# block 1

block_1/class_map.png
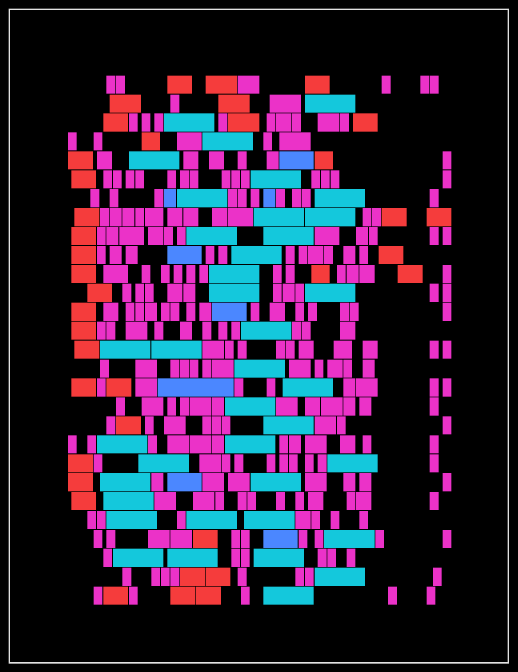
[src/rtl/hazard_unit.sv]
`default_nettype none
// ============================================================================
// hazard_unit : ID-stage hazard detection and EX-stage forwarding responder.
//   Optional total stall-cycle counter enabled by HAZARD_STALL_COUNT_EN.
// Revision: 1.0
// ============================================================================
module hazard_unit #(
  parameter int REG_AW    = 5,
  parameter int MAX_STALL = 2
) (
  input  logic              clk,
  input  logic              rst,
  input  logic [5:0]        id_opcode,
  input  logic [REG_AW-1:0] id_rs,
  input  logic [REG_AW-1:0] id_rt,
  input  logic [REG_AW-1:0] id_wreg,
  input  logic              id_regWrite,
  input  logic              id_memRead,
  input  logic              clear_IFID,
  output logic              sel_cancel,
  output logic              pc_write,
  output logic              ifid_write,
  output logic              ifid_flush,
  output logic [1:0]        fwdA,
  output logic [1:0]        fwdB,
  output logic              stall_err,
  output logic [31:0]       stall_cycles
);

  localparam logic [5:0] OP_RTYPE = 6'h00;
  localparam logic [5:0] OP_BEQ   = 6'h04;
  localparam logic [5:0] OP_BNE   = 6'h05;
  localparam logic [5:0] OP_ADDI  = 6'h08;
  localparam logic [5:0] OP_ANDI  = 6'h0C;
  localparam logic [5:0] OP_LW    = 6'h23;
  localparam logic [5:0] OP_SW    = 6'h2B;

  localparam int CW = $clog2(MAX_STALL + 2);
  localparam logic [CW-1:0] STALL_LIM = MAX_STALL[CW-1:0];

  logic id_use_rs, id_use_rt, id_branch;

  always_comb begin
    id_use_rs = 1'b0;
    id_use_rt = 1'b0;
    id_branch = 1'b0;
    case (id_opcode)
      OP_RTYPE, OP_SW: begin
        id_use_rs = 1'b1;
        id_use_rt = 1'b1;
      end
      OP_BEQ, OP_BNE: begin
        id_use_rs = 1'b1;
        id_use_rt = 1'b1;
        id_branch = 1'b1;
      end
      OP_ADDI, OP_ANDI, OP_LW: id_use_rs = 1'b1;
      default: ;
    endcase
  end

  // Shadow pipeline; later stages keep only the fields still consulted.
  logic              ex_valid, ex_wr, ex_ld, ex_use_rs, ex_use_rt;
  logic [REG_AW-1:0] ex_wreg, ex_rs, ex_rt;
  logic              mem_valid, mem_wr, mem_ld;
  logic [REG_AW-1:0] mem_wreg;
  logic              wb_valid, wb_wr;
  logic [REG_AW-1:0] wb_wreg;

  function automatic logic hit(input logic v, input logic wr,
                               input logic [REG_AW-1:0] wreg,
                               input logic [REG_AW-1:0] r,
                               input logic used);
    return v & wr & (wreg != '0) & (wreg == r) & used;
  endfunction

  logic ex_hit_any, mem_hit_any, stall;

  assign ex_hit_any  = hit(ex_valid, ex_wr, ex_wreg, id_rs, id_use_rs)
                     | hit(ex_valid, ex_wr, ex_wreg, id_rt, id_use_rt);
  assign mem_hit_any = hit(mem_valid, mem_wr, mem_wreg, id_rs, id_use_rs)
                     | hit(mem_valid, mem_wr, mem_wreg, id_rt, id_use_rt);

  assign stall = rst & ((ex_ld & ex_hit_any)
                      | (id_branch & ex_hit_any)
                      | (id_branch & mem_ld & mem_hit_any));

  always_comb begin
    sel_cancel = ~stall;
    pc_write   = ~stall;
    ifid_write = ~stall;
    ifid_flush = clear_IFID & ~stall;
    fwdA       = 2'b00;
    fwdB       = 2'b00;
    if (hit(mem_valid, mem_wr, mem_wreg, ex_rs, ex_use_rs))
      fwdA = 2'b10;
    else if (hit(wb_valid, wb_wr, wb_wreg, ex_rs, ex_use_rs))
      fwdA = 2'b01;
    if (hit(mem_valid, mem_wr, mem_wreg, ex_rt, ex_use_rt))
      fwdB = 2'b10;
    else if (hit(wb_valid, wb_wr, wb_wreg, ex_rt, ex_use_rt))
      fwdB = 2'b01;
    if (!rst) begin
      sel_cancel = 1'b1;
      pc_write   = 1'b1;
      ifid_write = 1'b1;
      ifid_flush = 1'b0;
      fwdA       = 2'b00;
      fwdB       = 2'b00;
    end
  end

  always_ff @(posedge clk) begin
    if (!rst) begin
      ex_valid  <= 1'b0;
      ex_wr     <= 1'b0;
      ex_ld     <= 1'b0;
      ex_use_rs <= 1'b0;
      ex_use_rt <= 1'b0;
      ex_wreg   <= '0;
      ex_rs     <= '0;
      ex_rt     <= '0;
      mem_valid <= 1'b0;
      mem_wr    <= 1'b0;
      mem_ld    <= 1'b0;
      mem_wreg  <= '0;
      wb_valid  <= 1'b0;
      wb_wr     <= 1'b0;
      wb_wreg   <= '0;
    end else begin
      wb_valid  <= mem_valid;
      wb_wr     <= mem_wr;
      wb_wreg   <= mem_wreg;
      mem_valid <= ex_valid;
      mem_wr    <= ex_wr;
      mem_ld    <= ex_ld;
      mem_wreg  <= ex_wreg;
      ex_valid  <= ~stall;
      ex_wr     <= ~stall & id_regWrite;
      ex_ld     <= ~stall & id_memRead;
      ex_use_rs <= ~stall & id_use_rs;
      ex_use_rt <= ~stall & id_use_rt;
      ex_wreg   <= id_wreg;
      ex_rs     <= id_rs;
      ex_rt     <= id_rt;
    end
  end

  // Consecutive-stall run length; saturates one past the limit.
  logic [CW-1:0] stall_run;

  always_ff @(posedge clk) begin
    if (!rst) begin
      stall_run <= '0;
      stall_err <= 1'b0;
    end else if (stall) begin
      if (stall_run <= STALL_LIM)
        stall_run <= stall_run + 1'b1;
      if (stall_run >= STALL_LIM)
        stall_err <= 1'b1;
    end else begin
      stall_run <= '0;
    end
  end

`ifdef HAZARD_STALL_COUNT_EN
  logic [31:0] stall_total;

  always_ff @(posedge clk) begin
    if (!rst)
      stall_total <= 32'd0;
    else if (stall && (stall_total != 32'hFFFF_FFFF))
      stall_total <= stall_total + 32'd1;
  end

  assign stall_cycles = stall_total;
`else
  assign stall_cycles = 32'd0;
`endif

endmodule
`default_nettype wire

[config.mk]
export PLATFORM = sky130hd
export DESIGN_NAME = hazard_unit
export DESIGN_NICKNAME = d
export VERILOG_FILES = /design/src/rtl/hazard_unit.sv
export SDC_FILE = /design/constraint.sdc
export NUM_CORES = 1
export LEC_CHECK = 0
export ABC_AREA = 1
export CORE_ASPECT_RATIO = 1.4
export CORE_MARGIN = 8
export CORE_UTILIZATION = 51
export DETAILED_ROUTE_END_ITERATION = 8
export PLACE_DENSITY_LB_ADDON = 0.3
export SLEW_MARGIN = 20
export SYNTH_ARGS = -nofsm -noshare
export SYNTH_HDL_FRONTEND = slang
export SYNTH_SLANG_ARGS = --single-unit
[constraint.sdc]
create_clock -name clk -period 3.24 [get_ports clk]
set_input_delay 0.648 -clock clk [delete_from_list [all_inputs] [get_ports clk]]
set_output_delay 0.648 -clock clk [all_outputs]
set_load 0.02 [all_outputs]
==> notes.org <==
* Flow results

** Synth
- For this design, Yosys synthesis ends with a cell count of 309.
- Per Yosys stat, the portion of area used by sequential elements is 34.60%.
- Count of mapped cells out of synthesis :: 309
- Synth mux share :: 0%
- Top cells by area, synth :: sky130_fd_sc_hd__dfxtp_1, sky130_fd_sc_hd__buf_4, sky130_fd_sc_hd__inv_1
- Most common cell in the synthesized netlist :: sky130_fd_sc_hd__inv_1
- The synthesis report gives the async set-or-reset register share as 0%.
- Library cell occupying the most area in the post-synthesis netlist :: sky130_fd_sc_hd__dfxtp_1
- Summing the areas of all fa, ha and maj instances in the mapped netlist gives 1.138% of the synthesized area.
- Syn. warnings :: 0
- Synthesized-area fraction occupied by and/or/nand/nor cells :: 25.78%
- Counting flops with a built-in enable in the synthesized netlist gives 0.

** Die
- I/O Pins :: 67
- Die width :: 71.49 um
- Tap insertion was completed with 45 tapcells.

** Setup path
- For flop-to-flop paths, the worst setup slack is 1.80 ns.
- The slowest stage of the critical path is the sky130_fd_sc_hd__clkdlybuf4s50_1 cell.
- Worst Path Required :: 2.59 ns
- The endpoint identified for the worst register-to-register timing path is ex_use_rs$_SDFF_PN0_.

** Global route
- Number of global-route vias before repair :: 1,710
- Overall fraction of global-route tracks in use :: 14.03%

** Power
- Worst IR Drop VDD :: 0.2943 mV
- Per the summary, power density relative to cell area is 416.4 mW/mm2.
- The internal portion of the total power is 0.7785 mW.
- Switch Pwr :: 0.2817 mW

** Cells and area
- Fraction of layout instances using a drive strength above 1 :: 8.163%
- Commonest cells after routing, fill and taps aside :: sky130_fd_sc_hd__inv_1, sky130_fd_sc_hd__nand2_1, sky130_fd_sc_hd__dfxtp_1
- Most frequent logic cell in the layout :: sky130_fd_sc_hd__inv_1
- The final antenna diode tally reported by the flow is 0.
- Per the layout report, the design carries 37 non-clock buffers.
- The design has 38 sequential cells.
- Post-synthesis to final-layout area growth :: 15.82%
- Multi-input gates :: 197
- After layout the signal buffers, clock cells excluded, come to 14.64% of cell area.
- Sequential cell area :: 760.7 um2
- The final report gives the core utilization as 60.57%.
- Count of inverters not on the clock network in the layout :: 63

** Route
- Per the detail_route report, vias per standard cell equal 4.477.
- WL per Instance :: 11.58 um
- WL final :: 4492 um
- Number of search-and-repair iterations in the first detailed-routing pass :: 4
- For this run, design rule violations remaining after detail routing come to 0.
- In this run, the number of DRC markers left after iteration 0 of detailed routing was 53.

** Hold path
- Hold analysis shows the worst path with a depth of 2.
- The path class of the tightest hold or removal check is register to register.

** Flow run
- Warnings raised by the tools during the run amount to 27.

** Run status
- The flow ran to the end, and the final reports show no timing, DRC or antenna violations.

** Place
- Count of buffers from port buffering :: 34
- Cell area after placement :: 0.002427 mm2

** Clocking
- Clk Latency, worst-skew pair :: 0.29 ns
- Deepest clock path buffer count :: 2
- Looking at the clock tree report, the H-tree level count equals 2.
- Clock tree root buffer cell :: sky130_fd_sc_hd__clkbuf_8
- Clk sinks :: 38
- CTS tree :: done
- CTS Buf Count :: 5

** STA
- Highest attainable clock frequency :: 327.7 MHz
- Pins Over Slew Limit :: 0
## Picture notes: block_1/class_map.png
clock drivers and dummy loads: shown in blue, cells 8, share of their area 4.4%. remaining logic cells: shown in magenta, cells 260, share of their area 50%. remaining buffers and delay cells: shown in red, cells 37, share of their area 15%. registers: shown in cyan, cells 38, share of their area 31%.

[registers in the layout, indices dropped and copies added, names as in the netlist]
signal     flops
stall_run      2
ex_use_rt      1
mem_ld         1
ex_valid       1
wb_wreg        5
ex_rt          5
wb_wr          1
mem_wr         1
mem_valid      1
wb_valid       1
ex_wreg        5
mem_wreg       5
ex_rs          5
ex_use_rs      1
ex_ld          1
stall_err      1
ex_wr          1
[power by group through the flow]
stage	sequential [mW]	clock, mW	combinational [mW]
global placement	0.515	0	0.159
floorplan	0.508	0	0.141
finish	0.506	0.391	0.164
global route	0.508	0.420	0.183
detailed placement	0.516	0	0.161
CTS	0.505	0.399	0.162
[routing by layer]
layer | wire length (um) | vias to the layer above | track usage [%]
li1 | - | 920 | -
met1 | 1695 | 750 | 12.50
met2 | 2316 | 57 | 25.52
met3 | 325 | 10 | 4.701
met4 | 155 | 0 | 10.60
met5 | 0 | - | 0
[worst max-delay path: cells and delay by family]
family,cells,cell delay (ns)
AND/OR/NAND/NOR,3,0.45
AND-OR/OR-AND,1,0.15
buffers and inverters,2,1.15

# block 2

block_2/gates.png
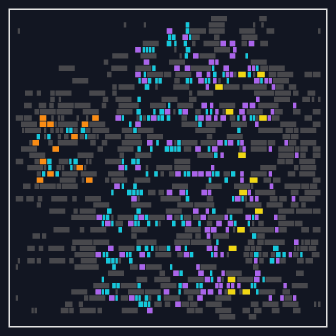
block_2/ff_map.png
Other sequential cells in the stronger gray, the rest of the logic in the fainter gray.
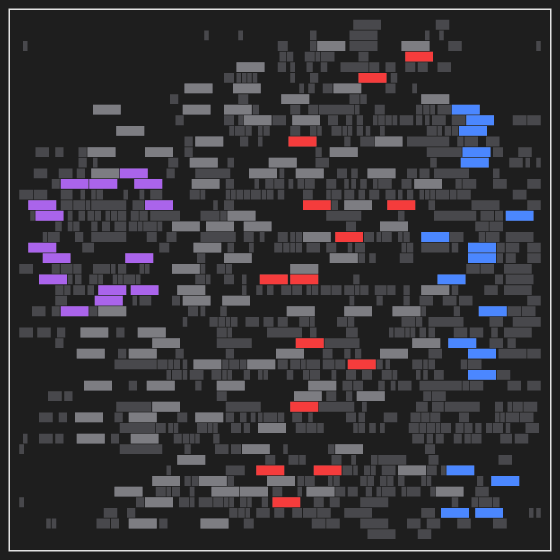
block_2/clock_wires.png
Bar = 50 um.
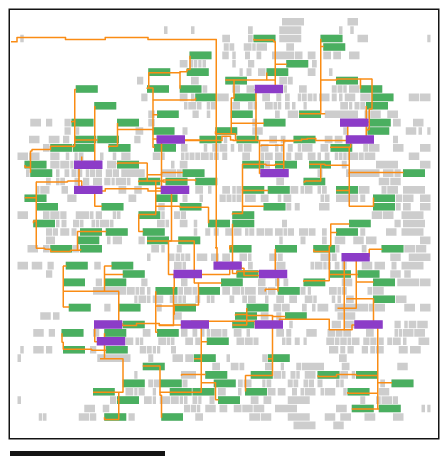
==> src/rtl/poci_gpio.sv <==
// poci_gpio: POCI GPIO slave with synchronised, debounced inputs,
// sticky rise/fall flags, a level irq and set/clear outputs.
// Ports: pclk/presetn (sync, active low), POCI psel/penable/pwrite/
// paddr/pwdata/prdata/pready/pslverr, gpio_in[NIN], gpio_out[NOUT], irq.
// Option: define POCI_GPIO_INVERT_EN to add INV (0x1C), XORed into gpio_in.
module poci_gpio #(
  parameter int NIN             = 14,
  parameter int NOUT            = 18,
  parameter int DEBOUNCE_CYCLES = 20000
) (
  input  logic            pclk,
  input  logic            presetn,
  input  logic            psel,
  input  logic            penable,
  input  logic            pwrite,
  input  logic [4:0]      paddr,
  input  logic [31:0]     pwdata,
  output logic [31:0]     prdata,
  output logic            pready,
  output logic            pslverr,
  input  logic [NIN-1:0]  gpio_in,
  output logic [NOUT-1:0] gpio_out,
  output logic            irq
);

  localparam int PW = $clog2(DEBOUNCE_CYCLES);

  localparam logic [2:0] A_IN   = 3'd0;
  localparam logic [2:0] A_RISE = 3'd1;
  localparam logic [2:0] A_FALL = 3'd2;
  localparam logic [2:0] A_OUT  = 3'd3;
  localparam logic [2:0] A_SET  = 3'd4;
  localparam logic [2:0] A_CLR  = 3'd5;
  localparam logic [2:0] A_EN   = 3'd6;
  localparam logic [2:0] A_INV  = 3'd7;

  logic [NIN-1:0]  sync0_q, sync1_q, samp_q, state_q;
  logic [NIN-1:0]  rise_q, fall_q, en_q, inv_q;
  logic [NIN-1:0]  samp_d, state_d, rise_d, fall_d, en_d, inv_d;
  logic [NIN-1:0]  in_x, upd, wdi;
  logic [NOUT-1:0] out_q, out_d, wdo;
  logic [PW-1:0]   presc_q, presc_d;
  logic            irq_q, irq_d, tick;
  logic [2:0]      idx;
  logic            access, hit, err, wr;
  logic [31:0]     rdata;
  logic            unused_bits;

  assign unused_bits = ^{paddr[1:0], pwdata};

  assign idx    = paddr[4:2];
  assign access = psel & penable;
  assign wdi    = pwdata[NIN-1:0];
  assign wdo    = pwdata[NOUT-1:0];

`ifdef POCI_GPIO_INVERT_EN
  assign in_x = gpio_in ^ inv_q;
`else
  assign in_x = gpio_in;
`endif

  always_comb begin
    rdata = '0;
    hit   = 1'b1;
    unique case (idx)
      A_IN:   rdata = 32'(state_q);
      A_RISE: rdata = 32'(rise_q);
      A_FALL: rdata = 32'(fall_q);
      A_OUT:  rdata = 32'(out_q);
      A_SET:  rdata = '0;
      A_CLR:  rdata = '0;
      A_EN:   rdata = 32'(en_q);
      A_INV: begin
`ifdef POCI_GPIO_INVERT_EN
        rdata = 32'(inv_q);
`else
        hit   = 1'b0;
`endif
      end
    endcase
  end

  assign prdata  = psel ? rdata : '0;
  assign pready  = 1'b1;
  assign err     = access & (~hit | (pwrite & (idx == A_IN)));
  assign pslverr = err;
  assign wr      = access & pwrite & ~err;

  // A channel moves only when two successive ticks saw the same value.
  assign tick    = (presc_q == PW'(DEBOUNCE_CYCLES - 1));
  assign presc_d = tick ? '0 : presc_q + PW'(1);
  assign samp_d  = tick ? sync1_q : samp_q;
  assign upd     = tick ? (~(sync1_q ^ samp_q) & (sync1_q ^ state_q)) : '0;
  assign state_d = state_q ^ upd;

  // Hardware set is ORed in after the clear, so it wins a collision.
  always_comb begin
    rise_d = rise_q;
    fall_d = fall_q;
    en_d   = en_q;
    inv_d  = inv_q;
    out_d  = out_q;
    if (wr && idx == A_RISE) rise_d = rise_d & ~wdi;
    if (wr && idx == A_FALL) fall_d = fall_d & ~wdi;
    if (wr && idx == A_EN)   en_d   = wdi;
`ifdef POCI_GPIO_INVERT_EN
    if (wr && idx == A_INV)  inv_d  = wdi;
`endif
    if (wr && idx == A_OUT)  out_d  = wdo;
    if (wr && idx == A_SET)  out_d  = out_q | wdo;
    if (wr && idx == A_CLR)  out_d  = out_q & ~wdo;
    rise_d = rise_d | (upd & sync1_q);
    fall_d = fall_d | (upd & ~sync1_q);
  end

  assign irq_d = |((rise_q | fall_q) & en_q);

  always_ff @(posedge pclk) begin
    if (!presetn) begin
      sync0_q <= '0;
      sync1_q <= '0;
      samp_q  <= '0;
      state_q <= '0;
      rise_q  <= '0;
      fall_q  <= '0;
      en_q    <= '0;
      inv_q   <= '0;
      out_q   <= '0;
      presc_q <= '0;
      irq_q   <= 1'b0;
    end else begin
      sync0_q <= in_x;
      sync1_q <= sync0_q;
      samp_q  <= samp_d;
      state_q <= state_d;
      rise_q  <= rise_d;
      fall_q  <= fall_d;
      en_q    <= en_d;
      inv_q   <= inv_d;
      out_q   <= out_d;
      presc_q <= presc_d;
      irq_q   <= irq_d;
    end
  end

  assign gpio_out = out_q;
  assign irq      = irq_q;

endmodule
==> config.mk <==
export PLATFORM = sky130hd
export DESIGN_NAME = poci_gpio
export DESIGN_NICKNAME = d
export VERILOG_FILES = /design/src/rtl/poci_gpio.sv
export SDC_FILE = /design/constraint.sdc
export NUM_CORES = 1
export LEC_CHECK = 0
export CAP_MARGIN = 0
export CELL_PAD_IN_SITES_DETAIL_PLACEMENT = 0
export CELL_PAD_IN_SITES_GLOBAL_PLACEMENT = 2
export CORE_MARGIN = 2
export CORE_UTILIZATION = 33
export CTS_CLUSTER_DIAMETER = 40
export CTS_CLUSTER_SIZE = 28
export DETAILED_ROUTE_END_ITERATION = 16
export HOLD_SLACK_MARGIN = 0.05
export PLACE_DENSITY = 0.82
export SLEW_MARGIN = 20
export SYNTH_ARGS = -nofsm -noshare
export SYNTH_HDL_FRONTEND = slang
export SYNTH_SLANG_ARGS = --single-unit
==> constraint.sdc <==
create_clock -name pclk -period 4.5 [get_ports pclk]
set_clock_uncertainty 0.05 [all_clocks]
set_input_delay 0.9 -clock pclk [delete_from_list [all_inputs] [get_ports pclk]]
set_output_delay 0.9 -clock pclk [all_outputs]
set_load 0.05 [all_outputs]
==> notes.org <==
* Flow results

** Run status
- The flow ran to the end, and the final reports show no timing, DRC or antenna violations.

** Route
- The detailed router reported a total wirelength of 16,040 um.
- Number of search-and-repair iterations in the first detailed-routing pass :: 5
- After detailed routing, the wire length on met1 is 7797 um.
- The first routing iteration left 436 violations.
- Signal nets in the final route climb as high as met4.
- Once detail routing completed, the nets flagged for antenna violations numbered 0.

** Clocking
- CTS tree :: done
- Deepest clock path buffer count :: 2
- Buffers inserted during clock tree synthesis total 17.
- Buffers added to address setup during post-CTS repair amount to 0.
- Resize count post-CTS :: 0

** Global route
- Global routing used 23.89% of the available met2 tracks.
- Number of antenna violations at the first check in global routing :: 0
- Met3 GRT Util :: 4.815%
- Met1 capacity usage during global routing :: 23.60%
- After global routing the overflow that remains totals 0.
- Wire length of the first global-routing pass :: 25,390 um

** Synth
- In the post-synthesis netlist, the cell with the most instances is sky130_fd_sc_hd__dfxtp_1.
- Register share after synthesis :: 44.31%
- Summing every instance area after synthesis gives 0.005963 mm2.
- Synthesis handed over a netlist of 703 instances.
- The commonest cells after synthesis are sky130_fd_sc_hd__dfxtp_1, sky130_fd_sc_hd__nand2_1, sky130_fd_sc_hd__nand3_1.
- Looking at area per cell type in the netlist, the leader is sky130_fd_sc_hd__dfxtp_1.
- Distinct cells, synth :: 43

** Setup path
- Critical path endpoint category :: primary output
- Per STA, the endpoint of the critical path is prdata[13].
- Looking at the reg2reg group, the worst path starts from presc_q[0]$_SDFF_PP0_.
- Slowest stage cell on the critical path :: sky130_fd_sc_hd__and3b_1
- Endpoint of the lowest-slack register-to-register path :: rise_q[8]$_SDFF_PN0_
- For reference, the critical path cell chain is clkdlybuf4s50_1 > buf_4 > and3b_1 > a21oi_1 > a21oi_1 > buf_12.
- Critical path buffer and inverter count :: 3
- Walking the critical path from launch to capture passes 6 cell instances.
- STA classifies the critical path startpoint as a primary input.
- In this design, the largest share of critical-path delay is due to buffers and inverters.
- The critical path is of the primary input to primary output type.

** Die
- Chip height :: 138.4 um
- Overall die area :: 0.01916 mm2
- Num rows :: 49

** Cells and area
- Per the area breakdown, the dominant cell category is combinational gates.
- Leaving out fill and tap cells, the most frequent cells in the layout are sky130_fd_sc_hd__dfxtp_1, sky130_fd_sc_hd__nand2_1, sky130_fd_sc_hd__nand3_1.
- Fin nets :: 817
- Number of clock-tree buffers in the layout :: 19
- 516 cells are multi-input combinational gates.
- Final std cell area, no fill :: 0.007684 mm2
- Portion of the layout cell area used by clock cells :: 8.549%
- The post-route netlist has 9.702% of its cells at a drive strength greater than 1.

** STA
- The highest clock rate this design can be run at is 246.7 MHz.
- Pins Over Slew Limit :: 0
- The final layout reports a setup TNS of 0 ns.

** Hold path
- The number of cells on the worst hold path is listed as 1.
- Path class of the lowest-slack min-delay path :: register to register
Notes on block_2/gates.png above:
aoi and oai cells: shown in purple, cells 148, most used a21boi_0. nand cells: shown in cyan, cells 177, most used nand2_1. mux cells: shown in yellow, cells 14, most used mux2i_1. xor and xnor cells: shown in orange, cells 13, most used xnor2_1, where middle left.

Notes on block_2/ff_map.png above:
`rise_q`: shown in red, sequential cells 14. `presc_q`: shown in purple, sequential cells 15, where middle left. `gpio_out`: shown in blue, sequential cells 18.
Another 85 sequential cells are not colored.

Notes on block_2/clock_wires.png above:
clock wires: shown in orange, length 1,790 um. clock-net drivers: shown in purple, count 17. flip-flops: shown in green, count 132.
There are 18 routed clock nets. Position of the flops: all over the die.

## cell families (layout without fill, tap and decap cells)
family | Yosys count | in the layout | share of synthesized area (%)
xor gates and xnor gates | 13 | 13 | 1.909
adders and majority gates | 1 | 1 | 0.2098
other | 2 | 15 | 0.1259
DFF | 132 | 132 | 44.31
buffers and inverters | 68 | 125 | 5.497
and+or+nand+nor | 292 | 292 | 24.70
muxes | 14 | 14 | 2.350
AOI/OAI and AO/OA | 181 | 181 | 20.90
## through the flow
step / total power [mW] / util, % / setup slack (ns) / std cells / hold WS, ns
final: 2.894 / 43.07 / 0.4464 / 1002 / 0.3794
after global placement: 1.391 / 39.39 / 0.4778 / 970 / 0.3666
after detailed placement: 1.394 / 39.39 / 0.4545 / 970 / 0.3692
after CTS: 2.930 / 43.07 / 0.4591 / 1002 / 0.3826
after global routing: 3.005 / 43.07 / 0.3417 / 1002 / 0.3996
after floorplan: 1.331 / - / 0.7610 / 716 / 0.3619
## report_power, final
part | total (mW) | switching (mW) | internal [mW]
clock network | 1.52 | 0.514 | 1.01
registers | 1.20 | 0.0133 | 1.19
logic | 0.171 | 0.109 | 0.0614
total | 2.89 | 0.636 | 2.26

# block 3

block_3/clock_nets.png
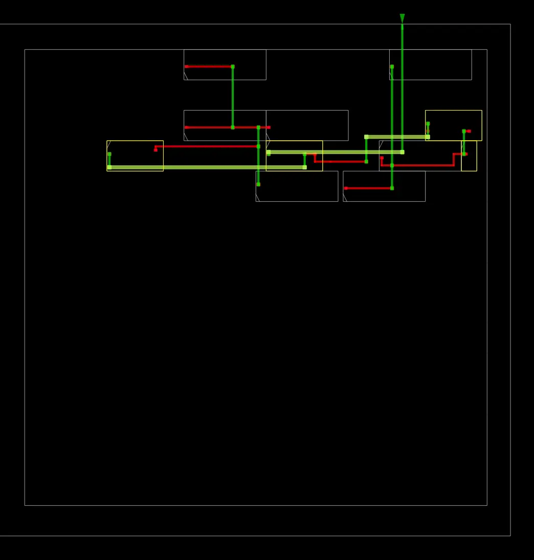
block_3/clock_wires.png
Bar = 10 um.
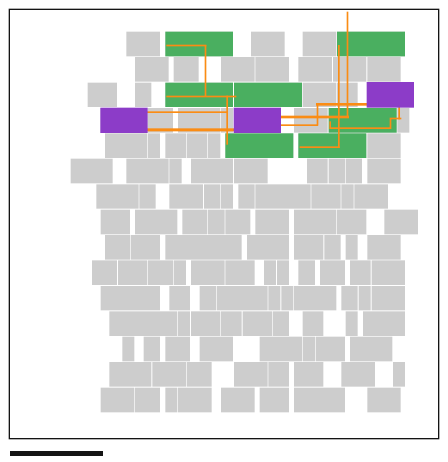
$ cat config.mk
export PLATFORM = sky130hd
export DESIGN_NAME = alu_4
export DESIGN_NICKNAME = d
export VERILOG_FILES = /design/src/rtl/alu_4.sv
export SDC_FILE = /design/constraint.sdc
export NUM_CORES = 1
export LEC_CHECK = 0
export CAP_MARGIN = 0
export CORE_MARGIN = 2
export CORE_UTILIZATION = 50
export CTS_BUF_LIST = sky130_fd_sc_hd__clkbuf_8
export DETAILED_ROUTE_END_ITERATION = 10
export PLACE_DENSITY = 0.94
export SYNTH_ARGS = -nofsm -noshare
export SYNTH_HDL_FRONTEND = slang
export SYNTH_SLANG_ARGS = --single-unit
$ cat constraint.sdc
create_clock -name clk -period 10.4 [get_ports clk]
set_input_delay 3.12 -clock clk [delete_from_list [all_inputs] [get_ports clk]]
set_output_delay 3.12 -clock clk [all_outputs]
set_load 0.005 [all_outputs]
$ cat src/rtl/alu_4.sv
// 4-bit ALU with combinational result/flags and a one-cycle registered copy.
// Add and subtract share one adder; subtract feeds ~b with carry-in from op[0].
module alu_4 (
  input  logic       clk,
  input  logic       reset,
  input  logic [3:0] a,
  input  logic [3:0] b,
  input  logic [2:0] op,
  output logic [3:0] result,
  output logic       c,
  output logic       n,
  output logic       z,
  output logic       v,
  output logic [3:0] result_q,
  output logic [3:0] flags_q
);

  typedef enum logic [2:0] {
    OP_NOT_A = 3'b000,
    OP_NOT_B = 3'b001,
    OP_AND   = 3'b010,
    OP_OR    = 3'b011,
    OP_XOR   = 3'b100,
    OP_XNOR  = 3'b101,
    OP_ADD   = 3'b110,
    OP_SUB   = 3'b111
  } op_e;

  op_e        w_op;
  logic [3:0] w_b_eff;
  logic [4:0] w_sum;
  logic       w_arith_v;

  assign w_op    = op_e'(op);
  assign w_b_eff = op[0] ? ~b : b;
  assign w_sum   = {1'b0, a} + {1'b0, w_b_eff} + {4'b0000, op[0]};

  // With b already inverted for subtract, one overflow rule covers both ops.
  assign w_arith_v = (a[3] == w_b_eff[3]) && (w_sum[3] != a[3]);

  always_comb begin
    result = '0;
    c      = 1'b0;
    v      = 1'b0;
    unique case (w_op)
      OP_NOT_A: result = ~a;
      OP_NOT_B: result = ~b;
      OP_AND:   result = a & b;
      OP_OR:    result = a | b;
      OP_XOR:   result = a ^ b;
      OP_XNOR:  result = ~(a ^ b);
      OP_ADD, OP_SUB: begin
        result = w_sum[3:0];
        c      = w_sum[4];
        v      = w_arith_v;
      end
      default: result = '0;
    endcase
  end

  assign n = result[3];
  assign z = (result == 4'b0000);

  always_ff @(posedge clk) begin
    if (reset) begin
      result_q <= '0;
      flags_q  <= '0;
    end else begin
      result_q <= result;
      flags_q  <= {c, n, z, v};
    end
  end

endmodule

==> notes.org <==
* Flow results

** Global route
- Residual overflow from global routing :: 0
- Maximum number of pins on one net before global-route repair :: 24
- Met1 capacity usage during global routing :: 25.00%
- The number of global-route vias before repair was 808.
- The first global-routing pass estimated 3422 um of wire.

** Route
- Routed wl met2 :: 1164 um
- The highest metal layer carrying signal wires in the routed design is met4.
- For this run, design rule violations remaining after detail routing come to 0.
- Number of search-and-repair iterations in the first detailed-routing pass :: 4
- WL final :: 2143 um
- The routed layout has 827 vias.
- The routed wirelength on the met1 layer is recorded as 807 um.
- For this run, the detailed router reports a per-instance via density of 5.783.
- Antenna-violating nets left :: 0

** STA
- Relative max-transition margin :: 63.29%
- Final-report hold violation count :: 0
- Per the final report, max-transition violations number 0.
- In the final timing run, aggregate negative setup slack is 0 ns.
- For the pin with the worst max-slew slack, the measured transition is 0.5489 ns.
- From the final report, the count of setup violators was given as 0.

** Flow run
- Across the run, the number of max-cap violations was 0.
- Across all stage logs, warnings added up to 31.

** Cells and area
- Post-synthesis to final-layout area growth :: 34.81%
- Most frequent logic cell in the layout :: sky130_fd_sc_hd__clkdlybuf4s50_1
- Final core area utilization :: 69.70%
- Final std cell area, no fill :: 0.001177 mm2
- Logic area :: 643.1 um2

** Synth
- Among all flip-flop cells after synthesis, the most frequent one is sky130_fd_sc_hd__dfxtp_1.
- Net count after synthesis :: 125
- The area fraction of the largest cell type after synthesis is 17.19%.
- Per the post-synthesis report, the number of cells in the design is 99.
- Syn. warnings :: 0
- Register bit count reported by yosys :: 7
- According to the Yosys statistics, the synthesized design has a chip area of 873.3 um2.
- Yosys stat cell total :: 99
- Share of synthesized cell area in and-or and or-and compound cells :: 19.20%
- Dominant combinational cell family by area after synthesis :: simple AND/OR/NAND/NOR gates
- Synthesized-area fraction occupied by adder cells :: 19.48%
- Most common cell in the synthesized netlist :: sky130_fd_sc_hd__ha_1

** Power
- Switching Fraction :: 31.62%
- Worst IR Drop VDD :: 0.09178 mV
- Power Internal :: 0.08736 mW
- Sequential power share :: 23.3%
- Part of the power in the clock network :: 29.3%

** Die
- Die width :: 45.80 um
- Std-Cell Core Area :: 0.001689 mm2
- Core utilization at floorplan :: 51.70%
- For reference, the placement row count at floorplan is 15.
- Overall die area :: 0.002097 mm2

** Run status
- The run finished with clean final reports.

** Place
- After its last routability iteration, the placer logged a weighted congestion of 0.8129.
- Summing all placed instances gives a cell area of 0.001132 mm2.
- Number of placed instances with taps included :: 139
- Count of buffers from port buffering :: 28

** Setup path
- The worst setup path is captured at a primary output.
- Crit path depth :: 9
- The critical path in this run is classified as primary input to primary output.
- STA classifies the critical path startpoint as a primary input.
- CP Data Arrival Time :: 6.12 ns
- Cells traversed along the worst timing path :: clkdlybuf4s50_1 > buf_4 > xor2_1 > fa_1 > mux4_2 > o21ai_2 > o21ai_2 > nor3_2 > clkdlybuf4s50_1
- The critical path's slowest stage uses the library cell sky130_fd_sc_hd__clkdlybuf4s50_1.

** Clocking
- The clock net in this run drives a total of 7 sinks.
- The number of hold buffers added after CTS was 0.
- TritonCTS built the clock tree.
- Buffers inserted during clock tree synthesis total 3.
- In this run the post-CTS setup repair buffer count came out at 0.
- Deepest clock path buffer count :: 2
- Per the CTS log, the root buffer master is sky130_fd_sc_hd__clkbuf_8.

** Hold path
- Worst hold path cell count :: 2
- Path class of the lowest-slack min-delay path :: primary input to register
Notes on block_3/clock_nets.png above:
number of clock-tree buffers in the layout: 3
layout sequential cell count: 7

Notes on block_3/clock_wires.png above:
clock-net drivers: shown in purple, count 3. clock wires: shown in orange, length 117 um. flip-flops: shown in green, count 7.
There are 4 routed clock nets.

per-stage QoR:
step           hold WS [ns]  worst slack, ns  power [mW]
3_5_place_dp          3.825            1.158     0.09057
6_report              3.607            1.165      0.1278
2_1_floorplan         3.191            2.350     0.06620
4_1_cts               3.605            1.158      0.1285
3_3_place_gp          3.821            1.380     0.08720
5_1_grt               3.615            1.005      0.1360
state kept, by name, indices dropped and copies added, names as in the netlist:
register	flops
flags_q	4
result_q	3
power groups by stage:
stage	sequential (mW)	combinational [mW]	clock [mW]
2_1_floorplan	0.0305	0.0357	0
3_3_place_gp	0.0302	0.0570	0
3_5_place_dp	0.0302	0.0603	0
4_1_cts	0.0299	0.0608	0.0379
5_1_grt	0.0299	0.0660	0.0401
6_report	0.0298	0.0606	0.0374
cell type report:
cell class | count | share of cell area, %
inverter | 10 | 3.401
sequential | 7 | 11.90
clock buffer | 3 | 3.507
tap | 17 | 1.807
multi-input combinational | 76 | 54.62
clock inverter | 1 | 0.3188
timing repair buffer | 29 | 24.44
path summary, 6_finish.rpt:
check   from  slack, ns                endpoint
max    op[0]       1.16                       z
min    reset       3.61  result_q[1]$_SDFF_PP0_

# block 4

block_4/ff_map.png
Other sequential cells in the stronger gray, the rest of the logic in the fainter gray.
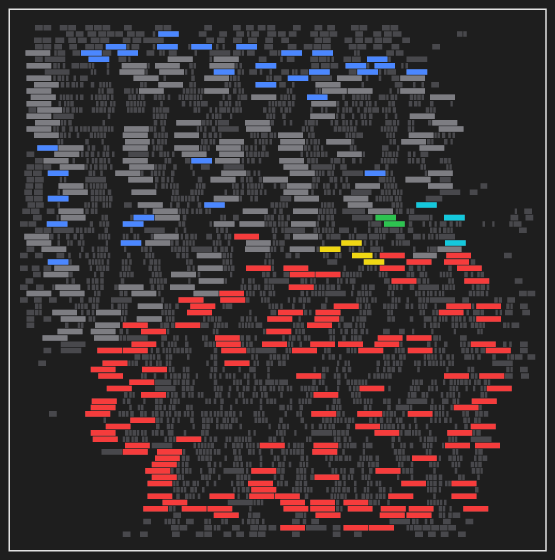
block_4/gates.png
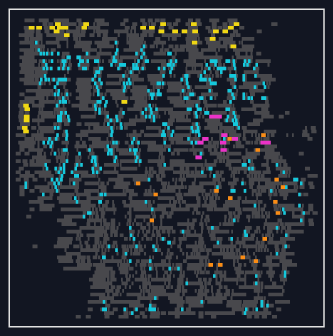
`src/rtl/store_buffer_lsu.sv`:
```
// store_buffer_lsu: load/store unit with a FIFO store buffer, store-to-load forwarding
// and opportunistic draining of buffered stores when the memory port is idle.
module store_buffer_lsu #(
  parameter int DEPTH  = 4,
  parameter int ADDR_W = 32,
  parameter int DATA_W = 32
) (
  input  logic              Clock,
  input  logic              Reset_n,
  input  logic [ADDR_W-1:0] CpuAddress,
  input  logic [DATA_W-1:0] CpuWriteData,
  input  logic              CpuMemRead,
  input  logic              CpuMemWrite,
  output logic [DATA_W-1:0] CpuReadData,
  output logic              Stall,
  output logic              Empty,
  output logic [ADDR_W-1:0] Address,
  output logic [DATA_W-1:0] WriteData,
  output logic              MemRead,
  output logic              MemWrite,
  input  logic [DATA_W-1:0] ReadData
);
  localparam int PW = $clog2(DEPTH);
  localparam logic [PW:0] FULL_CNT = (PW+1)'(DEPTH);
  logic [ADDR_W-1:0] addr_q [DEPTH];
  logic [DATA_W-1:0] data_q [DEPTH];
  logic [DEPTH-1:0]  valid_q;
  logic [PW-1:0]     head, tail, idx;
  logic [PW:0]       count;
  logic              fwd_hit_q, hit, is_ld, is_st, full, push, miss, fwd_hit, drain;
  logic [DATA_W-1:0] fwd_data_q, fwd_data;
  assign is_ld   = CpuMemRead;
  assign is_st   = !CpuMemRead && CpuMemWrite;
  assign full    = count == FULL_CNT;
  assign push    = is_st && !full;
  assign fwd_hit = is_ld && hit;
  assign miss    = is_ld && !hit;
  // the port is busy only for a load miss or an accepted store
  assign drain   = count != '0 && !miss && !push;
  assign Stall       = is_st && full;
  assign Empty       = count == '0;
  assign MemRead     = miss;
  assign MemWrite    = drain;
  assign Address     = miss ? CpuAddress : addr_q[head];
  assign WriteData   = data_q[head];
  assign CpuReadData = fwd_hit_q ? fwd_data_q : ReadData;
  // walk oldest to youngest so the youngest match wins
  always_comb begin
    hit = 1'b0;
    fwd_data = '0;
    idx = '0;
    for (int i = 0; i < DEPTH; i++) begin
      idx = head + i[PW-1:0];
      if (valid_q[idx] && addr_q[idx] == CpuAddress) begin
        hit = 1'b1;
        fwd_data = data_q[idx];
      end
    end
  end
  always_ff @(posedge Clock) begin
    if (push) begin
      addr_q[tail] <= CpuAddress;
      data_q[tail] <= CpuWriteData;
    end
  end
  always_ff @(posedge Clock or negedge Reset_n) begin
    if (!Reset_n) begin
      head       <= '0;
      tail       <= '0;
      count      <= '0;
      valid_q    <= '0;
      fwd_hit_q  <= 1'b0;
      fwd_data_q <= '0;
    end else begin
      fwd_hit_q <= fwd_hit;
      if (fwd_hit) fwd_data_q <= fwd_data;
      if (push) begin
        valid_q[tail] <= 1'b1;
        tail          <= tail + 1'b1;
        count         <= count + 1'b1;
      end else if (drain) begin
        valid_q[head] <= 1'b0;
        head          <= head + 1'b1;
        count         <= count - 1'b1;
      end
    end
  end
endmodule
```
`config.mk`:
```
export PLATFORM = sky130hd
export DESIGN_NAME = store_buffer_lsu
export DESIGN_NICKNAME = d
export VERILOG_FILES = /design/src/rtl/store_buffer_lsu.sv
export SDC_FILE = /design/constraint.sdc
export NUM_CORES = 1
export LEC_CHECK = 0
export ABC_AREA = 1
export ABC_CLOCK_PERIOD_IN_PS = 13150
export CAP_MARGIN = 10
export CORE_AREA = 4 4 226 228
export DETAILED_ROUTE_END_ITERATION = 10
export DIE_AREA = 0 0 230 232
export GPL_ROUTABILITY_DRIVEN = 0
export PLACE_DENSITY_LB_ADDON = 0.2
export SLEW_MARGIN = 20
export SYNTH_ARGS = -nofsm -noshare
export SYNTH_HDL_FRONTEND = slang
export SYNTH_SLANG_ARGS = --single-unit
```
`constraint.sdc`:
```
create_clock -name Clock -period 13.15 [get_ports Clock]
set_clock_uncertainty 0.1 [all_clocks]
set_input_delay 1.315 -clock Clock [delete_from_list [all_inputs] [get_ports Clock]]
set_output_delay 1.315 -clock Clock [all_outputs]
set_load 0.01 [all_outputs]
```
==> notes.org <==
* Flow results

** Route
- The routed design has 63,470 um of wire.
- Antenna-violating nets left :: 0
- After detailed routing, the number of vias per cell comes to 5.334.
- Number of search-and-repair iterations in the first detailed-routing pass :: 6
- Routed wl met2 :: 28,990 um

** Cells and area
- Multi-input logic gates represent a cell area share of 41.10%.
- Fin nets :: 2,908
- The finished cells cover 0.02291 mm2.
- The finished layout holds 3,491 standard cells, fillers aside.
- Register share of the cell area :: 38.40%
- Signal buffers share of area :: 9.406%
- Biggest regs :: addr_q: 128 flops, data_q: 128 flops, fwd_data_q: 32 flops
- The final design was reported to hold multi-input combinational gates totalling 2,111.
- Between the synthesized netlist and the finished layout, the area growth was recorded as 17.63%.
- Per the final report, the share of cell area in clock cells is 5.238%.
- Diode count :: 0

** Synth
- Xor-xnor portion of the synthesized cell area :: 0.7646%
- For this design, Yosys synthesis ends with a cell count of 2,709.
- In this run, the synthesized area fraction spent on AND-OR/OR-AND gates is recorded as 11.06%.
- Synthesized-area fraction occupied by and/or/nand/nor cells :: 33.86%
- Summed over all instances, the cell type with the most area after synthesis is sky130_fd_sc_hd__edfxtp_1.
- The synthesis run identifies the leading combinational cell family as simple AND/OR/NAND/NOR gates.
- The synthesized netlist occupies a cell area of 0.01947 mm2.

** STA
- Counting pins that exceed their max-slew limit in the final report gives 0.
- Final-report hold violation count :: 0
- Fin crit share :: 68.09%
- The worst path needs 8.954 ns of the cycle, external delays included.
- RSZ-0062 raised after global routing :: no
- The final layout reports a setup TNS of 0 ns.

** Power
- Net switching is 48.55% of the power.
- Sequential cells burn 24.0% of the power.
- Final total power :: 5.145 mW
- The report lists the power per cell area as 224.6 mW/mm2.
- In this run the VDD rail shows a maximum IR drop of 0.1768 mV.
- Top power group :: combinational cells
- Leakage :: 9.982 nW
- In this run the power spent charging and discharging nets is 2.498 mW.
- Looking at the power breakdown, the clock network takes 20.0% of the total.

** Setup path
- The setup check on the worst reg-to-reg path leaves a slack of 6.49 ns.
- CP Data Arrival Time :: 7.54 ns
- For reference, the critical path is launched at head[0]$_DFFE_PN0P_.
- The capture point of the worst register-to-register path is recorded as fwd_data_q[2]$_DFFE_PN0P_.

** Clocking
- Clock tree synthesis selected as its root buffer the cell sky130_fd_sc_hd__clkbuf_16.
- Worst-path clk slew :: 0.06 ns
- Deepest clock path buffer count :: 3

** Place
- Detailed placement reports a standard cell area of 0.02168 mm2.
- Count of buffers from port buffering :: 199

** Run status
- Result of the run :: finished clean

** Global route
- Maximum number of pins on one net before global-route repair :: 257
- Wire length of the first global-routing pass :: 98,030 um

** Die
- Overall die area :: 0.05336 mm2
Notes on block_4/ff_map.png above:
`count`: shown in cyan, sequential cells 3. `addr_q`: shown in red, sequential cells 128. `tail`: shown in green, sequential cells 2. `valid_q`: shown in yellow, sequential cells 4. `fwd_data_q`: shown in blue, sequential cells 32.

Notes on block_4/gates.png above:
aoi and oai cells: shown in cyan, cells 414, most used o21ai_0. xor and xnor cells: shown in orange, cells 17, most used xor2_1. fa/ha/maj cells: shown in magenta, cells 9, most used ha_1. mux cells: shown in yellow, cells 32, most used mux2_2.

==> routing by layer <==
metal  up-vias  global-route usage [%]
met4         2                   7.958
met3       132                   4.845
met2       767                   37.51
li1       9102                       -
met5         -                       0
met1      8618                   30.94
==> worst max-delay path: stages (launching register included) <==
cell                              delay [ns]
sky130_fd_sc_hd__dfrtp_4                0.74
sky130_fd_sc_hd__inv_6                  0.75
sky130_fd_sc_hd__ha_4                   0.50
sky130_fd_sc_hd__inv_4                  0.46
sky130_fd_sc_hd__buf_4                  0.85
sky130_fd_sc_hd__nand3_1                0.20
sky130_fd_sc_hd__nand3_1                0.21
sky130_fd_sc_hd__nand2_1                0.07
sky130_fd_sc_hd__nor2_1                 0.18
sky130_fd_sc_hd__nand2_1                0.08
sky130_fd_sc_hd__nor2_1                 0.09
sky130_fd_sc_hd__nand3_1                0.12
sky130_fd_sc_hd__nor2_4                 0.11
sky130_fd_sc_hd__buf_4                  0.70
sky130_fd_sc_hd__nor2_1                 0.17
sky130_fd_sc_hd__nand3_2                0.19
sky130_fd_sc_hd__inv_2                  0.38
sky130_fd_sc_hd__o21ai_0                0.37
sky130_fd_sc_hd__clkdlybuf4s50_1        0.59

# block 5

block_5/clock_wires.png
Bar = 50 um.
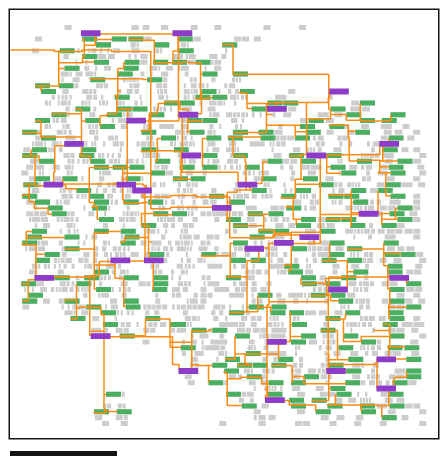
block_5/ff_map.png
Other sequential cells in the stronger gray, the rest of the logic in the fainter gray.
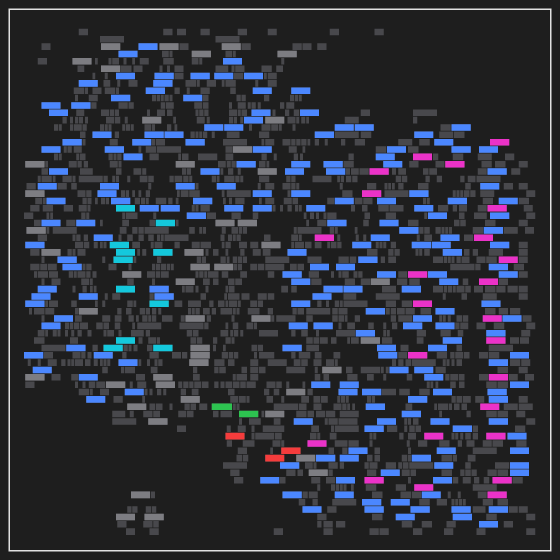
===== src/rtl/lcd_pixel_capture.sv =====
// Parallel RGB LCD receiver: recovers pixel coordinates from den/vsync strobes, checks
// frame geometry and queues tagged pixels in a small show-ahead FIFO with valid/ready output.
module lcd_pixel_capture #(
    parameter int HOR_PIX    = 480,
    parameter int VER_PIX    = 272,
    parameter int FIFO_DEPTH = 4
) (
    input  logic        clk_12mhz,
    input  logic        rst,
    input  logic        pix_en,
    input  logic        hsync,
    input  logic        vsync,
    input  logic        den,
    input  logic [23:0] rgb,
    input  logic        err_clr,
    input  logic        out_ready,
    output logic        out_valid,
    output logic [23:0] out_rgb,
    output logic [10:0] out_x,
    output logic [10:0] out_y,
    output logic        out_sof,
    output logic        out_eol,
    output logic        frame_done,
    output logic        err_hcount,
    output logic        err_vcount,
    output logic        overflow,
    output logic        locked
);
    localparam int AW = (FIFO_DEPTH > 1) ? $clog2(FIFO_DEPTH) : 1;
    localparam int CW = AW + 1;
    localparam logic [10:0]   HOR_L   = 11'(HOR_PIX);
    localparam logic [10:0]   VER_L   = 11'(VER_PIX);
    localparam logic [10:0]   LAST_X  = 11'(HOR_PIX - 1);
    localparam logic [CW-1:0] DEPTH_L = CW'(FIFO_DEPTH);

    typedef enum logic [1:0] {IDLE, ACTIVE, DONE} state_t;

    typedef struct packed {
        logic        sof;
        logic        eol;
        logic [10:0] y;
        logic [10:0] x;
        logic [23:0] rgb;
    } entry_t;

    state_t      state_q, state_d, cur_state;
    logic [10:0] pix_cnt_q, pix_cnt_d, cur_pix;
    logic [10:0] line_cnt_q, line_cnt_d, cur_line;
    logic        prev_vsync_q, prev_vsync_d;
    logic        prev_hsync_q, prev_hsync_d;
    logic        prev_den_q, prev_den_d;
    logic        frame_done_q, frame_done_d;
    logic        frame_err_q, frame_err_d;
    logic        err_hcount_q, err_hcount_d;
    logic        err_vcount_q, err_vcount_d;
    logic        overflow_q, overflow_d;
    logic        locked_q, locked_d;

    entry_t      mem_q [FIFO_DEPTH];
    entry_t      mem_d [FIFO_DEPTH];
    entry_t      head_q, head_d;
    logic [AW-1:0] wr_ptr_q, wr_ptr_d, rd_ptr_q, rd_ptr_d;
    logic [CW-1:0] count_q, count_d;

    logic        vs_fall, de_fall;
    logic        push_req, push_ok, pop, full;
    logic        set_h, set_v, set_o, enter_done;
    entry_t      push_entry;

    // hsync is sampled for observability only; lines are delimited by den.
    logic        hsync_unused;
    assign hsync_unused = prev_hsync_q;

    always_comb begin
        state_d      = state_q;
        pix_cnt_d    = pix_cnt_q;
        line_cnt_d   = line_cnt_q;
        prev_vsync_d = prev_vsync_q;
        prev_hsync_d = prev_hsync_q;
        prev_den_d   = prev_den_q;
        frame_done_d = 1'b0;
        frame_err_d  = frame_err_q;
        vs_fall      = 1'b0;
        de_fall      = 1'b0;
        cur_state    = state_q;
        cur_pix      = pix_cnt_q;
        cur_line     = line_cnt_q;
        push_req     = 1'b0;
        push_entry   = '0;
        set_h        = 1'b0;
        set_v        = 1'b0;
        enter_done   = 1'b0;
        if (pix_en) begin
            prev_vsync_d = vsync;
            prev_hsync_d = hsync;
            prev_den_d   = den;
            vs_fall      = prev_vsync_q & ~vsync;
            de_fall      = prev_den_q & ~den;
            // Frame restart is resolved first so a coincident den strobe lands at (0,0).
            if (vs_fall) begin
                set_v       = (state_q == ACTIVE);
                cur_state   = ACTIVE;
                cur_pix     = '0;
                cur_line    = '0;
                frame_err_d = 1'b0;
            end
            state_d    = cur_state;
            pix_cnt_d  = cur_pix;
            line_cnt_d = cur_line;
            case (cur_state)
                ACTIVE: begin
                    if (den) begin
                        if (cur_pix < HOR_L) begin
                            push_req       = 1'b1;
                            push_entry.rgb = rgb;
                            push_entry.x   = cur_pix;
                            push_entry.y   = cur_line;
                            push_entry.sof = (cur_pix == '0) && (cur_line == '0);
                            push_entry.eol = (cur_pix == LAST_X);
                            pix_cnt_d      = cur_pix + 11'd1;
                        end else begin
                            set_h = 1'b1;
                        end
                    end else if (de_fall && !vs_fall) begin
                        set_h     = (cur_pix != HOR_L);
                        pix_cnt_d = '0;
                        if (cur_line < VER_L) begin
                            line_cnt_d = cur_line + 11'd1;
                        end
                        if (cur_line + 11'd1 == VER_L) begin
                            state_d      = DONE;
                            frame_done_d = 1'b1;
                            enter_done   = 1'b1;
                        end
                    end
                end
                DONE: begin
                    if (den) begin
                        set_v = 1'b1;
                    end
                end
                default: ;
            endcase
            frame_err_d = frame_err_d | set_h;
        end
    end

    always_comb begin
        pop      = (count_q != '0) & out_ready;
        full     = (count_q == DEPTH_L);
        push_ok  = push_req & (~full | pop);
        set_o    = push_req & full & ~pop;
        mem_d    = mem_q;
        if (push_ok) begin
            mem_d[wr_ptr_q] = push_entry;
        end
        wr_ptr_d = wr_ptr_q + AW'(push_ok);
        rd_ptr_d = rd_ptr_q + AW'(pop);
        count_d  = count_q + CW'(push_ok) - CW'(pop);
        // Head register keeps the last entry visible once the FIFO runs empty.
        head_d   = (count_d != '0) ? mem_d[rd_ptr_d] : head_q;

        err_hcount_d = set_h | (err_hcount_q & ~err_clr);
        err_vcount_d = set_v | (err_vcount_q & ~err_clr);
        overflow_d   = set_o | (overflow_q & ~err_clr);
        if (set_h || set_v || set_o) begin
            locked_d = 1'b0;
        end else if (enter_done && !frame_err_d) begin
            locked_d = 1'b1;
        end else begin
            locked_d = locked_q;
        end
    end

    always_ff @(posedge clk_12mhz) begin
        mem_q <= mem_d;
        if (rst) begin
            state_q      <= IDLE;
            pix_cnt_q    <= '0;
            line_cnt_q   <= '0;
            prev_vsync_q <= 1'b1;
            prev_hsync_q <= 1'b1;
            prev_den_q   <= 1'b0;
            frame_done_q <= 1'b0;
            frame_err_q  <= 1'b0;
            err_hcount_q <= 1'b0;
            err_vcount_q <= 1'b0;
            overflow_q   <= 1'b0;
            locked_q     <= 1'b0;
            head_q       <= '0;
            wr_ptr_q     <= '0;
            rd_ptr_q     <= '0;
            count_q      <= '0;
        end else begin
            state_q      <= state_d;
            pix_cnt_q    <= pix_cnt_d;
            line_cnt_q   <= line_cnt_d;
            prev_vsync_q <= prev_vsync_d;
            prev_hsync_q <= prev_hsync_d;
            prev_den_q   <= prev_den_d;
            frame_done_q <= frame_done_d;
            frame_err_q  <= frame_err_d;
            err_hcount_q <= err_hcount_d;
            err_vcount_q <= err_vcount_d;
            overflow_q   <= overflow_d;
            locked_q     <= locked_d;
            head_q       <= head_d;
            wr_ptr_q     <= wr_ptr_d;
            rd_ptr_q     <= rd_ptr_d;
            count_q      <= count_d;
        end
    end

    assign out_valid  = (count_q != '0);
    assign out_rgb    = head_q.rgb;
    assign out_x      = head_q.x;
    assign out_y      = head_q.y;
    assign out_sof    = head_q.sof;
    assign out_eol    = head_q.eol;
    assign frame_done = frame_done_q;
    assign err_hcount = err_hcount_q;
    assign err_vcount = err_vcount_q;
    assign overflow   = overflow_q;
    assign locked     = locked_q;

endmodule


===== config.mk =====
export PLATFORM = sky130hd
export DESIGN_NAME = lcd_pixel_capture
export DESIGN_NICKNAME = d
export VERILOG_FILES = /design/src/rtl/lcd_pixel_capture.sv
export SDC_FILE = /design/constraint.sdc
export NUM_CORES = 1
export LEC_CHECK = 0
export ABC_CLOCK_PERIOD_IN_PS = 4180
export CAP_MARGIN = 10
export CORE_MARGIN = 5
export CORE_UTILIZATION = 35
export DETAILED_ROUTE_END_ITERATION = 8
export HOLD_SLACK_MARGIN = 0.15
export PLACE_DENSITY = 0.54
export SYNTH_ARGS = -nofsm -noshare
export SYNTH_HDL_FRONTEND = slang
export SYNTH_SLANG_ARGS = --single-unit

===== constraint.sdc =====
create_clock -name clk_12mhz -period 4.18 [get_ports clk_12mhz]
set_clock_uncertainty 0.15 [all_clocks]
set_input_delay 0.418 -clock clk_12mhz [delete_from_list [all_inputs] [get_ports clk_12mhz]]
set_output_delay 0.418 -clock clk_12mhz [all_outputs]
set_load 0.05 [all_outputs]

==> notes.org <==
* Flow results

** Synth
- Net count after synthesis :: 1,431
- Count of mapped cells out of synthesis :: 1,390

** Cells and area
- Buffers excl. clock :: 136
- Of the total standard cell area in the layout, the sequential portion is 36.94%.
- Fraction of area in multi-input gates :: 42.36%

** Global route
- Overall fraction of global-route tracks in use :: 17.49%

** Hold path
- The worst hold path belongs to the class register to register.

** STA
- RSZ-0062 raised after global routing :: no
- Sum Neg Setup Slack :: 0 ns
- Counting I/O delays and the setup requirement, the final critical path takes 3.573 ns.
- In the final report, the number of endpoints failing setup comes to 0.

** Run status
- The flow ran to the end, and the final reports show no timing, DRC or antenna violations.

** Route
- Per the log, the first TritonRoute iteration ended with a DRC count of 506.
- Signal nets in the final route climb as high as met4.
- Number of search-and-repair iterations in the first detailed-routing pass :: 4
- The routed design shows a via density per instance of 5.388.

** Place
- RePlAce ended its routability-driven mode at a weighted congestion of 0.7939.
- Worst slack at placement :: 0.03469 ns
- Number of placed instances with taps included :: 1,877

** Setup path
- Gate family responsible for the most delay along the worst path :: simple AND/OR/NAND/NOR gates

** Die
- After floorplanning, the die was sized to cover 0.03995 mm2.
- Std-Cell Core Area :: 0.03557 mm2

** Clocking
- Resize count post-CTS :: 0

** Power
- Sequential cell power :: 3.12 mW
Notes on block_5/clock_wires.png above:
clock-net drivers: shown in purple, count 31. clock wires: shown in orange, length 3,720 um. flip-flops: shown in green, count 279.
There are 32 routed clock nets.

Notes on block_5/ff_map.png above:
`line_cnt_q`: shown in cyan, sequential cells 11, where middle left. `out_rgb`: shown in magenta, sequential cells 24. `mem_q`: shown in blue, sequential cells 192, where all over the die. `wr_ptr_q`: shown in green, sequential cells 2. `count_q`: shown in red, sequential cells 3.
Another 47 sequential cells are not colored.

[registers in the layout, indices dropped and copies added (netlist names), 3 cells and up]
name / cells
out_rgb: 24
mem_q: 192
count_q: 3
pix_cnt_q: 11
out_x: 11
out_y: 11
line_cnt_q: 11
[metrics by stage]
stage          hold WS, ns  power [mW]
5_1_grt             0.3080       10.17
6_report            0.2858       9.611
3_3_place_gp        0.2696       7.021
2_1_floorplan       0.2543       5.777
3_5_place_dp        0.2769       7.094
4_1_cts             0.2907       9.733
[path summary, 6_finish.rpt]
kind / startpoint / end / slack, ns / cells past startpoint
min reg2reg: mem_q[82]$_DFF_P_ / mem_q[82]$_DFF_P_ / 0.29 / 2
max reg2reg: state_q[1]$_SDFFE_PP0P_ / out_rgb[21]$_SDFFE_PP0P_ / 0.61 / 17
min: mem_q[82]$_DFF_P_ / mem_q[82]$_DFF_P_ / 0.29 / 2
max: state_q[1]$_SDFFE_PP0P_ / out_rgb[21]$_SDFFE_PP0P_ / 0.61 / 17
[cell families after synthesis]
family	count (synthesis)
AND-OR/OR-AND	351
XOR/XNOR	6
adder cells (fa/ha/maj)	9
buffers and inverters	166
flip-flops	279
multiplexers	158
AND/OR/NAND/NOR	421

# block 6

[src/rtl/pipe_id_ex_skid_if.sv]
// ID->EX handshake bundle: upstream ID payload channel and downstream EX payload channel.
// The stage uses the slave modport; the environment driving ID and consuming EX uses master.
interface pipe_id_ex_skid_if #(
    parameter int DW  = 8,
    parameter int RW  = 3,
    parameter int OPW = 4
);
    logic           in_valid;
    logic           in_ready;
    logic [OPW-1:0] in_opcode;
    logic [DW-1:0]  in_a;
    logic [DW-1:0]  in_b;
    logic [RW-1:0]  in_rs;
    logic [RW-1:0]  in_rt;
    logic [RW-1:0]  in_rd;

    logic           out_valid;
    logic           out_ready;
    logic [OPW-1:0] out_opcode;
    logic [DW-1:0]  out_a;
    logic [DW-1:0]  out_b;
    logic [RW-1:0]  out_rs;
    logic [RW-1:0]  out_rt;
    logic [RW-1:0]  out_rd;

    modport slave (
        input  in_valid, in_opcode, in_a, in_b, in_rs, in_rt, in_rd, out_ready,
        output in_ready, out_valid, out_opcode, out_a, out_b, out_rs, out_rt, out_rd
    );

    modport master (
        output in_valid, in_opcode, in_a, in_b, in_rs, in_rt, in_rd, out_ready,
        input  in_ready, out_valid, out_opcode, out_a, out_b, out_rs, out_rt, out_rd
    );
endinterface

[src/rtl/pipe_id_ex_skid.sv]
// ID->EX pipeline stage built as a two-entry skid buffer (main + skid register).
// in_ready is registered (NOT skid valid), so out_ready never reaches in_ready combinationally.
// Invalid entries always carry an all-zero payload, so an empty stage emits a NOP bubble.
// Optional feature: define PIPE_ID_EX_PERF_EN to add saturating stall/bubble counters.
module pipe_id_ex_skid #(
    parameter int DW  = 8,
    parameter int RW  = 3,
    parameter int OPW = 4
) (
    input  logic                    clk,
    input  logic                    rstn,
    input  logic                    flush,
    pipe_id_ex_skid_if.slave        bus
`ifdef PIPE_ID_EX_PERF_EN
    ,
    output logic [15:0]             stall_cnt,
    output logic [15:0]             bubble_cnt
`endif
);

    typedef struct packed {
        logic [OPW-1:0] op;
        logic [DW-1:0]  a;
        logic [DW-1:0]  b;
        logic [RW-1:0]  rs;
        logic [RW-1:0]  rt;
        logic [RW-1:0]  rd;
    } pld_t;

    pld_t in_pld;
    pld_t main_p1, skid_p1;
    pld_t main_nxt, skid_nxt;
    logic vld_p1, skid_vld_p1;
    logic vld_nxt, skid_vld_nxt;
    logic in_rdy_p1;
    logic in_xfer, out_xfer;

    assign in_pld   = '{op: bus.in_opcode, a: bus.in_a, b: bus.in_b,
                        rs: bus.in_rs, rt: bus.in_rt, rd: bus.in_rd};
    assign in_xfer  = bus.in_valid & in_rdy_p1;
    assign out_xfer = vld_p1 & bus.out_ready;

    // Next-state of the two entries: refill main when it is empty or draining, else park input in skid.
    always_comb begin
        main_nxt     = main_p1;
        skid_nxt     = skid_p1;
        vld_nxt      = vld_p1;
        skid_vld_nxt = skid_vld_p1;
        if (!vld_p1 || out_xfer) begin
            if (skid_vld_p1) begin
                // Oldest payload first: skid moves up; input is blocked while skid is full.
                main_nxt     = skid_p1;
                vld_nxt      = 1'b1;
                skid_nxt     = '0;
                skid_vld_nxt = 1'b0;
            end else if (in_xfer) begin
                main_nxt = in_pld;
                vld_nxt  = 1'b1;
            end else begin
                main_nxt = '0;
                vld_nxt  = 1'b0;
            end
        end else if (in_xfer) begin
            skid_nxt     = in_pld;
            skid_vld_nxt = 1'b1;
        end
    end

    // ---- stage p1: main/skid registers; reset and flush empty the stage and zero payloads ----
    always_ff @(posedge clk or negedge rstn) begin
        if (!rstn) begin
            main_p1     <= '0;
            skid_p1     <= '0;
            vld_p1      <= 1'b0;
            skid_vld_p1 <= 1'b0;
            in_rdy_p1   <= 1'b1;
        end else if (flush) begin
            main_p1     <= '0;
            skid_p1     <= '0;
            vld_p1      <= 1'b0;
            skid_vld_p1 <= 1'b0;
            in_rdy_p1   <= 1'b1;
        end else begin
            main_p1     <= main_nxt;
            skid_p1     <= skid_nxt;
            vld_p1      <= vld_nxt;
            skid_vld_p1 <= skid_vld_nxt;
            in_rdy_p1   <= ~skid_vld_nxt;
        end
    end

    assign bus.in_ready   = in_rdy_p1;
    assign bus.out_valid  = vld_p1;
    assign bus.out_opcode = main_p1.op;
    assign bus.out_a      = main_p1.a;
    assign bus.out_b      = main_p1.b;
    assign bus.out_rs     = main_p1.rs;
    assign bus.out_rt     = main_p1.rt;
    assign bus.out_rd     = main_p1.rd;

`ifdef PIPE_ID_EX_PERF_EN
    function automatic logic [15:0] sat_inc16(input logic [15:0] v);
        return (v == 16'hFFFF) ? v : v + 16'd1;
    endfunction

    // Performance counters: survive flush, cleared only by reset, stick at all-ones.
    always_ff @(posedge clk or negedge rstn) begin
        if (!rstn) begin
            stall_cnt  <= '0;
            bubble_cnt <= '0;
        end else begin
            if (vld_p1 && !bus.out_ready)
                stall_cnt <= sat_inc16(stall_cnt);
            if (!vld_p1 && bus.out_ready)
                bubble_cnt <= sat_inc16(bubble_cnt);
        end
    end
`endif

endmodule
[src/flat_wrapper.sv]
// flat-port wrapper written by rule: the top's interface ports become plain ports
module pipe_id_ex_skid_flat 
#(
    parameter int DW  = 8,
    parameter int RW  = 3,
    parameter int OPW = 4
)
  (clk, rstn, flush, bus_in_valid, bus_in_opcode, bus_in_a, bus_in_b, bus_in_rs, bus_in_rt, bus_in_rd, bus_out_ready, bus_in_ready, bus_out_valid, bus_out_opcode, bus_out_a, bus_out_b, bus_out_rs, bus_out_rt, bus_out_rd);
  pipe_id_ex_skid_if #(.DW(DW), .RW(RW), .OPW(OPW)) bus_i ();
  input  logic clk;
  input  logic rstn;
  input  logic flush;
  input wire logic [$bits(bus_i.in_valid)-1:0] bus_in_valid;
  input wire logic [$bits(bus_i.in_opcode)-1:0] bus_in_opcode;
  input wire logic [$bits(bus_i.in_a)-1:0] bus_in_a;
  input wire logic [$bits(bus_i.in_b)-1:0] bus_in_b;
  input wire logic [$bits(bus_i.in_rs)-1:0] bus_in_rs;
  input wire logic [$bits(bus_i.in_rt)-1:0] bus_in_rt;
  input wire logic [$bits(bus_i.in_rd)-1:0] bus_in_rd;
  input wire logic [$bits(bus_i.out_ready)-1:0] bus_out_ready;
  output wire logic [$bits(bus_i.in_ready)-1:0] bus_in_ready;
  output wire logic [$bits(bus_i.out_valid)-1:0] bus_out_valid;
  output wire logic [$bits(bus_i.out_opcode)-1:0] bus_out_opcode;
  output wire logic [$bits(bus_i.out_a)-1:0] bus_out_a;
  output wire logic [$bits(bus_i.out_b)-1:0] bus_out_b;
  output wire logic [$bits(bus_i.out_rs)-1:0] bus_out_rs;
  output wire logic [$bits(bus_i.out_rt)-1:0] bus_out_rt;
  output wire logic [$bits(bus_i.out_rd)-1:0] bus_out_rd;
  assign bus_i.in_valid = bus_in_valid;
  assign bus_i.in_opcode = bus_in_opcode;
  assign bus_i.in_a = bus_in_a;
  assign bus_i.in_b = bus_in_b;
  assign bus_i.in_rs = bus_in_rs;
  assign bus_i.in_rt = bus_in_rt;
  assign bus_i.in_rd = bus_in_rd;
  assign bus_i.out_ready = bus_out_ready;
  assign bus_in_ready = bus_i.in_ready;
  assign bus_out_valid = bus_i.out_valid;
  assign bus_out_opcode = bus_i.out_opcode;
  assign bus_out_a = bus_i.out_a;
  assign bus_out_b = bus_i.out_b;
  assign bus_out_rs = bus_i.out_rs;
  assign bus_out_rt = bus_i.out_rt;
  assign bus_out_rd = bus_i.out_rd;
  pipe_id_ex_skid #(.DW(DW), .RW(RW), .OPW(OPW)) u_core (.clk(clk), .rstn(rstn), .flush(flush), .bus(bus_i));
endmodule
[config.mk]
export PLATFORM = sky130hd
export DESIGN_NAME = pipe_id_ex_skid_flat
export DESIGN_NICKNAME = d
export VERILOG_FILES = /design/src/rtl/pipe_id_ex_skid_if.sv /design/src/rtl/pipe_id_ex_skid.sv /design/src/flat_wrapper.sv
export SDC_FILE = /design/constraint.sdc
export NUM_CORES = 1
export LEC_CHECK = 0
export CORE_AREA = 2 2 80 74
export CTS_CLUSTER_DIAMETER = 40
export DETAILED_ROUTE_END_ITERATION = 6
export DIE_AREA = 0 0 82 76
export GPL_ROUTABILITY_DRIVEN = 0
export HOLD_SLACK_MARGIN = 0.08
export PLACE_DENSITY = 0.87
export RECOVER_POWER = 25
export SLEW_MARGIN = 20
export SYNTH_ARGS = -nofsm -noshare
export SYNTH_HDL_FRONTEND = slang
export SYNTH_SLANG_ARGS = --single-unit
[constraint.sdc]
create_clock -name clk -period 4.2 [get_ports clk]
set_clock_uncertainty 0.05 [all_clocks]
set_input_delay 0.63 -clock clk [delete_from_list [all_inputs] [get_ports clk]]
set_output_delay 0.63 -clock clk [all_outputs]
set_load 0.01 [all_outputs]
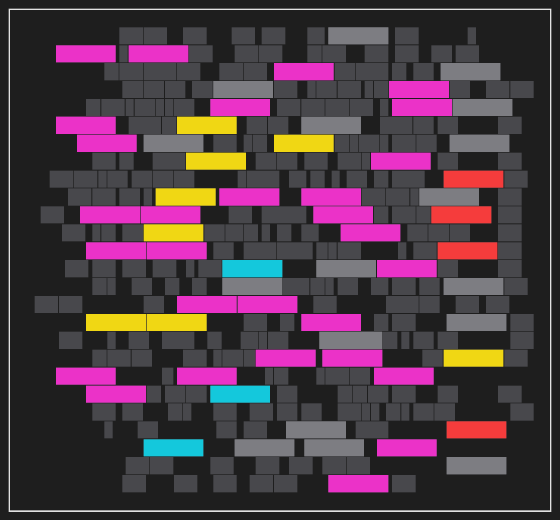
block_6/ff_map.png
Other sequential cells in the stronger gray, the rest of the logic in the fainter gray.
`u_core.bus.out_b`: shown in yellow, sequential cells 8. `u_core.bus.out_rt`: shown in cyan, sequential cells 3. `u_core.skid_p1`: shown in magenta, sequential cells 29. `u_core.bus.out_opcode`: shown in red, sequential cells 4.

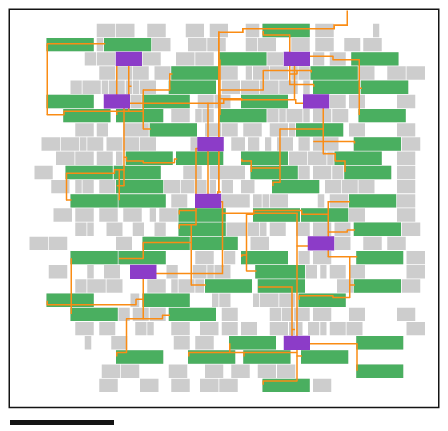
block_6/clock_wires.png
Bar = 20 um.
clock-net drivers: shown in purple, count 9. clock wires: shown in orange, length 754 um. flip-flops: shown in green, count 61.
Position of the flops: all over the die.

power groups by stage:
stage,clock network [mW],logic (mW),registers (mW)
final,0.460,0.169,0.615
after global routing,0.493,0.183,0.617
after CTS,0.467,0.170,0.616
after detailed placement,0,0.169,0.626
after global placement,0,0.167,0.626
after floorplan,0,0.0738,0.631
flip-flops by register name (all words and copies together) (netlist names), 3 cells and up:
name and cells:
u_core.bus.out_rd 3, u_core.bus.out_a 8, u_core.skid_p1 29, u_core.bus.out_b 8
u_core.bus.out_opcode 4, u_core.bus.out_rt 3, u_core.bus.out_rs 3
cells by family after synthesis:
kind of cell           count (synthesis)
and+or+nand+nor                       64
buffers and inverters                 22
AOI/OAI and AO/OA                     60
muxes                                 30
DFF                                   61
cell usage after synthesis, drive strengths merged:
cell / n
inv: 1
dfrtp: 60
nor2b: 1
nor2: 2
nor3b: 1
nand2: 29
mux2: 1
o21bai: 1
dfstp: 1
a22o: 58
and3b: 1
mux2i: 29
and2: 1
o21ai: 1
buf: 10
nand2b: 29
clkbuf: 11
through the flow:
stage                     instances  util (%)
after global placement          355     63.28
after global routing            371     66.53
after floorplan                 237         -
after CTS                       371     66.44
final                           371     66.53
after detailed placement        355     63.28
==> notes.org <==
* Flow results

** Cells and area
- Logic area :: 0.001172 mm2
- Sequential cell area :: 0.001528 mm2
- Final std cell area, no fill :: 0.003636 mm2
- Number of clock-tree buffers in the layout :: 14
- Portion of the layout cell area used by clock cells :: 4.749%
- Fin nets :: 330
- Top cell category :: sequential cells
- Non-clock buffering takes up 18.48% of total cell area after layout.
- By instance count after routing, the leading logic cell types are sky130_fd_sc_hd__clkdlybuf4s50_1, sky130_fd_sc_hd__dfrtp_1, sky130_fd_sc_hd__a22o_1.
- In the final layout, the fill cell count is 405.
- Multi-input combinational cells in the finished layout were counted as 154.

** Global route
- The first global-routing pass estimated 10,320 um of wire.
- Met1 capacity usage during global routing :: 28.96%
- Number of global-route vias before repair :: 2,162
- Most Used Layer, Global Route :: met2
- On met3, the global router reports a usage of 6.398%.

** Setup path
- CP Data Arrival Time :: 2.73 ns
- Nature of the critical path startpoint :: primary input
- The critical path ends at u_core.bus.in_ready$_DFF_PN1_.
- The largest single stage delay on the critical path is 1.58 ns.
- Endpoint of the lowest-slack register-to-register path :: u_core.bus.out_b[6]$_DFFE_PN0P_
- Max fanout on the critical path was recorded as 43.
- The critical path is of the primary input to async pin type.
- The cell sequence reported for the critical path is clkbuf_1 > buf_4.

** Run status
- The final reports fail on max-capacitance violations, max-slew violations.
- Result of the run :: finished with violations

** Route
- The routed design shows a wire length per standard cell of 16.72 um.
- Antenna-violating nets left :: 0
- Met1 WL :: 2701 um
- The first TritonRoute pass finished after 4 iterations.

** Die
- Before placement the cells fill 51.21% of the core.
- Chip height :: 76 um
- Num rows :: 26
- The chip occupies 0.006232 mm2.

** Flow run
- Number of logged tool warnings :: 26
- Max-cap viol count :: 1

** Hold path
- Path class of the lowest-slack min-delay path :: register to register
- End point of the most critical hold path :: u_core.bus.out_opcode[3]$_DFFE_PN0P_
- The startpoint identified for the worst hold timing path is u_core.bus.out_opcode[3]$_DFFE_PN0P_.

** Place
- During placement, the flow inserted port buffers numbering 64.
- Cell area after placement :: 0.003458 mm2

** STA
- Relative max-transition margin :: -49.93%
- Fin crit share :: 55.43%
- Pins Over Slew Limit :: 44
- Final critical delay including setup and external delays :: 2.328 ns
- From the final report, the count of setup violators was given as 0.

** Synth
- Fraction of synthesized cell area taken by the top area cell type :: 53.64%
- The synthesized netlist contains 18 unique library cells.
- Share of synthesized cell area in and-or and or-and compound cells :: 18.60%
- Dominant combinational cell family by area after synthesis :: AND-OR/OR-AND gates
- Syn. warnings :: 0

** Clocking
- Looking at the clock tree report, the H-tree level count equals 3.
- In this run, post-CTS hold repair placed 0 buffers.
- For the worst-skew pair, the clock arrives at the later sink with an insertion delay of 0.33 ns.
- The tree is rooted in a sky130_fd_sc_hd__clkbuf_8.

** Power
- Total power normalized to cell area comes to 342.1 mW/mm2.
- Net switching is 24.44% of the power.

# block 7

block_7/class_map.png
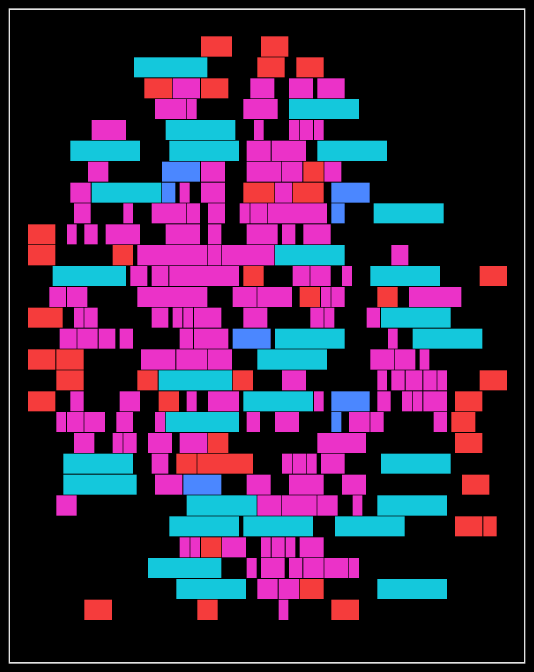
--- config.mk ---
export PLATFORM = sky130hd
export DESIGN_NAME = line_frame_sequencer
export DESIGN_NICKNAME = d
export VERILOG_FILES = /design/src/rtl/line_frame_sequencer.sv
export SDC_FILE = /design/constraint.sdc
export NUM_CORES = 1
export LEC_CHECK = 0
export ABC_CLOCK_PERIOD_IN_PS = 1990
export CAP_MARGIN = 10
export CORE_AREA = 2 2 65 83
export DETAILED_ROUTE_END_ITERATION = 10
export DIE_AREA = 0 0 67 85
export GPL_TIMING_DRIVEN = 0
export PLACE_DENSITY = 0.55
export REMOVE_ABC_BUFFERS = 1
export SLEW_MARGIN = 20
export SYNTH_ARGS = -nofsm -noshare
export SYNTH_HDL_FRONTEND = slang
export SYNTH_SLANG_ARGS = --single-unit
--- constraint.sdc ---
create_clock -name clk -period 1.99 [get_ports clk]
set_input_delay 0.597 -clock clk [delete_from_list [all_inputs] [get_ports clk]]
set_output_delay 0.597 -clock clk [all_outputs]
set_load 0.01 [all_outputs]
--- src/rtl/line_frame_sequencer.sv ---
// Frame-level initiator for the pixel/line counter: gates one line at a time,
// waits for downstream ready, inserts blanking gaps and flags end of frame.
module line_frame_sequencer #(
  parameter int LINE_W         = 12,
  parameter int NUM_LINES      = 4096,
  parameter int NUM_LINES_TEST = 1290,
  parameter int GAP_CYCLES     = 4
) (
  input  logic              clk,
  input  logic              rst_n,
  input  logic              start,
  input  logic              abort,
  input  logic              test,
  input  logic              sink_ready,
  input  logic              end_line,
  output logic              line_enb,
  output logic [LINE_W-1:0] line_idx,
  output logic              start_of_line,
  output logic              frame_busy,
  output logic              frame_done,
  output logic              seq_err
);

  typedef enum logic [2:0] {
    S_IDLE,
    S_WAIT_RDY,
    S_LINE,
    S_GAP,
    S_DONE
  } state_e;

  localparam logic [LINE_W-1:0] LAST_NORM = LINE_W'(NUM_LINES - 1);
  localparam logic [LINE_W-1:0] LAST_TEST = LINE_W'(NUM_LINES_TEST - 1);
  localparam bit                HAS_GAP   = (GAP_CYCLES > 0);
  localparam logic [7:0]        GAP_LOAD  = HAS_GAP ? 8'(GAP_CYCLES - 1) : 8'd0;

  state_e              state_q, state_d;
  logic                test_q, test_d;
  logic [LINE_W-1:0]   idx_q, idx_d;
  logic [7:0]          gap_cnt_q, gap_cnt_d;
  logic                seq_err_q, seq_err_d;
  logic                line_enb_q, line_enb_d;
  logic                sol_q, sol_d;
  logic                busy_q, busy_d;
  logic                done_q, done_d;

  logic [LINE_W-1:0]   last_idx;
  logic                is_last;
  logic                accept_start;

  // The mode is frozen at frame start so a mid-frame toggle of test is ignored.
  assign last_idx     = test_q ? LAST_TEST : LAST_NORM;
  assign is_last      = (idx_q >= last_idx);
  assign accept_start = (state_q == S_IDLE) && start && !abort;

  // State register
  // NOTE: sequential state uses non-blocking assignments so every flop samples
  // the pre-edge values; blocking here would create order-dependent races.
  always_ff @(posedge clk or negedge rst_n) begin
    if (!rst_n) begin
      state_q <= S_IDLE;
    end else begin
      state_q <= state_d;
    end
  end

  // Next-state logic; abort overrides every transition.
  // NOTE: state_d gets a default before any branch so no path leaves it
  // unassigned, which would otherwise infer a latch.
  always_comb begin
    state_d = state_q;
    if (abort) begin
      state_d = S_IDLE;
    end else begin
      unique case (state_q)
        S_IDLE:     if (start)      state_d = S_WAIT_RDY;
        S_WAIT_RDY: if (sink_ready) state_d = S_LINE;
        S_LINE: begin
          if (end_line) begin
            if (is_last)      state_d = S_DONE;
            else if (HAS_GAP) state_d = S_GAP;
            else              state_d = S_WAIT_RDY;
          end
        end
        S_GAP:      if (gap_cnt_q == 8'd0) state_d = S_WAIT_RDY;
        S_DONE:     state_d = S_IDLE;
        default:    state_d = S_IDLE;
      endcase
    end
  end

  // Output and datapath next values; every output is a flop driven from state_d.
  always_comb begin
    test_d    = test_q;
    idx_d     = idx_q;
    gap_cnt_d = gap_cnt_q;
    seq_err_d = seq_err_q;

    if (accept_start) begin
      test_d    = test;
      idx_d     = '0;
      seq_err_d = 1'b0;
    end

    if ((state_q == S_LINE) && end_line && !abort && !is_last) begin
      idx_d = idx_q + LINE_W'(1);
    end

    if ((state_q == S_LINE) && (state_d == S_GAP)) begin
      gap_cnt_d = GAP_LOAD;
    end else if ((state_q == S_GAP) && (gap_cnt_q != 8'd0)) begin
      gap_cnt_d = gap_cnt_q - 8'd1;
    end

    // A stray end_line is recorded but never alters the state flow.
    if (end_line && (state_q != S_LINE)) begin
      seq_err_d = 1'b1;
    end

    line_enb_d = (state_d == S_LINE);
    sol_d      = (state_q == S_WAIT_RDY) && (state_d == S_LINE);
    busy_d     = (state_d != S_IDLE);
    done_d     = (state_d == S_DONE);
  end

  always_ff @(posedge clk or negedge rst_n) begin
    if (!rst_n) begin
      test_q     <= 1'b0;
      idx_q      <= '0;
      gap_cnt_q  <= 8'd0;
      seq_err_q  <= 1'b0;
      line_enb_q <= 1'b0;
      sol_q      <= 1'b0;
      busy_q     <= 1'b0;
      done_q     <= 1'b0;
    end else begin
      test_q     <= test_d;
      idx_q      <= idx_d;
      gap_cnt_q  <= gap_cnt_d;
      seq_err_q  <= seq_err_d;
      line_enb_q <= line_enb_d;
      sol_q      <= sol_d;
      busy_q     <= busy_d;
      done_q     <= done_d;
    end
  end

  assign line_enb      = line_enb_q;
  assign line_idx      = idx_q;
  assign start_of_line = sol_q;
  assign frame_busy    = busy_q;
  assign frame_done    = done_q;
  assign seq_err       = seq_err_q;

endmodule
==> notes.org <==
* Flow results

** Synth
- Yosys stat cell total :: 171
- Of all cell types, the one taking the most synthesized area is sky130_fd_sc_hd__dfrtp_1.
- Sorting the synthesis cell report by count puts at the top sky130_fd_sc_hd__dfrtp_1.
- For this run, the leading register cell type out of synthesis is sky130_fd_sc_hd__dfrtp_1.
- Commonest cells in the netlist :: sky130_fd_sc_hd__dfrtp_1, sky130_fd_sc_hd__nand2_1, sky130_fd_sc_hd__nor2_1
- Fraction of synthesized cell area taken by the top area cell type :: 43.35%
- Synthesis handed over a netlist of 171 instances.
- Register share after synthesis :: 43.35%

** Setup path
- The worst register-to-register path begins at test_q$_DFFE_PN0P_.
- The worst register-to-register path ends at line_idx[9]$_DFFE_PN0P_.
- The cell sequence reported for the critical path is ha_1 > a21oi_2 > a211oi_2 > o21a_2 > buf_6 > o31a_1 > a21o_1.
- According to the timing report, the arrival time at the worst endpoint equals 2.23 ns.
- The worst setup path is launched from a register.
- The critical path's slowest stage uses the library cell sky130_fd_sc_hd__dfrtp_2.
- Worst Path Required :: 2.16 ns

** Cells and area
- Logic area :: 0.001033 mm2
- The layout report gives the register share of total cell area as 31.52%.
- Final std cells w/o fill :: 279
- Multi-input gates :: 133
- Portion of the layout cell area used by clock cells :: 3.550%
- Signal buffers share of area :: 15.87%
- Buffers excl. clock :: 39

** Power
- Leakage :: 1.020 nW
- Sequential cell power :: 0.805 mW
- Looking at the VDD voltage map, the peak drop is 0.3184 mV.
- The script computed the net switching share of total power as 32.57%.

** Run status
- Result of the run :: finished with violations
- Violations in the final reports :: negative setup slack

** STA
- The most critical hold endpoint after final layout shows a slack of 0.3462 ns.
- After layout, the worst path uses 103.4% of the clock period.
- Endpoints failing hold in the final report were tallied at 0.
- Headroom to the max-slew limit came out at 55.59%.
- Total of endpoints with negative setup slack in the final report :: 7
- Layout Skew :: 0.004434 ns
- Pins Over Slew Limit :: 0
- Final worst setup slack :: -0.06692 ns
- Highest attainable clock frequency :: 486.2 MHz

** Global route
- The first global-routing pass estimated 6975 um of wire.
- Met1 capacity usage during global routing :: 19.17%
- The number of global-route vias before repair is 1,459.

** Clocking
- CTS Buf Count :: 5
- Per the repair_timing log after CTS, setup buffers inserted total 12.
- The later pin in the worst-skew pair is clocked with a latency of 0.28 ns.
- CTS tree :: done
- Worst-path clk slew :: 0.06 ns

** Route
- Antenna-violating nets left :: 0

** Place
- The placed instances occupy a cell area of 0.001973 mm2.
- The final weighted congestion recorded by global placement is 0.7674.
- Count of buffers from port buffering :: 23

** Die
- During I/O placement, the number of pins put on the boundary was 24.
- The design received a total of 62 well taps at floorplan.
Notes on block_7/class_map.png above:
registers: shown in cyan, cells 29, share of their area 33%. remaining logic cells: shown in magenta, cells 141, share of their area 47%. remaining buffers and delay cells: shown in red, cells 39, share of their area 16%. clock drivers and dummy loads: shown in blue, cells 8, share of their area 3.7%.

[worst max path at each step]
stage,startpoint,end,slack [ns],depth (start not counted)
floorplan,line_idx[2]$_DFFE_PN0P_,line_idx[2]$_DFFE_PN0P_,-0.07,6
global placement,test_q$_DFFE_PN0P_,line_idx[1]$_DFFE_PN0P_,-0.52,5
detailed placement,test_q$_DFFE_PN0P_,line_idx[1]$_DFFE_PN0P_,-0.53,5
CTS,test_q$_DFFE_PN0P_,line_idx[9]$_DFFE_PN0P_,-0.04,7
global route,test_q$_DFFE_PN0P_,line_idx[9]$_DFFE_PN0P_,-0.13,7
finish,test_q$_DFFE_PN0P_,line_idx[9]$_DFFE_PN0P_,-0.07,7
[worst max-delay path, delay by kind of cell (launching register included)]
kind | cells | cell delay, ns
AND-OR/OR-AND | 5 | 1.00
flip-flops | 1 | 0.47
adder cells (fa/ha/maj) | 1 | 0.34
buffers and inverters | 1 | 0.14
[kinds of logic after synthesis]
family                   after synthesis  synth area share [%]
buffers and inverters                  9                 2.018
AND-OR/OR-AND                         44                 17.86
flip-flops                            29                 43.35
AND/OR/NAND/NOR                       67                 22.27
multiplexers                           5                 3.139
adder cells (fa/ha/maj)               11                 8.221
XOR/XNOR                               6                 3.139

# block 8

block_8/ff_map.png
Other sequential cells in the stronger gray, the rest of the logic in the fainter gray.
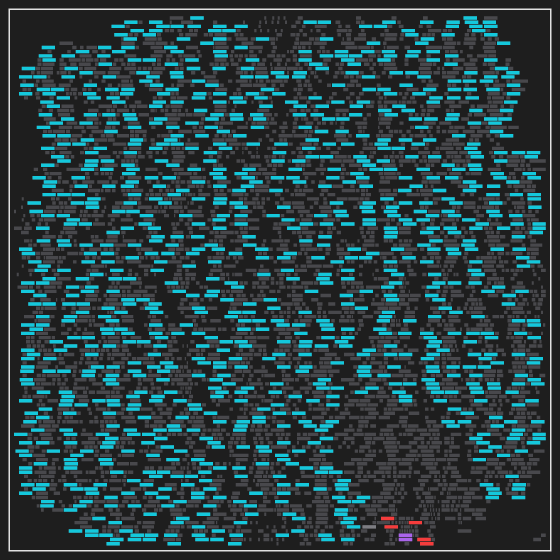
block_8/clock_wires.png
Bar = 100 um.
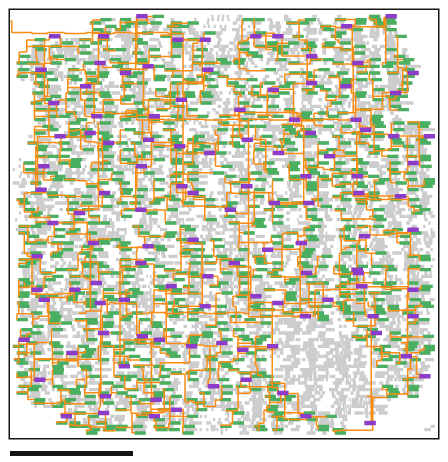
$ cat config.mk
export PLATFORM = sky130hd
export DESIGN_NAME = reg_file_mp
export DESIGN_NICKNAME = d
export VERILOG_FILES = /design/src/rtl/pkg_reg_file.sv /design/src/rtl/rf_clear_seq.sv /design/src/rtl/reg_file_mp.sv
export SDC_FILE = /design/constraint.sdc
export NUM_CORES = 2
export LEC_CHECK = 0
export CAP_MARGIN = 40
export CORE_MARGIN = 2
export CORE_UTILIZATION = 45
export DETAILED_ROUTE_END_ITERATION = 10
export PLACE_DENSITY_LB_ADDON = 0.1
export SLEW_MARGIN = 20
export SYNTH_ARGS = -nofsm -noshare
export SYNTH_HDL_FRONTEND = slang
export SYNTH_SLANG_ARGS = --single-unit
$ cat constraint.sdc
create_clock -name clk -period 2.3 [get_ports clk]
set_input_delay 0.23 -clock clk [delete_from_list [all_inputs] [get_ports clk]]
set_output_delay 0.23 -clock clk [all_outputs]
set_load 0.01 [all_outputs]
$ cat src/rtl/pkg_reg_file.sv
// Shared types and default sizing for the multi-port register file.
package pkg_reg_file;
  localparam int RF_XLEN     = 32;
  localparam int RF_NUM_REGS = 32;

  typedef enum logic [1:0] {
    IDLE,
    CLEAR,
    DONE
  } rf_clr_state_t;
endpackage

$ cat src/rtl/rf_clear_seq.sv
// Clear sequencer: walks a pointer over registers 1..NUM_REGS-1, one per cycle,
// then emits a single clr_done pulse. Register 0 is hardwired, so it is skipped.
module rf_clear_seq
  import pkg_reg_file::*;
#(
  parameter  int NUM_REGS = RF_NUM_REGS,
  localparam int ADDR_W   = $clog2(NUM_REGS)
) (
  input  logic              clk,
  input  logic              reset_n,
  input  logic              clr_req,
  output logic              busy,
  output logic              clr_done,
  output logic              clr_en,
  output logic [ADDR_W-1:0] clr_addr
);

  rf_clr_state_t     state_q, state_d;
  logic [ADDR_W-1:0] ptr_q, ptr_d;

  // Next-state and pointer; clr_req outside IDLE is ignored.
  always_comb begin
    state_d = state_q;
    ptr_d   = ptr_q;
    unique case (state_q)
      IDLE: begin
        if (clr_req) begin
          state_d = CLEAR;
          ptr_d   = ADDR_W'(1);
        end
      end
      CLEAR: begin
        ptr_d = ptr_q + ADDR_W'(1);
        if (ptr_q == ADDR_W'(NUM_REGS - 1)) begin
          state_d = DONE;
          ptr_d   = '0;
        end
      end
      DONE:    state_d = IDLE;
      default: state_d = IDLE;
    endcase
  end

  // State and pointer registers; reset aborts any sequence in flight.
  always_ff @(posedge clk or negedge reset_n) begin
    if (!reset_n) begin
      state_q <= IDLE;
      ptr_q   <= '0;
    end else begin
      state_q <= state_d;
      ptr_q   <= ptr_d;
    end
  end

  assign busy     = (state_q == CLEAR);
  assign clr_done = (state_q == DONE);
  assign clr_en   = busy;
  assign clr_addr = ptr_q;

endmodule

$ cat src/rtl/reg_file_mp.sv
// Multi-read-port register file with x0 hardwired to zero and a sequenced
// whole-file clear. Define RF_BYPASS_EN to forward an accepted write to
// same-cycle reads of the same address.
module reg_file_mp
  import pkg_reg_file::*;
#(
  parameter  int XLEN     = RF_XLEN,
  parameter  int NUM_REGS = RF_NUM_REGS,
  parameter  int NUM_RD   = 2,
  localparam int ADDR_W   = $clog2(NUM_REGS)
) (
  input  logic                     clk,
  input  logic                     reset_n,
  input  logic [NUM_RD*ADDR_W-1:0] rd_addr,
  output logic [NUM_RD*XLEN-1:0]   rd_data,
  input  logic                     wr_en,
  input  logic [ADDR_W-1:0]        wr_addr,
  input  logic [XLEN-1:0]          wr_data,
  input  logic                     clr_req,
  output logic                     busy,
  output logic                     clr_done,
  output logic                     wr_drop
);

  logic [XLEN-1:0]   RFMem [NUM_REGS];
  logic              clr_en;
  logic [ADDR_W-1:0] clr_addr;
  logic              wr_acc;
  logic              wr_drop_d, wr_drop_q;

  rf_clear_seq #(.NUM_REGS(NUM_REGS)) u_clr (
    .clk      (clk),
    .reset_n  (reset_n),
    .clr_req  (clr_req),
    .busy     (busy),
    .clr_done (clr_done),
    .clr_en   (clr_en),
    .clr_addr (clr_addr)
  );

  // Writes to x0 are neither performed nor reported as dropped.
  assign wr_acc = wr_en && !busy && (wr_addr != '0);

  // Flag a non-x0 write that lands while the clear owns the array.
  always_comb begin
    wr_drop_d = wr_en && busy && (wr_addr != '0);
  end

  // Drop flag register.
  always_ff @(posedge clk or negedge reset_n) begin
    if (!reset_n) wr_drop_q <= 1'b0;
    else          wr_drop_q <= wr_drop_d;
  end

  assign wr_drop = wr_drop_q;

  // Storage: clear has priority, though it never overlaps an accepted write.
  always_ff @(posedge clk or negedge reset_n) begin
    if (!reset_n) begin
      for (int j = 0; j < NUM_REGS; j++) RFMem[j] <= '0;
    end else if (clr_en) begin
      RFMem[clr_addr] <= '0;
    end else if (wr_acc) begin
      RFMem[wr_addr] <= wr_data;
    end
  end

  // Combinational read ports, each fully independent.
  for (genvar gi = 0; gi < NUM_RD; gi++) begin : g_rd
    logic [ADDR_W-1:0] ra;
    logic [XLEN-1:0]   mem_word;
    assign ra       = rd_addr[gi*ADDR_W +: ADDR_W];
    assign mem_word = (ra == '0) ? '0 : RFMem[ra];
`ifdef RF_BYPASS_EN
    assign rd_data[gi*XLEN +: XLEN] = (wr_acc && (ra == wr_addr)) ? wr_data : mem_word;
`else
    assign rd_data[gi*XLEN +: XLEN] = mem_word;
`endif
  end

endmodule

==> notes.org <==
* Flow results

** Synth
- Per the synthesis report, the dominant area consumer among library cells is sky130_fd_sc_hd__dfrtp_1.

** Global route
- Number of global-route vias before repair :: 45,960

** Setup path
- Critical path endpoint :: rd_data[46]
- Endpoint of the lowest-slack register-to-register path :: RFMem[851]$_DFFE_PN0P_
- Max Fanout on Critical Path :: 3
- Cells traversed along the worst timing path :: mux2i_1 > a221oi_2 > o21ai_2 > a311oi_4 > buf_2

** Clocking
- Setup Buffers After CTS :: 55
- Htree depth :: 3

** Cells and area
- Fin nets :: 4,463
- Post-synthesis to final-layout area growth :: 28.35%

** STA
- The final timing report gives a worst setup slack of -0.6858 ns.
- The final report lists the setup-violating endpoint count as 64.

** Run status
- Violations in the final reports :: negative setup slack
- Result of the run :: finished with violations

** Power
- Switching Fraction :: 30.64%
- Worst IR Drop VDD :: 0.6546 mV
- Sequential power share :: 40.3%

** Hold path
- Path class of the lowest-slack min-delay path :: primary input to async pin

** Route
- For this block, the initial DRC count from the detailed router was 5,832.
Notes on block_8/ff_map.png above:
`RFMem`: shown in cyan, sequential cells 1,024, where all over the die. `u_clr.clr_addr`: shown in red, sequential cells 5, where lower right. `u_clr.state_q`: shown in purple, sequential cells 2.

Notes on block_8/clock_wires.png above:
flip-flops: shown in green, count 1,032. clock wires: shown in orange, length 14,500 um. clock-net drivers: shown in purple, count 115.
There are 116 routed clock nets. Position of the flops: all over the die.

==> sequential cells by signal, summed over array words and instances, names as in the netlist <==
name	count
u_clr.clr_addr	5
RFMem	1024
wr_drop	1
u_clr.state_q	2
==> stage by stage <==
stage / setup WS (ns) / hold WS [ns] / power, mW / instances
after floorplan: 0.3168 / -0.06559 / 27.72 / 3835
after global placement: -1.833 / 0.1947 / 33.63 / 5780
after detailed placement: -1.333 / 0.1973 / 34.02 / 5783
after CTS: -0.6215 / 0.02699 / 53.66 / 6023
after global routing: -0.7115 / 0.05589 / 55.58 / 6041
final: -0.6858 / 0.02787 / 54.04 / 6042
==> layout by cell type (no fill, tap or decap), drive strengths merged, types with 46 or more instances in the layout <==
master  instances
mux2i         129
clkbuf        169
mux2           64
dfrtp        1032
a22o          993
mux4          448
a311oi         64
nor2b          71
a22oi          64
a221oi         46
buf           916
a211oi         64
o21ai         112
==> kinds of logic (layout without fill, tap and decap cells) <==
| family | after synthesis | after routing |
|---|---|---|
| buffers and inverters | 513 | 1181 |
| other | 0 | 3 |
| and+or+nand+nor | 245 | 245 |
| muxes | 641 | 641 |
| AOI/OAI and AO/OA | 1399 | 1399 |
| DFF | 1032 | 1032 |
| adders and majority gates | 5 | 5 |

# block 9

block_9/class_map.png
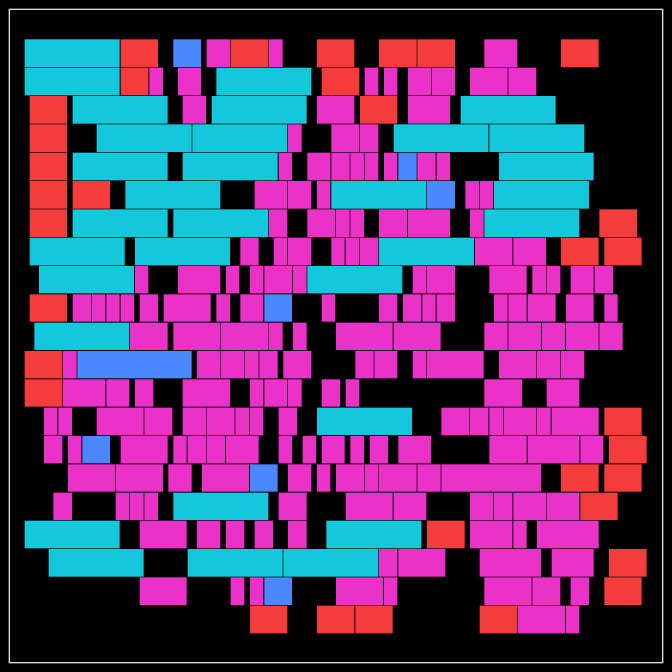
block_9/clock_wires.png
Bar = 20 um.
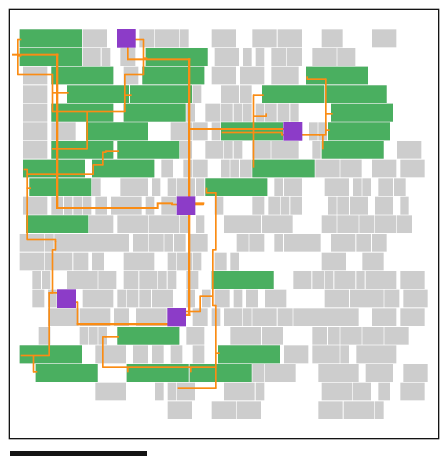
--- config.mk ---
export PLATFORM = sky130hd
export DESIGN_NAME = wash_countdown_flat
export DESIGN_NICKNAME = d
export VERILOG_FILES = /design/src/rtl/wash_pkg.sv /design/src/rtl/wash_countdown_if.sv /design/src/rtl/edge_sync.sv /design/src/rtl/wash_countdown.sv /design/src/flat_wrapper.sv
export SDC_FILE = /design/constraint.sdc
export NUM_CORES = 1
export LEC_CHECK = 0
export CORE_UTILIZATION = 58
export DETAILED_ROUTE_END_ITERATION = 12
export PLACE_DENSITY = 0.88
export SLEW_MARGIN = 25
export SYNTH_ARGS = -nofsm -noshare
export SYNTH_HDL_FRONTEND = slang
export SYNTH_SLANG_ARGS = --single-unit
--- constraint.sdc ---
create_clock -name clk -period 5.7 [get_ports clk]
set_input_delay 1.425 -clock clk [delete_from_list [all_inputs] [get_ports clk]]
set_output_delay 1.425 -clock clk [all_outputs]
set_load 0.01 [all_outputs]
--- src/rtl/wash_pkg.sv ---
// wash_pkg: shared definitions for the washing-machine run-phase countdown.
//   - state_t      : FSM state encoding (IDLE, WASH, RINSE, SPIN, DONE)
//   - PH_*         : phase codes presented on the display/status bus
//   - DEF_*        : default widths and limits used as parameter defaults
//   - phase_of()   : maps an FSM state onto its externally visible phase code
package wash_pkg;

  localparam int DEF_TIME_W     = 7;
  localparam int DEF_MAX_TIME   = 99;
  localparam int DEF_BUZZ_TICKS = 3;

  localparam logic [1:0] PH_IDLE  = 2'd0;
  localparam logic [1:0] PH_WASH  = 2'd1;
  localparam logic [1:0] PH_RINSE = 2'd2;
  localparam logic [1:0] PH_SPIN  = 2'd3;

  typedef enum logic [2:0] {
    S_IDLE  = 3'd0,
    S_WASH  = 3'd1,
    S_RINSE = 3'd2,
    S_SPIN  = 3'd3,
    S_DONE  = 3'd4
  } state_t;

  // DONE shares the spin/done phase code so the display keeps showing
  // the last phase while the buzzer sounds.
  function automatic logic [1:0] phase_of(input state_t s);
    case (s)
      S_WASH:         phase_of = PH_WASH;
      S_RINSE:        phase_of = PH_RINSE;
      S_SPIN, S_DONE: phase_of = PH_SPIN;
      default:        phase_of = PH_IDLE;
    endcase
  endfunction

endpackage

--- src/rtl/wash_countdown_if.sv ---
// wash_countdown_if: key/timer inputs and status outputs of the countdown.
//   master (controller/panel side): drives clk_1hz, start, pause, settimer;
//                                   reads the status outputs.
//   slave  (wash_countdown)       : reads the inputs; drives running, paused,
//                                   phase, remaining, tens, ones, done, buzzer.
interface wash_countdown_if
  import wash_pkg::*;
#(
  parameter int TIME_W = DEF_TIME_W
);
  logic              clk_1hz;
  logic              start;
  logic              pause;
  logic [TIME_W-1:0] settimer;
  logic              running;
  logic              paused;
  logic [1:0]        phase;
  logic [TIME_W-1:0] remaining;
  logic [3:0]        tens;
  logic [3:0]        ones;
  logic              done;
  logic              buzzer;

  modport master (
    output clk_1hz, start, pause, settimer,
    input  running, paused, phase, remaining, tens, ones, done, buzzer
  );

  modport slave (
    input  clk_1hz, start, pause, settimer,
    output running, paused, phase, remaining, tens, ones, done, buzzer
  );
endinterface

--- src/rtl/edge_sync.sv ---
// edge_sync: brings an asynchronous level into the clk domain through two
// flops and emits a registered one-cycle pulse on its rising edge.
//   clk, rst : system clock, asynchronous active-high reset
//   din      : asynchronous level input
//   pulse    : one-clk pulse, three clk edges after din rises
module edge_sync (
  input  logic clk,
  input  logic rst,
  input  logic din,
  output logic pulse
);
  // sh[1:0] is the synchronizer, sh[2] remembers the previous synced level.
  // Registering the pulse keeps it glitch-free for the FSM.
  logic [2:0] sh;

  always_ff @(posedge clk or posedge rst) begin
    if (rst) begin
      sh    <= '0;
      pulse <= 1'b0;
    end else begin
      sh    <= {sh[1:0], din};
      pulse <= sh[1] & ~sh[2];
    end
  end
endmodule

--- src/rtl/wash_countdown.sv ---
// wash_countdown: run-phase countdown engine of the washing machine.
//   clk, rst : system clock, asynchronous active-high reset
//   bus      : wash_countdown_if.slave
//              in : clk_1hz (tick source), start, pause (key levels), settimer
//              out: running, paused, phase, remaining, tens/ones (BCD),
//                   done (one-cycle completion pulse), buzzer
// A start edge in IDLE latches the clamped set time; each unpaused tick
// counts it down, and the phase is chosen by comparing the count against
// half and quarter of the latched time.
module wash_countdown
  import wash_pkg::*;
#(
  parameter int TIME_W     = DEF_TIME_W,
  parameter int MAX_TIME   = DEF_MAX_TIME,
  parameter int BUZZ_TICKS = DEF_BUZZ_TICKS
) (
  input logic             clk,
  input logic             rst,
  wash_countdown_if.slave bus
);
  localparam int BUZZ_W = $clog2(BUZZ_TICKS + 1);

  logic tick, st_e, pz_e;

  edge_sync u_sync_tick  (.clk(clk), .rst(rst), .din(bus.clk_1hz), .pulse(tick));
  edge_sync u_sync_start (.clk(clk), .rst(rst), .din(bus.start),   .pulse(st_e));
  edge_sync u_sync_pause (.clk(clk), .rst(rst), .din(bus.pause),   .pulse(pz_e));

  state_t            state, state_nx;
  logic [TIME_W-1:0] remaining, remaining_nx;
  logic [TIME_W-1:0] half, half_nx;
  logic [TIME_W-1:0] quarter, quarter_nx;
  logic              paused, paused_nx;
  logic [BUZZ_W-1:0] buzz_cnt, buzz_cnt_nx;
  logic              done, done_nx;

  logic [TIME_W-1:0] t_set;
  logic [TIME_W-1:0] rem_dec;
  logic [BUZZ_W-1:0] buzz_dec;
  logic              tick_applied;

  // Clamp keeps the display at two digits; the decrements saturate at 0.
  assign t_set    = (bus.settimer > TIME_W'(MAX_TIME)) ? TIME_W'(MAX_TIME) : bus.settimer;
  assign rem_dec  = (remaining != '0) ? remaining - TIME_W'(1) : '0;
  assign buzz_dec = (buzz_cnt != '0) ? buzz_cnt - BUZZ_W'(1) : '0;

  // A pause edge in the same cycle as a tick swallows that tick.
  assign tick_applied = tick & ~paused & ~pz_e;

  // State and counter registers.
  always_ff @(posedge clk or posedge rst) begin
    if (rst) begin
      state     <= S_IDLE;
      remaining <= '0;
      half      <= '0;
      quarter   <= '0;
      paused    <= 1'b0;
      buzz_cnt  <= '0;
      done      <= 1'b0;
    end else begin
      state     <= state_nx;
      remaining <= remaining_nx;
      half      <= half_nx;
      quarter   <= quarter_nx;
      paused    <= paused_nx;
      buzz_cnt  <= buzz_cnt_nx;
      done      <= done_nx;
    end
  end

  // Next-state logic: phase is picked from the post-decrement count, so
  // short runs may jump straight past WASH or RINSE.
  always_comb begin
    state_nx     = state;
    remaining_nx = remaining;
    half_nx      = half;
    quarter_nx   = quarter;
    paused_nx    = paused;
    buzz_cnt_nx  = buzz_cnt;
    done_nx      = 1'b0;

    case (state)
      S_IDLE: begin
        if (st_e && (t_set != '0)) begin
          remaining_nx = t_set;
          half_nx      = t_set >> 1;
          quarter_nx   = t_set >> 2;
          paused_nx    = 1'b0;
          state_nx     = S_WASH;
        end
      end

      S_WASH, S_RINSE, S_SPIN: begin
        if (pz_e) begin
          paused_nx = ~paused;
        end
        if (tick_applied) begin
          remaining_nx = rem_dec;
          if (rem_dec == '0) begin
            state_nx    = S_DONE;
            done_nx     = 1'b1;
            buzz_cnt_nx = BUZZ_W'(BUZZ_TICKS);
          end else if (rem_dec > half) begin
            state_nx = S_WASH;
          end else if (rem_dec > quarter) begin
            state_nx = S_RINSE;
          end else begin
            state_nx = S_SPIN;
          end
        end
      end

      S_DONE: begin
        if (tick) begin
          buzz_cnt_nx = buzz_dec;
          if (buzz_dec == '0) begin
            state_nx = S_IDLE;
          end
        end
      end

      default: state_nx = S_IDLE;
    endcase
  end

  assign bus.running   = (state == S_WASH) || (state == S_RINSE) || (state == S_SPIN);
  assign bus.paused    = paused;
  assign bus.phase     = phase_of(state);
  assign bus.remaining = remaining;
  assign bus.tens      = 4'(remaining / TIME_W'(10));
  assign bus.ones      = 4'(remaining % TIME_W'(10));
  assign bus.done      = done;
  assign bus.buzzer    = (state == S_DONE);
endmodule
--- src/flat_wrapper.sv ---
// flat-port wrapper written by rule: the top's interface ports become plain ports
module wash_countdown_flat import wash_pkg::*;
#(
  parameter int TIME_W     = DEF_TIME_W,
  parameter int MAX_TIME   = DEF_MAX_TIME,
  parameter int BUZZ_TICKS = DEF_BUZZ_TICKS
)
  (clk, rst, bus_clk_1hz, bus_start, bus_pause, bus_settimer, bus_running, bus_paused, bus_phase, bus_remaining, bus_tens, bus_ones, bus_done, bus_buzzer);
  wash_countdown_if #(.TIME_W(TIME_W)) bus_i ();
  input logic clk;
  input logic rst;
  input wire logic [$bits(bus_i.clk_1hz)-1:0] bus_clk_1hz;
  input wire logic [$bits(bus_i.start)-1:0] bus_start;
  input wire logic [$bits(bus_i.pause)-1:0] bus_pause;
  input wire logic [$bits(bus_i.settimer)-1:0] bus_settimer;
  output wire logic [$bits(bus_i.running)-1:0] bus_running;
  output wire logic [$bits(bus_i.paused)-1:0] bus_paused;
  output wire logic [$bits(bus_i.phase)-1:0] bus_phase;
  output wire logic [$bits(bus_i.remaining)-1:0] bus_remaining;
  output wire logic [$bits(bus_i.tens)-1:0] bus_tens;
  output wire logic [$bits(bus_i.ones)-1:0] bus_ones;
  output wire logic [$bits(bus_i.done)-1:0] bus_done;
  output wire logic [$bits(bus_i.buzzer)-1:0] bus_buzzer;
  assign bus_i.clk_1hz = bus_clk_1hz;
  assign bus_i.start = bus_start;
  assign bus_i.pause = bus_pause;
  assign bus_i.settimer = bus_settimer;
  assign bus_running = bus_i.running;
  assign bus_paused = bus_i.paused;
  assign bus_phase = bus_i.phase;
  assign bus_remaining = bus_i.remaining;
  assign bus_tens = bus_i.tens;
  assign bus_ones = bus_i.ones;
  assign bus_done = bus_i.done;
  assign bus_buzzer = bus_i.buzzer;
  wash_countdown #(.TIME_W(TIME_W), .MAX_TIME(MAX_TIME), .BUZZ_TICKS(BUZZ_TICKS)) u_core (.clk(clk), .rst(rst), .bus(bus_i));
endmodule
==> notes.org <==
* Flow results

** Route
- Routed wl met2 :: 2096 um
- WL per Instance :: 13.92 um
- After the first detailed-routing iteration, the DRC count stood at 139.
- The detailed router reports a met3 wire length of 174 um.

** Synth
- Per the synthesis report, the AND-OR/OR-AND share of the synthesized area is 18.49%.

** Setup path
- Following the worst setup path forward leads to its endpoint at bus_ones[1].

** Run status
- The run finished with clean final reports.

** Clocking
- Worst-path clk slew :: 0.11 ns

** Cells and area
- After the last flow step, the layout net total stands at 286.
- For this run, the number of standard cells in the final layout without fillers is 306.
- Looking at the area split, the leading class of cells is combinational gates.

** Die
- The core region is 0.003416 mm2.
- For this design the top-level I/O count stands at 33.

** Power
- Summed over all cells, the static leakage comes to 1.096 nW.
- Part of the power in the clock network :: 10.0%
## Picture notes: block_9/class_map.png
remaining buffers and delay cells: shown in red, cells 33, share of their area 13%. registers: shown in cyan, cells 32, share of their area 32%. remaining logic cells: shown in magenta, cells 187, share of their area 51%. clock drivers and dummy loads: shown in blue, cells 8, share of their area 3.2%.

## Picture notes: block_9/clock_wires.png
clock wires: shown in orange, length 368 um. flip-flops: shown in green, count 32. clock-net drivers: shown in purple, count 5.
Position of the flops: all over the die. There are 6 routed clock nets.

[per-stage QoR]
step | total power [mW] | hold slack [ns] | cell area, um2 | utilization (%) | worst slack (ns)
global route | 1.863 | 0.3700 | 2531 | 74.10 | 0.8884
floorplan | 1.185 | 0.3312 | 2132 | - | 2.083
global placement | 1.492 | 0.3317 | 2451 | 71.76 | 1.516
detailed placement | 1.537 | 0.3403 | 2451 | 71.76 | 1.452
CTS | 1.719 | 0.3636 | 2531 | 74.10 | 1.053
finish | 1.715 | 0.3586 | 2531 | 74.10 | 1.054
[power by group through the flow]
| stage | registers (mW) | logic [mW] | clock network [mW] |
|---|---|---|---|
| floorplan | 0.351 | 0.834 | 0 |
| global placement | 0.398 | 1.09 | 0 |
| detailed placement | 0.403 | 1.13 | 0 |
| CTS | 0.399 | 1.15 | 0.174 |
| global route | 0.416 | 1.27 | 0.182 |
| finish | 0.400 | 1.14 | 0.171 |
[flip-flops by register name, summed over array words and instances, names as in the netlist, 2 cells and up]
signal,cells
u_core.buzz_cnt,2
u_core.u_sync_pause.sh,3
u_core.u_sync_tick.sh,3
u_core.half,6
u_core.u_sync_start.sh,3
u_core.state,3
u_core.bus.remaining,7

# block 10

block_10/ff_map.png
Other sequential cells in the stronger gray, the rest of the logic in the fainter gray.
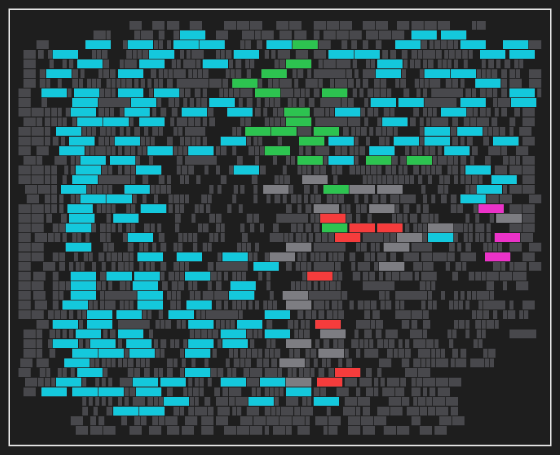
block_10/clock_nets.png
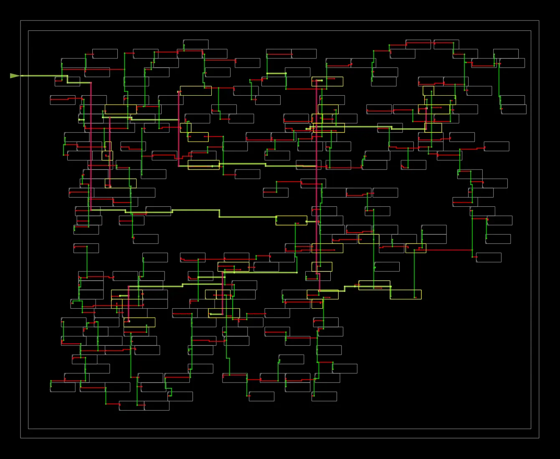
### src/rtl/adc_chan_arbiter_if.sv
// adc_chan_arbiter_if
//   Bundles the per-channel sample request bus, the shared config write bus
//   and the merged output stream of adc_chan_arbiter.
//   master : sample sources / config writer (drives req_* and wr_*)
//   slave  : the arbiter (drives dv_out, chan_out, data_out, overrun_out)
//   ovr_cnt_out exists only when ARB_OVERRUN_CNT_EN is defined.
interface adc_chan_arbiter_if #(
    parameter int W_CHAN    = 5,
    parameter int N_CHAN    = 8,
    parameter int W_DATA    = 18,
    parameter int W_WR_ADDR = 16,
    parameter int W_WR_CHAN = 16,
    parameter int W_WR_DATA = 48,
    parameter int W_OVR_CNT = 16
);
    logic [N_CHAN-1:0]        req_dv_in;
    logic [N_CHAN*W_DATA-1:0] req_data_in;
    logic                     wr_en;
    logic [W_WR_ADDR-1:0]     wr_addr;
    logic [W_WR_CHAN-1:0]     wr_chan;
    logic [W_WR_DATA-1:0]     wr_data;
    logic                     dv_out;
    logic [W_CHAN-1:0]        chan_out;
    logic signed [W_DATA-1:0] data_out;
    logic [N_CHAN-1:0]        overrun_out;
`ifdef ARB_OVERRUN_CNT_EN
    logic [W_OVR_CNT-1:0]     ovr_cnt_out;
`endif

    modport master (
        output req_dv_in, req_data_in, wr_en, wr_addr, wr_chan, wr_data,
        input  dv_out, chan_out, data_out, overrun_out
`ifdef ARB_OVERRUN_CNT_EN
        , ovr_cnt_out
`endif
    );

    modport slave (
        input  req_dv_in, req_data_in, wr_en, wr_addr, wr_chan, wr_data,
        output dv_out, chan_out, data_out, overrun_out
`ifdef ARB_OVERRUN_CNT_EN
        , ovr_cnt_out
`endif
    );
endinterface

### src/rtl/adc_chan_arbiter.sv
// adc_chan_arbiter
//   Round-robin scheduler merging N_CHAN ADC sample streams into one
//   dv/chan/data stream. One-deep hold register per channel, at most one
//   sample issued per clock, per-channel enable and sticky overrun flags
//   configured over the shared write bus.
// Ports
//   clk_in  : system clock
//   rst_in  : synchronous active-high reset
//   bus     : adc_chan_arbiter_if.slave (req_*, wr_*, dv/chan/data/overrun out)
// Optional feature
//   ARB_OVERRUN_CNT_EN : adds ovr_cnt_out, a saturating total overrun count,
//                        cleared by an ARB_OVR_CLR_ADDR write with wr_data[1]=1.
module adc_chan_arbiter #(
    parameter int W_CHAN    = 5,
    parameter int N_CHAN    = 8,
    parameter int W_DATA    = 18,
    parameter int W_WR_ADDR = 16,
    parameter int W_WR_CHAN = 16,
    parameter int W_WR_DATA = 48,
    parameter int W_OVR_CNT = 16,
    parameter logic [W_WR_ADDR-1:0] ARB_CHAN_EN_ADDR = 16'h0040,
    parameter logic [W_WR_ADDR-1:0] ARB_OVR_CLR_ADDR = 16'h0041
) (
    input logic               clk_in,
    input logic               rst_in,
    adc_chan_arbiter_if.slave bus
);
    localparam int W_PTR = (N_CHAN > 1) ? $clog2(N_CHAN) : 1;
    localparam logic [W_PTR:0] N_CHAN_P = (W_PTR + 1)'(N_CHAN);

    logic [N_CHAN-1:0][W_DATA-1:0] hold_q, hold_d;
    logic [N_CHAN-1:0]             hold_v_q, hold_v_d;
    logic [N_CHAN-1:0]             en_q, en_d;
    logic [N_CHAN-1:0]             ovr_q, ovr_d;
    logic [W_PTR-1:0]              rr_q, rr_d;
    logic                          dv_q, dv_d;
    logic [W_CHAN-1:0]             chan_q, chan_d;
    logic [W_DATA-1:0]             data_q, data_d;

    logic              found;
    logic [W_PTR-1:0]  gnt_idx;
    logic [W_PTR:0]    scan;
    logic [N_CHAN-1:0] gnt, cap, ovr_new;
    logic              wr_chan_ok, en_wr, clr_wr;
    logic [W_PTR-1:0]  wr_idx;

    assign wr_chan_ok = bus.wr_chan < W_WR_CHAN'(N_CHAN);
    assign wr_idx     = bus.wr_chan[W_PTR-1:0];
    assign en_wr      = bus.wr_en && wr_chan_ok && (bus.wr_addr == ARB_CHAN_EN_ADDR);
    assign clr_wr     = bus.wr_en && wr_chan_ok && (bus.wr_addr == ARB_OVR_CLR_ADDR);

    // Round-robin search starting at rr_q, wrapping at N_CHAN-1.
    always_comb begin
        found   = 1'b0;
        gnt_idx = '0;
        scan    = '0;
        for (int k = 0; k < N_CHAN; k++) begin
            scan = {1'b0, rr_q} + (W_PTR + 1)'(k);
            if (scan >= N_CHAN_P) scan = scan - N_CHAN_P;
            if (!found && hold_v_q[scan[W_PTR-1:0]]) begin
                found   = 1'b1;
                gnt_idx = scan[W_PTR-1:0];
            end
        end
        gnt = '0;
        if (found) gnt[gnt_idx] = 1'b1;
    end

    always_comb begin
        cap     = bus.req_dv_in & en_q;
        // A capture onto a hold being issued this cycle is not an overrun.
        ovr_new = cap & hold_v_q & ~gnt;

        hold_d   = hold_q;
        hold_v_d = cap | (hold_v_q & ~gnt);
        for (int i = 0; i < N_CHAN; i++)
            if (cap[i]) hold_d[i] = bus.req_data_in[i*W_DATA +: W_DATA];

        en_d = en_q;
        if (en_wr) begin
            en_d[wr_idx] = bus.wr_data[0];
            // Disabling drops whatever the channel holds, even a fresh capture.
            if (!bus.wr_data[0]) hold_v_d[wr_idx] = 1'b0;
        end

        // Clear first so a same-cycle overrun still sets the flag.
        ovr_d = ovr_q;
        if (clr_wr) ovr_d[wr_idx] = 1'b0;
        ovr_d = ovr_d | ovr_new;

        dv_d   = found;
        chan_d = found ? W_CHAN'(gnt_idx) : chan_q;
        data_d = found ? hold_q[gnt_idx] : data_q;
        rr_d   = rr_q;
        if (found) rr_d = (gnt_idx == W_PTR'(N_CHAN - 1)) ? '0 : gnt_idx + 1'b1;
    end

    always_ff @(posedge clk_in) begin
        if (rst_in) begin
            hold_q   <= '0;
            hold_v_q <= '0;
            en_q     <= '1;
            ovr_q    <= '0;
            rr_q     <= '0;
            dv_q     <= 1'b0;
            chan_q   <= '0;
            data_q   <= '0;
        end else begin
            hold_q   <= hold_d;
            hold_v_q <= hold_v_d;
            en_q     <= en_d;
            ovr_q    <= ovr_d;
            rr_q     <= rr_d;
            dv_q     <= dv_d;
            chan_q   <= chan_d;
            data_q   <= data_d;
        end
    end

    assign bus.dv_out      = dv_q;
    assign bus.chan_out    = chan_q;
    assign bus.data_out    = data_q;
    assign bus.overrun_out = ovr_q;

`ifdef ARB_OVERRUN_CNT_EN
    logic [W_OVR_CNT-1:0] ovr_cnt_q, ovr_cnt_d;
    logic [W_OVR_CNT:0]   cnt_sum;
    logic                 unused_wr_data;

    // Clear zeroes the base; overruns of the same cycle are still counted.
    always_comb begin
        cnt_sum = (clr_wr && bus.wr_data[1]) ? '0 : {1'b0, ovr_cnt_q};
        for (int i = 0; i < N_CHAN; i++)
            cnt_sum = cnt_sum + (W_OVR_CNT + 1)'(ovr_new[i]);
        ovr_cnt_d = cnt_sum[W_OVR_CNT] ? '1 : cnt_sum[W_OVR_CNT-1:0];
    end

    always_ff @(posedge clk_in) begin
        if (rst_in) ovr_cnt_q <= '0;
        else        ovr_cnt_q <= ovr_cnt_d;
    end

    assign bus.ovr_cnt_out = ovr_cnt_q;
    assign unused_wr_data  = ^bus.wr_data[W_WR_DATA-1:2];
`else
    logic unused_wr_data;
    assign unused_wr_data = ^bus.wr_data[W_WR_DATA-1:1];
`endif
endmodule

### src/flat_wrapper.sv
// flat-port wrapper written by rule: the top's interface ports become plain ports
module adc_chan_arbiter_flat 
#(
    parameter int W_CHAN    = 5,
    parameter int N_CHAN    = 8,
    parameter int W_DATA    = 18,
    parameter int W_WR_ADDR = 16,
    parameter int W_WR_CHAN = 16,
    parameter int W_WR_DATA = 48,
    parameter int W_OVR_CNT = 16,
    parameter logic [W_WR_ADDR-1:0] ARB_CHAN_EN_ADDR = 16'h0040,
    parameter logic [W_WR_ADDR-1:0] ARB_OVR_CLR_ADDR = 16'h0041
)
  (clk_in, rst_in, bus_req_dv_in, bus_req_data_in, bus_wr_en, bus_wr_addr, bus_wr_chan, bus_wr_data, bus_dv_out, bus_chan_out, bus_data_out, bus_overrun_out);
  adc_chan_arbiter_if #(.W_CHAN(W_CHAN), .N_CHAN(N_CHAN), .W_DATA(W_DATA), .W_WR_ADDR(W_WR_ADDR), .W_WR_CHAN(W_WR_CHAN), .W_WR_DATA(W_WR_DATA), .W_OVR_CNT(W_OVR_CNT)) bus_i ();
  input logic clk_in;
  input logic rst_in;
  input wire logic [$bits(bus_i.req_dv_in)-1:0] bus_req_dv_in;
  input wire logic [$bits(bus_i.req_data_in)-1:0] bus_req_data_in;
  input wire logic [$bits(bus_i.wr_en)-1:0] bus_wr_en;
  input wire logic [$bits(bus_i.wr_addr)-1:0] bus_wr_addr;
  input wire logic [$bits(bus_i.wr_chan)-1:0] bus_wr_chan;
  input wire logic [$bits(bus_i.wr_data)-1:0] bus_wr_data;
  output wire logic [$bits(bus_i.dv_out)-1:0] bus_dv_out;
  output wire logic [$bits(bus_i.chan_out)-1:0] bus_chan_out;
  output wire logic [$bits(bus_i.data_out)-1:0] bus_data_out;
  output wire logic [$bits(bus_i.overrun_out)-1:0] bus_overrun_out;
  assign bus_i.req_dv_in = bus_req_dv_in;
  assign bus_i.req_data_in = bus_req_data_in;
  assign bus_i.wr_en = bus_wr_en;
  assign bus_i.wr_addr = bus_wr_addr;
  assign bus_i.wr_chan = bus_wr_chan;
  assign bus_i.wr_data = bus_wr_data;
  assign bus_dv_out = bus_i.dv_out;
  assign bus_chan_out = bus_i.chan_out;
  assign bus_data_out = bus_i.data_out;
  assign bus_overrun_out = bus_i.overrun_out;
  adc_chan_arbiter #(.W_CHAN(W_CHAN), .N_CHAN(N_CHAN), .W_DATA(W_DATA), .W_WR_ADDR(W_WR_ADDR), .W_WR_CHAN(W_WR_CHAN), .W_WR_DATA(W_WR_DATA), .W_OVR_CNT(W_OVR_CNT), .ARB_CHAN_EN_ADDR(ARB_CHAN_EN_ADDR), .ARB_OVR_CLR_ADDR(ARB_OVR_CLR_ADDR)) u_core (.clk_in(clk_in), .rst_in(rst_in), .bus(bus_i));
endmodule
### config.mk
export PLATFORM = sky130hd
export DESIGN_NAME = adc_chan_arbiter_flat
export DESIGN_NICKNAME = d
export VERILOG_FILES = /design/src/rtl/adc_chan_arbiter_if.sv /design/src/rtl/adc_chan_arbiter.sv /design/src/flat_wrapper.sv
export SDC_FILE = /design/constraint.sdc
export NUM_CORES = 1
export LEC_CHECK = 0
export ABC_AREA = 1
export CAP_MARGIN = 20
export CORE_ASPECT_RATIO = 0.8
export CORE_MARGIN = 2
export CORE_UTILIZATION = 52
export DETAILED_ROUTE_END_ITERATION = 10
export GPL_TIMING_DRIVEN = 0
export PLACE_DENSITY = 0.87
export SLEW_MARGIN = 20
export SYNTH_ARGS = -nofsm -noshare
export SYNTH_HDL_FRONTEND = slang
export SYNTH_SLANG_ARGS = --single-unit
### constraint.sdc
create_clock -name clk_in -period 4.5 [get_ports clk_in]
set_input_delay 0.9 -clock clk_in [delete_from_list [all_inputs] [get_ports clk_in]]
set_output_delay 0.9 -clock clk_in [all_outputs]
set_load 0.02 [all_outputs]
==> notes.org <==
* Flow results

** Setup path
- CP Data Arrival Time :: 3.96 ns
- The worst register-to-register path begins at u_core.rr_q[0]$_SDFFE_PP0P_.
- Nature of the critical path startpoint :: register
- Per the post-run analysis, buffers plus inverters along the critical path come to 6.
- The worst setup path is of the register to register kind.
- Reg2Reg Depth :: 20
- For the worst setup path, the data required time is 4.82 ns.
- Cells traversed along the worst timing path :: buf_4 > inv_2 > buf_6 > ha_1 > inv_2 > nand3_1 > nand3_1 > nand2_2 > nor2_4 > nand4_4 > nor2_1 > nor2_1 > nand2_2 > nand2_4 > nand2_4 > buf_6 > buf_6 > ha_1 > o21ai_0 > a21oi_1

** Route
- WL final :: 30,670 um
- Antenna-violating nets left :: 0
- TritonRoute output was used to compute an average wire per cell of 16.49 um.

** Die
- Std-Cell Core Area :: 0.01727 mm2
- Tap Cells :: 225
- The floorplan report gives the top-level pin count as 267.

** STA
- The pin closest to its max-slew limit shows a slew of 0.7376 ns.
- Relative max-transition margin :: 50.83%
- Sum Neg Setup Slack :: 0 ns
- Setup repair after global routing left no endpoint under its margin.

** Global route
- Residual overflow from global routing :: 0
- Maximum number of pins on one net before global-route repair :: 21

** Synth
- Area of the mapped netlist :: 0.009151 mm2
- The cell-mix breakdown from Yosys lists the simple-gate area share as 35.99%.
- The synthesized netlist devotes 0.4102% of its cell area to adder and majority cells.
- The main area contributors are sky130_fd_sc_hd__dfxtp_1, sky130_fd_sc_hd__nand2_1, sky130_fd_sc_hd__nor2_1.
- Grouping non-sequential cells by family puts the most area in simple AND/OR/NAND/NOR gates.
- Register share after synthesis :: 42.22%
- Yosys stat cell total :: 1,386
- Fraction of synthesized cell area taken by the top area cell type :: 42.22%
- Xor-xnor portion of the synthesized cell area :: 0.3828%
- Syn avg cell area :: 6.603 um2

** Clocking
- CTS placed an instance of sky130_fd_sc_hd__clkbuf_16 at the clock tree root.
- The clock net in this run drives a total of 193 sinks.
- TritonCTS created 17 clock buffers.
- TritonCTS built the clock tree.

** Flow run
- Warnings raised by the tools during the run amount to 74.

** Place
- Count of buffers from port buffering :: 216
- Cell area after placement :: 0.01160 mm2

** Cells and area
- Buffers excl. clock :: 300
- Sequential cell area :: 0.003864 mm2
- The top cell types in the final layout, fill and taps aside, are sky130_fd_sc_hd__nand2_1, sky130_fd_sc_hd__nor2_1, sky130_fd_sc_hd__clkdlybuf4s50_1.
- The fraction of final cell area spent on clock buffers and inverters in this run is 4.904%.
- Number of inserted filler cells in the final layout :: 1,458
- The layout report gives the multi-input gate share of total cell area as 37.66%.

** Power
- Leakage :: 5.369 nW

** Hold path
- Worst hold path cell count :: 2
- The worst hold path begins at u_core.hold_q[33]$_SDFFE_PP0P_.

** Run status
- The run finished with clean final reports.
About block_10/ff_map.png:
`u_core.bus.chan_out`: shown in magenta, sequential cells 3. `u_core.bus.data_out`: shown in green, sequential cells 18, where top center. `u_core.hold_q`: shown in cyan, sequential cells 144, where all over the die. `u_core.bus.overrun_out`: shown in red, sequential cells 8.
Another 20 sequential cells are not colored.

About block_10/clock_nets.png:
Clk Latency, worst-skew pair: 0.45 ns
layout sequential cell count: 193

-- power by group --
group	switching (mW)	leakage [nW]	total [mW]	internal [mW]
registers	0.124	1.60	2.05	1.93
logic	3.85	3.47	5.59	1.75
clock network	0.750	0.292	1.51	0.759
total	4.72	5.37	9.15	4.43
-- flip-flops by register name, summed over array words and instances (netlist names) --
register / flops
u_core.hold_v_q: 8
u_core.en_q: 8
u_core.hold_q: 144
u_core.bus.dv_out: 1
u_core.bus.overrun_out: 8
u_core.rr_q: 3
u_core.bus.data_out: 18
u_core.bus.chan_out: 3
-- stage by stage --
step | setup WS, ns | cells | hold WS (ns)
detailed placement | 0.9332 | 1828 | 0.4435
floorplan | 1.528 | 1387 | 0.4297
global route | 0.6271 | 1860 | 0.4702
CTS | 0.9032 | 1860 | 0.4559
global placement | 0.9479 | 1828 | 0.4394
finish | 0.8602 | 1860 | 0.4540
-- metal layers --
| layer | GRT usage [%] | wire, um | up-vias |
|---|---|---|---|
| met5 | 0 | 0 | - |
| met4 | 10.81 | 735 | 0 |
| met3 | 6.321 | 2683 | 55 |
| met2 | 54.56 | 14060 | 455 |
| met1 | 42.95 | 13190 | 4664 |
| li1 | - | - | 4936 |


## Gallery

Clock routing.
Plate I
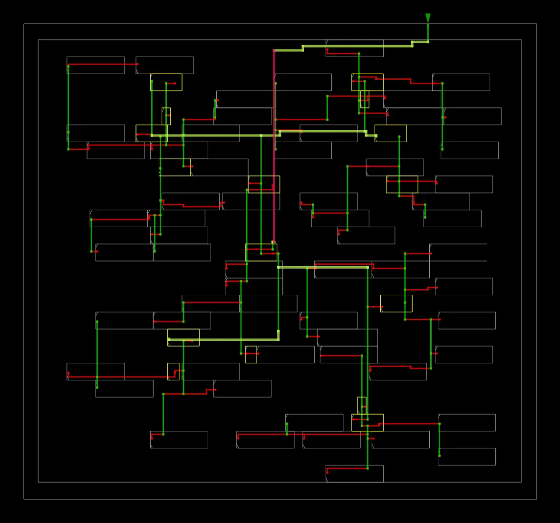
Plate II
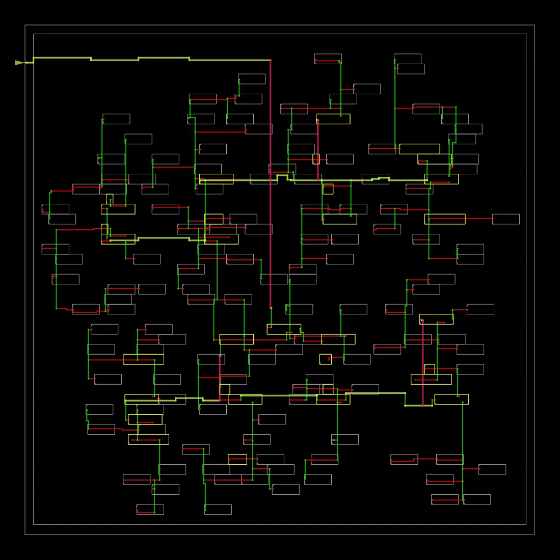
Plate III
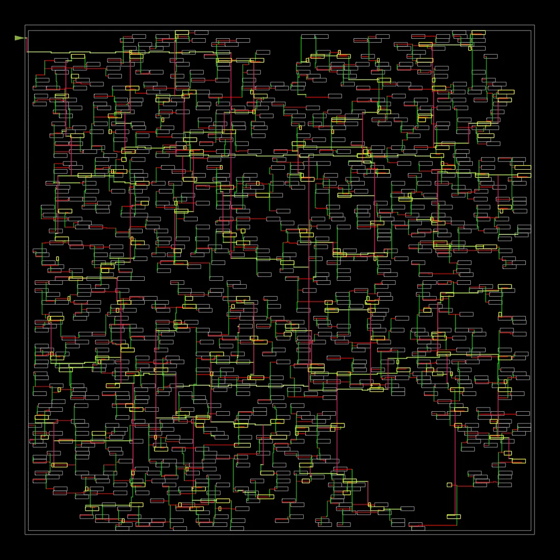
Plate IV
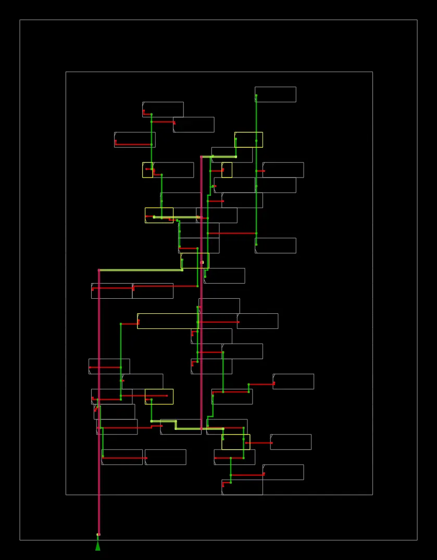
Plate V
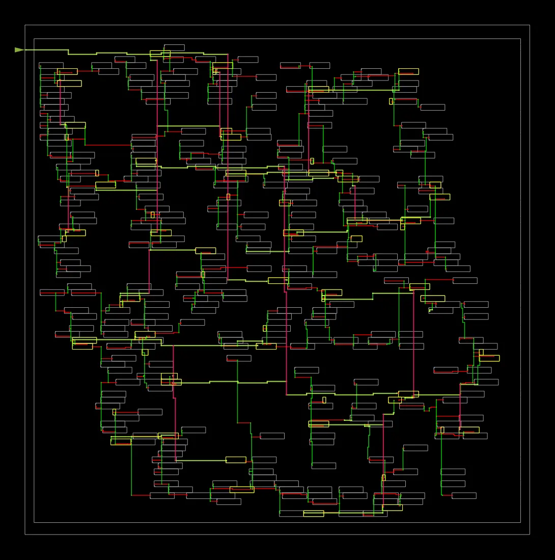
Plate VI
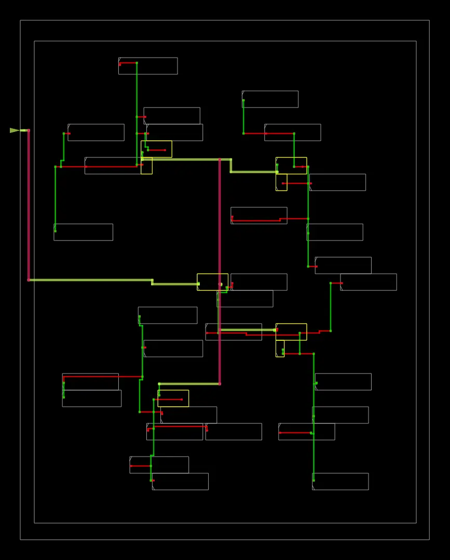
Plate IV is block 1.
Plate II is block 2.
Plate V is block 4.
Plate VI is block 7.
Plate I is block 6.
Plate III is block 8.


==> screenshots <==
Selected gate families.
panel A
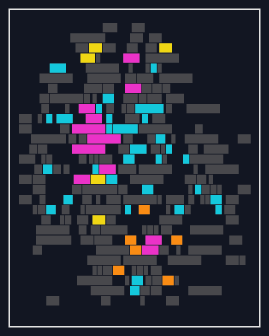
panel B
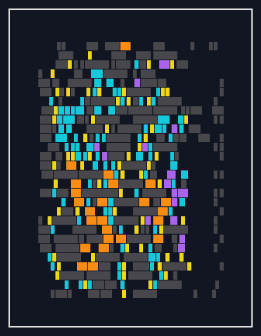
panel C
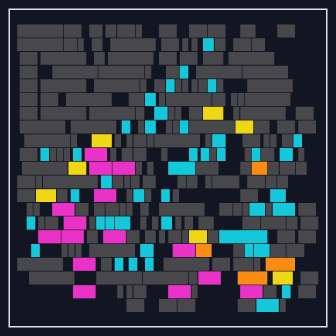
panel D
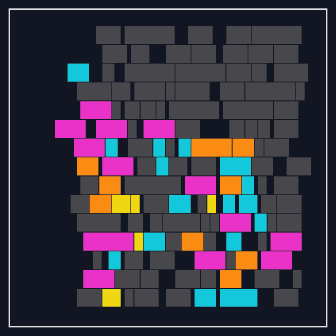
panel E
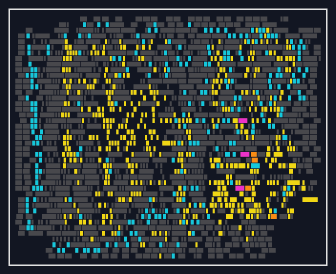
panel F
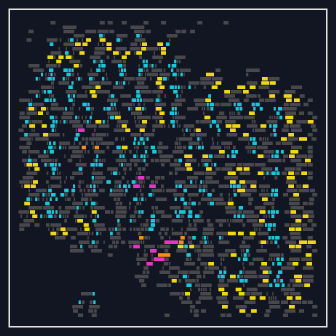
Block 9 is panel C.
Block 3 is panel D.
Block 1 is panel B.
Block 5 is panel F.
Block 10 is panel E.
Block 7 is panel A.
The one with the fewest cells is panel D.

Key to panel B:
xor and xnor cells: shown in orange, cells 24, most used xor2_1. nand cells: shown in cyan, cells 85, most used nand2_1. aoi and oai cells: shown in purple, cells 15, most used a21oi_1. inv cells: shown in yellow, cells 63, most used inv_1.

Power is estimated from default activity; no workload was simulated.
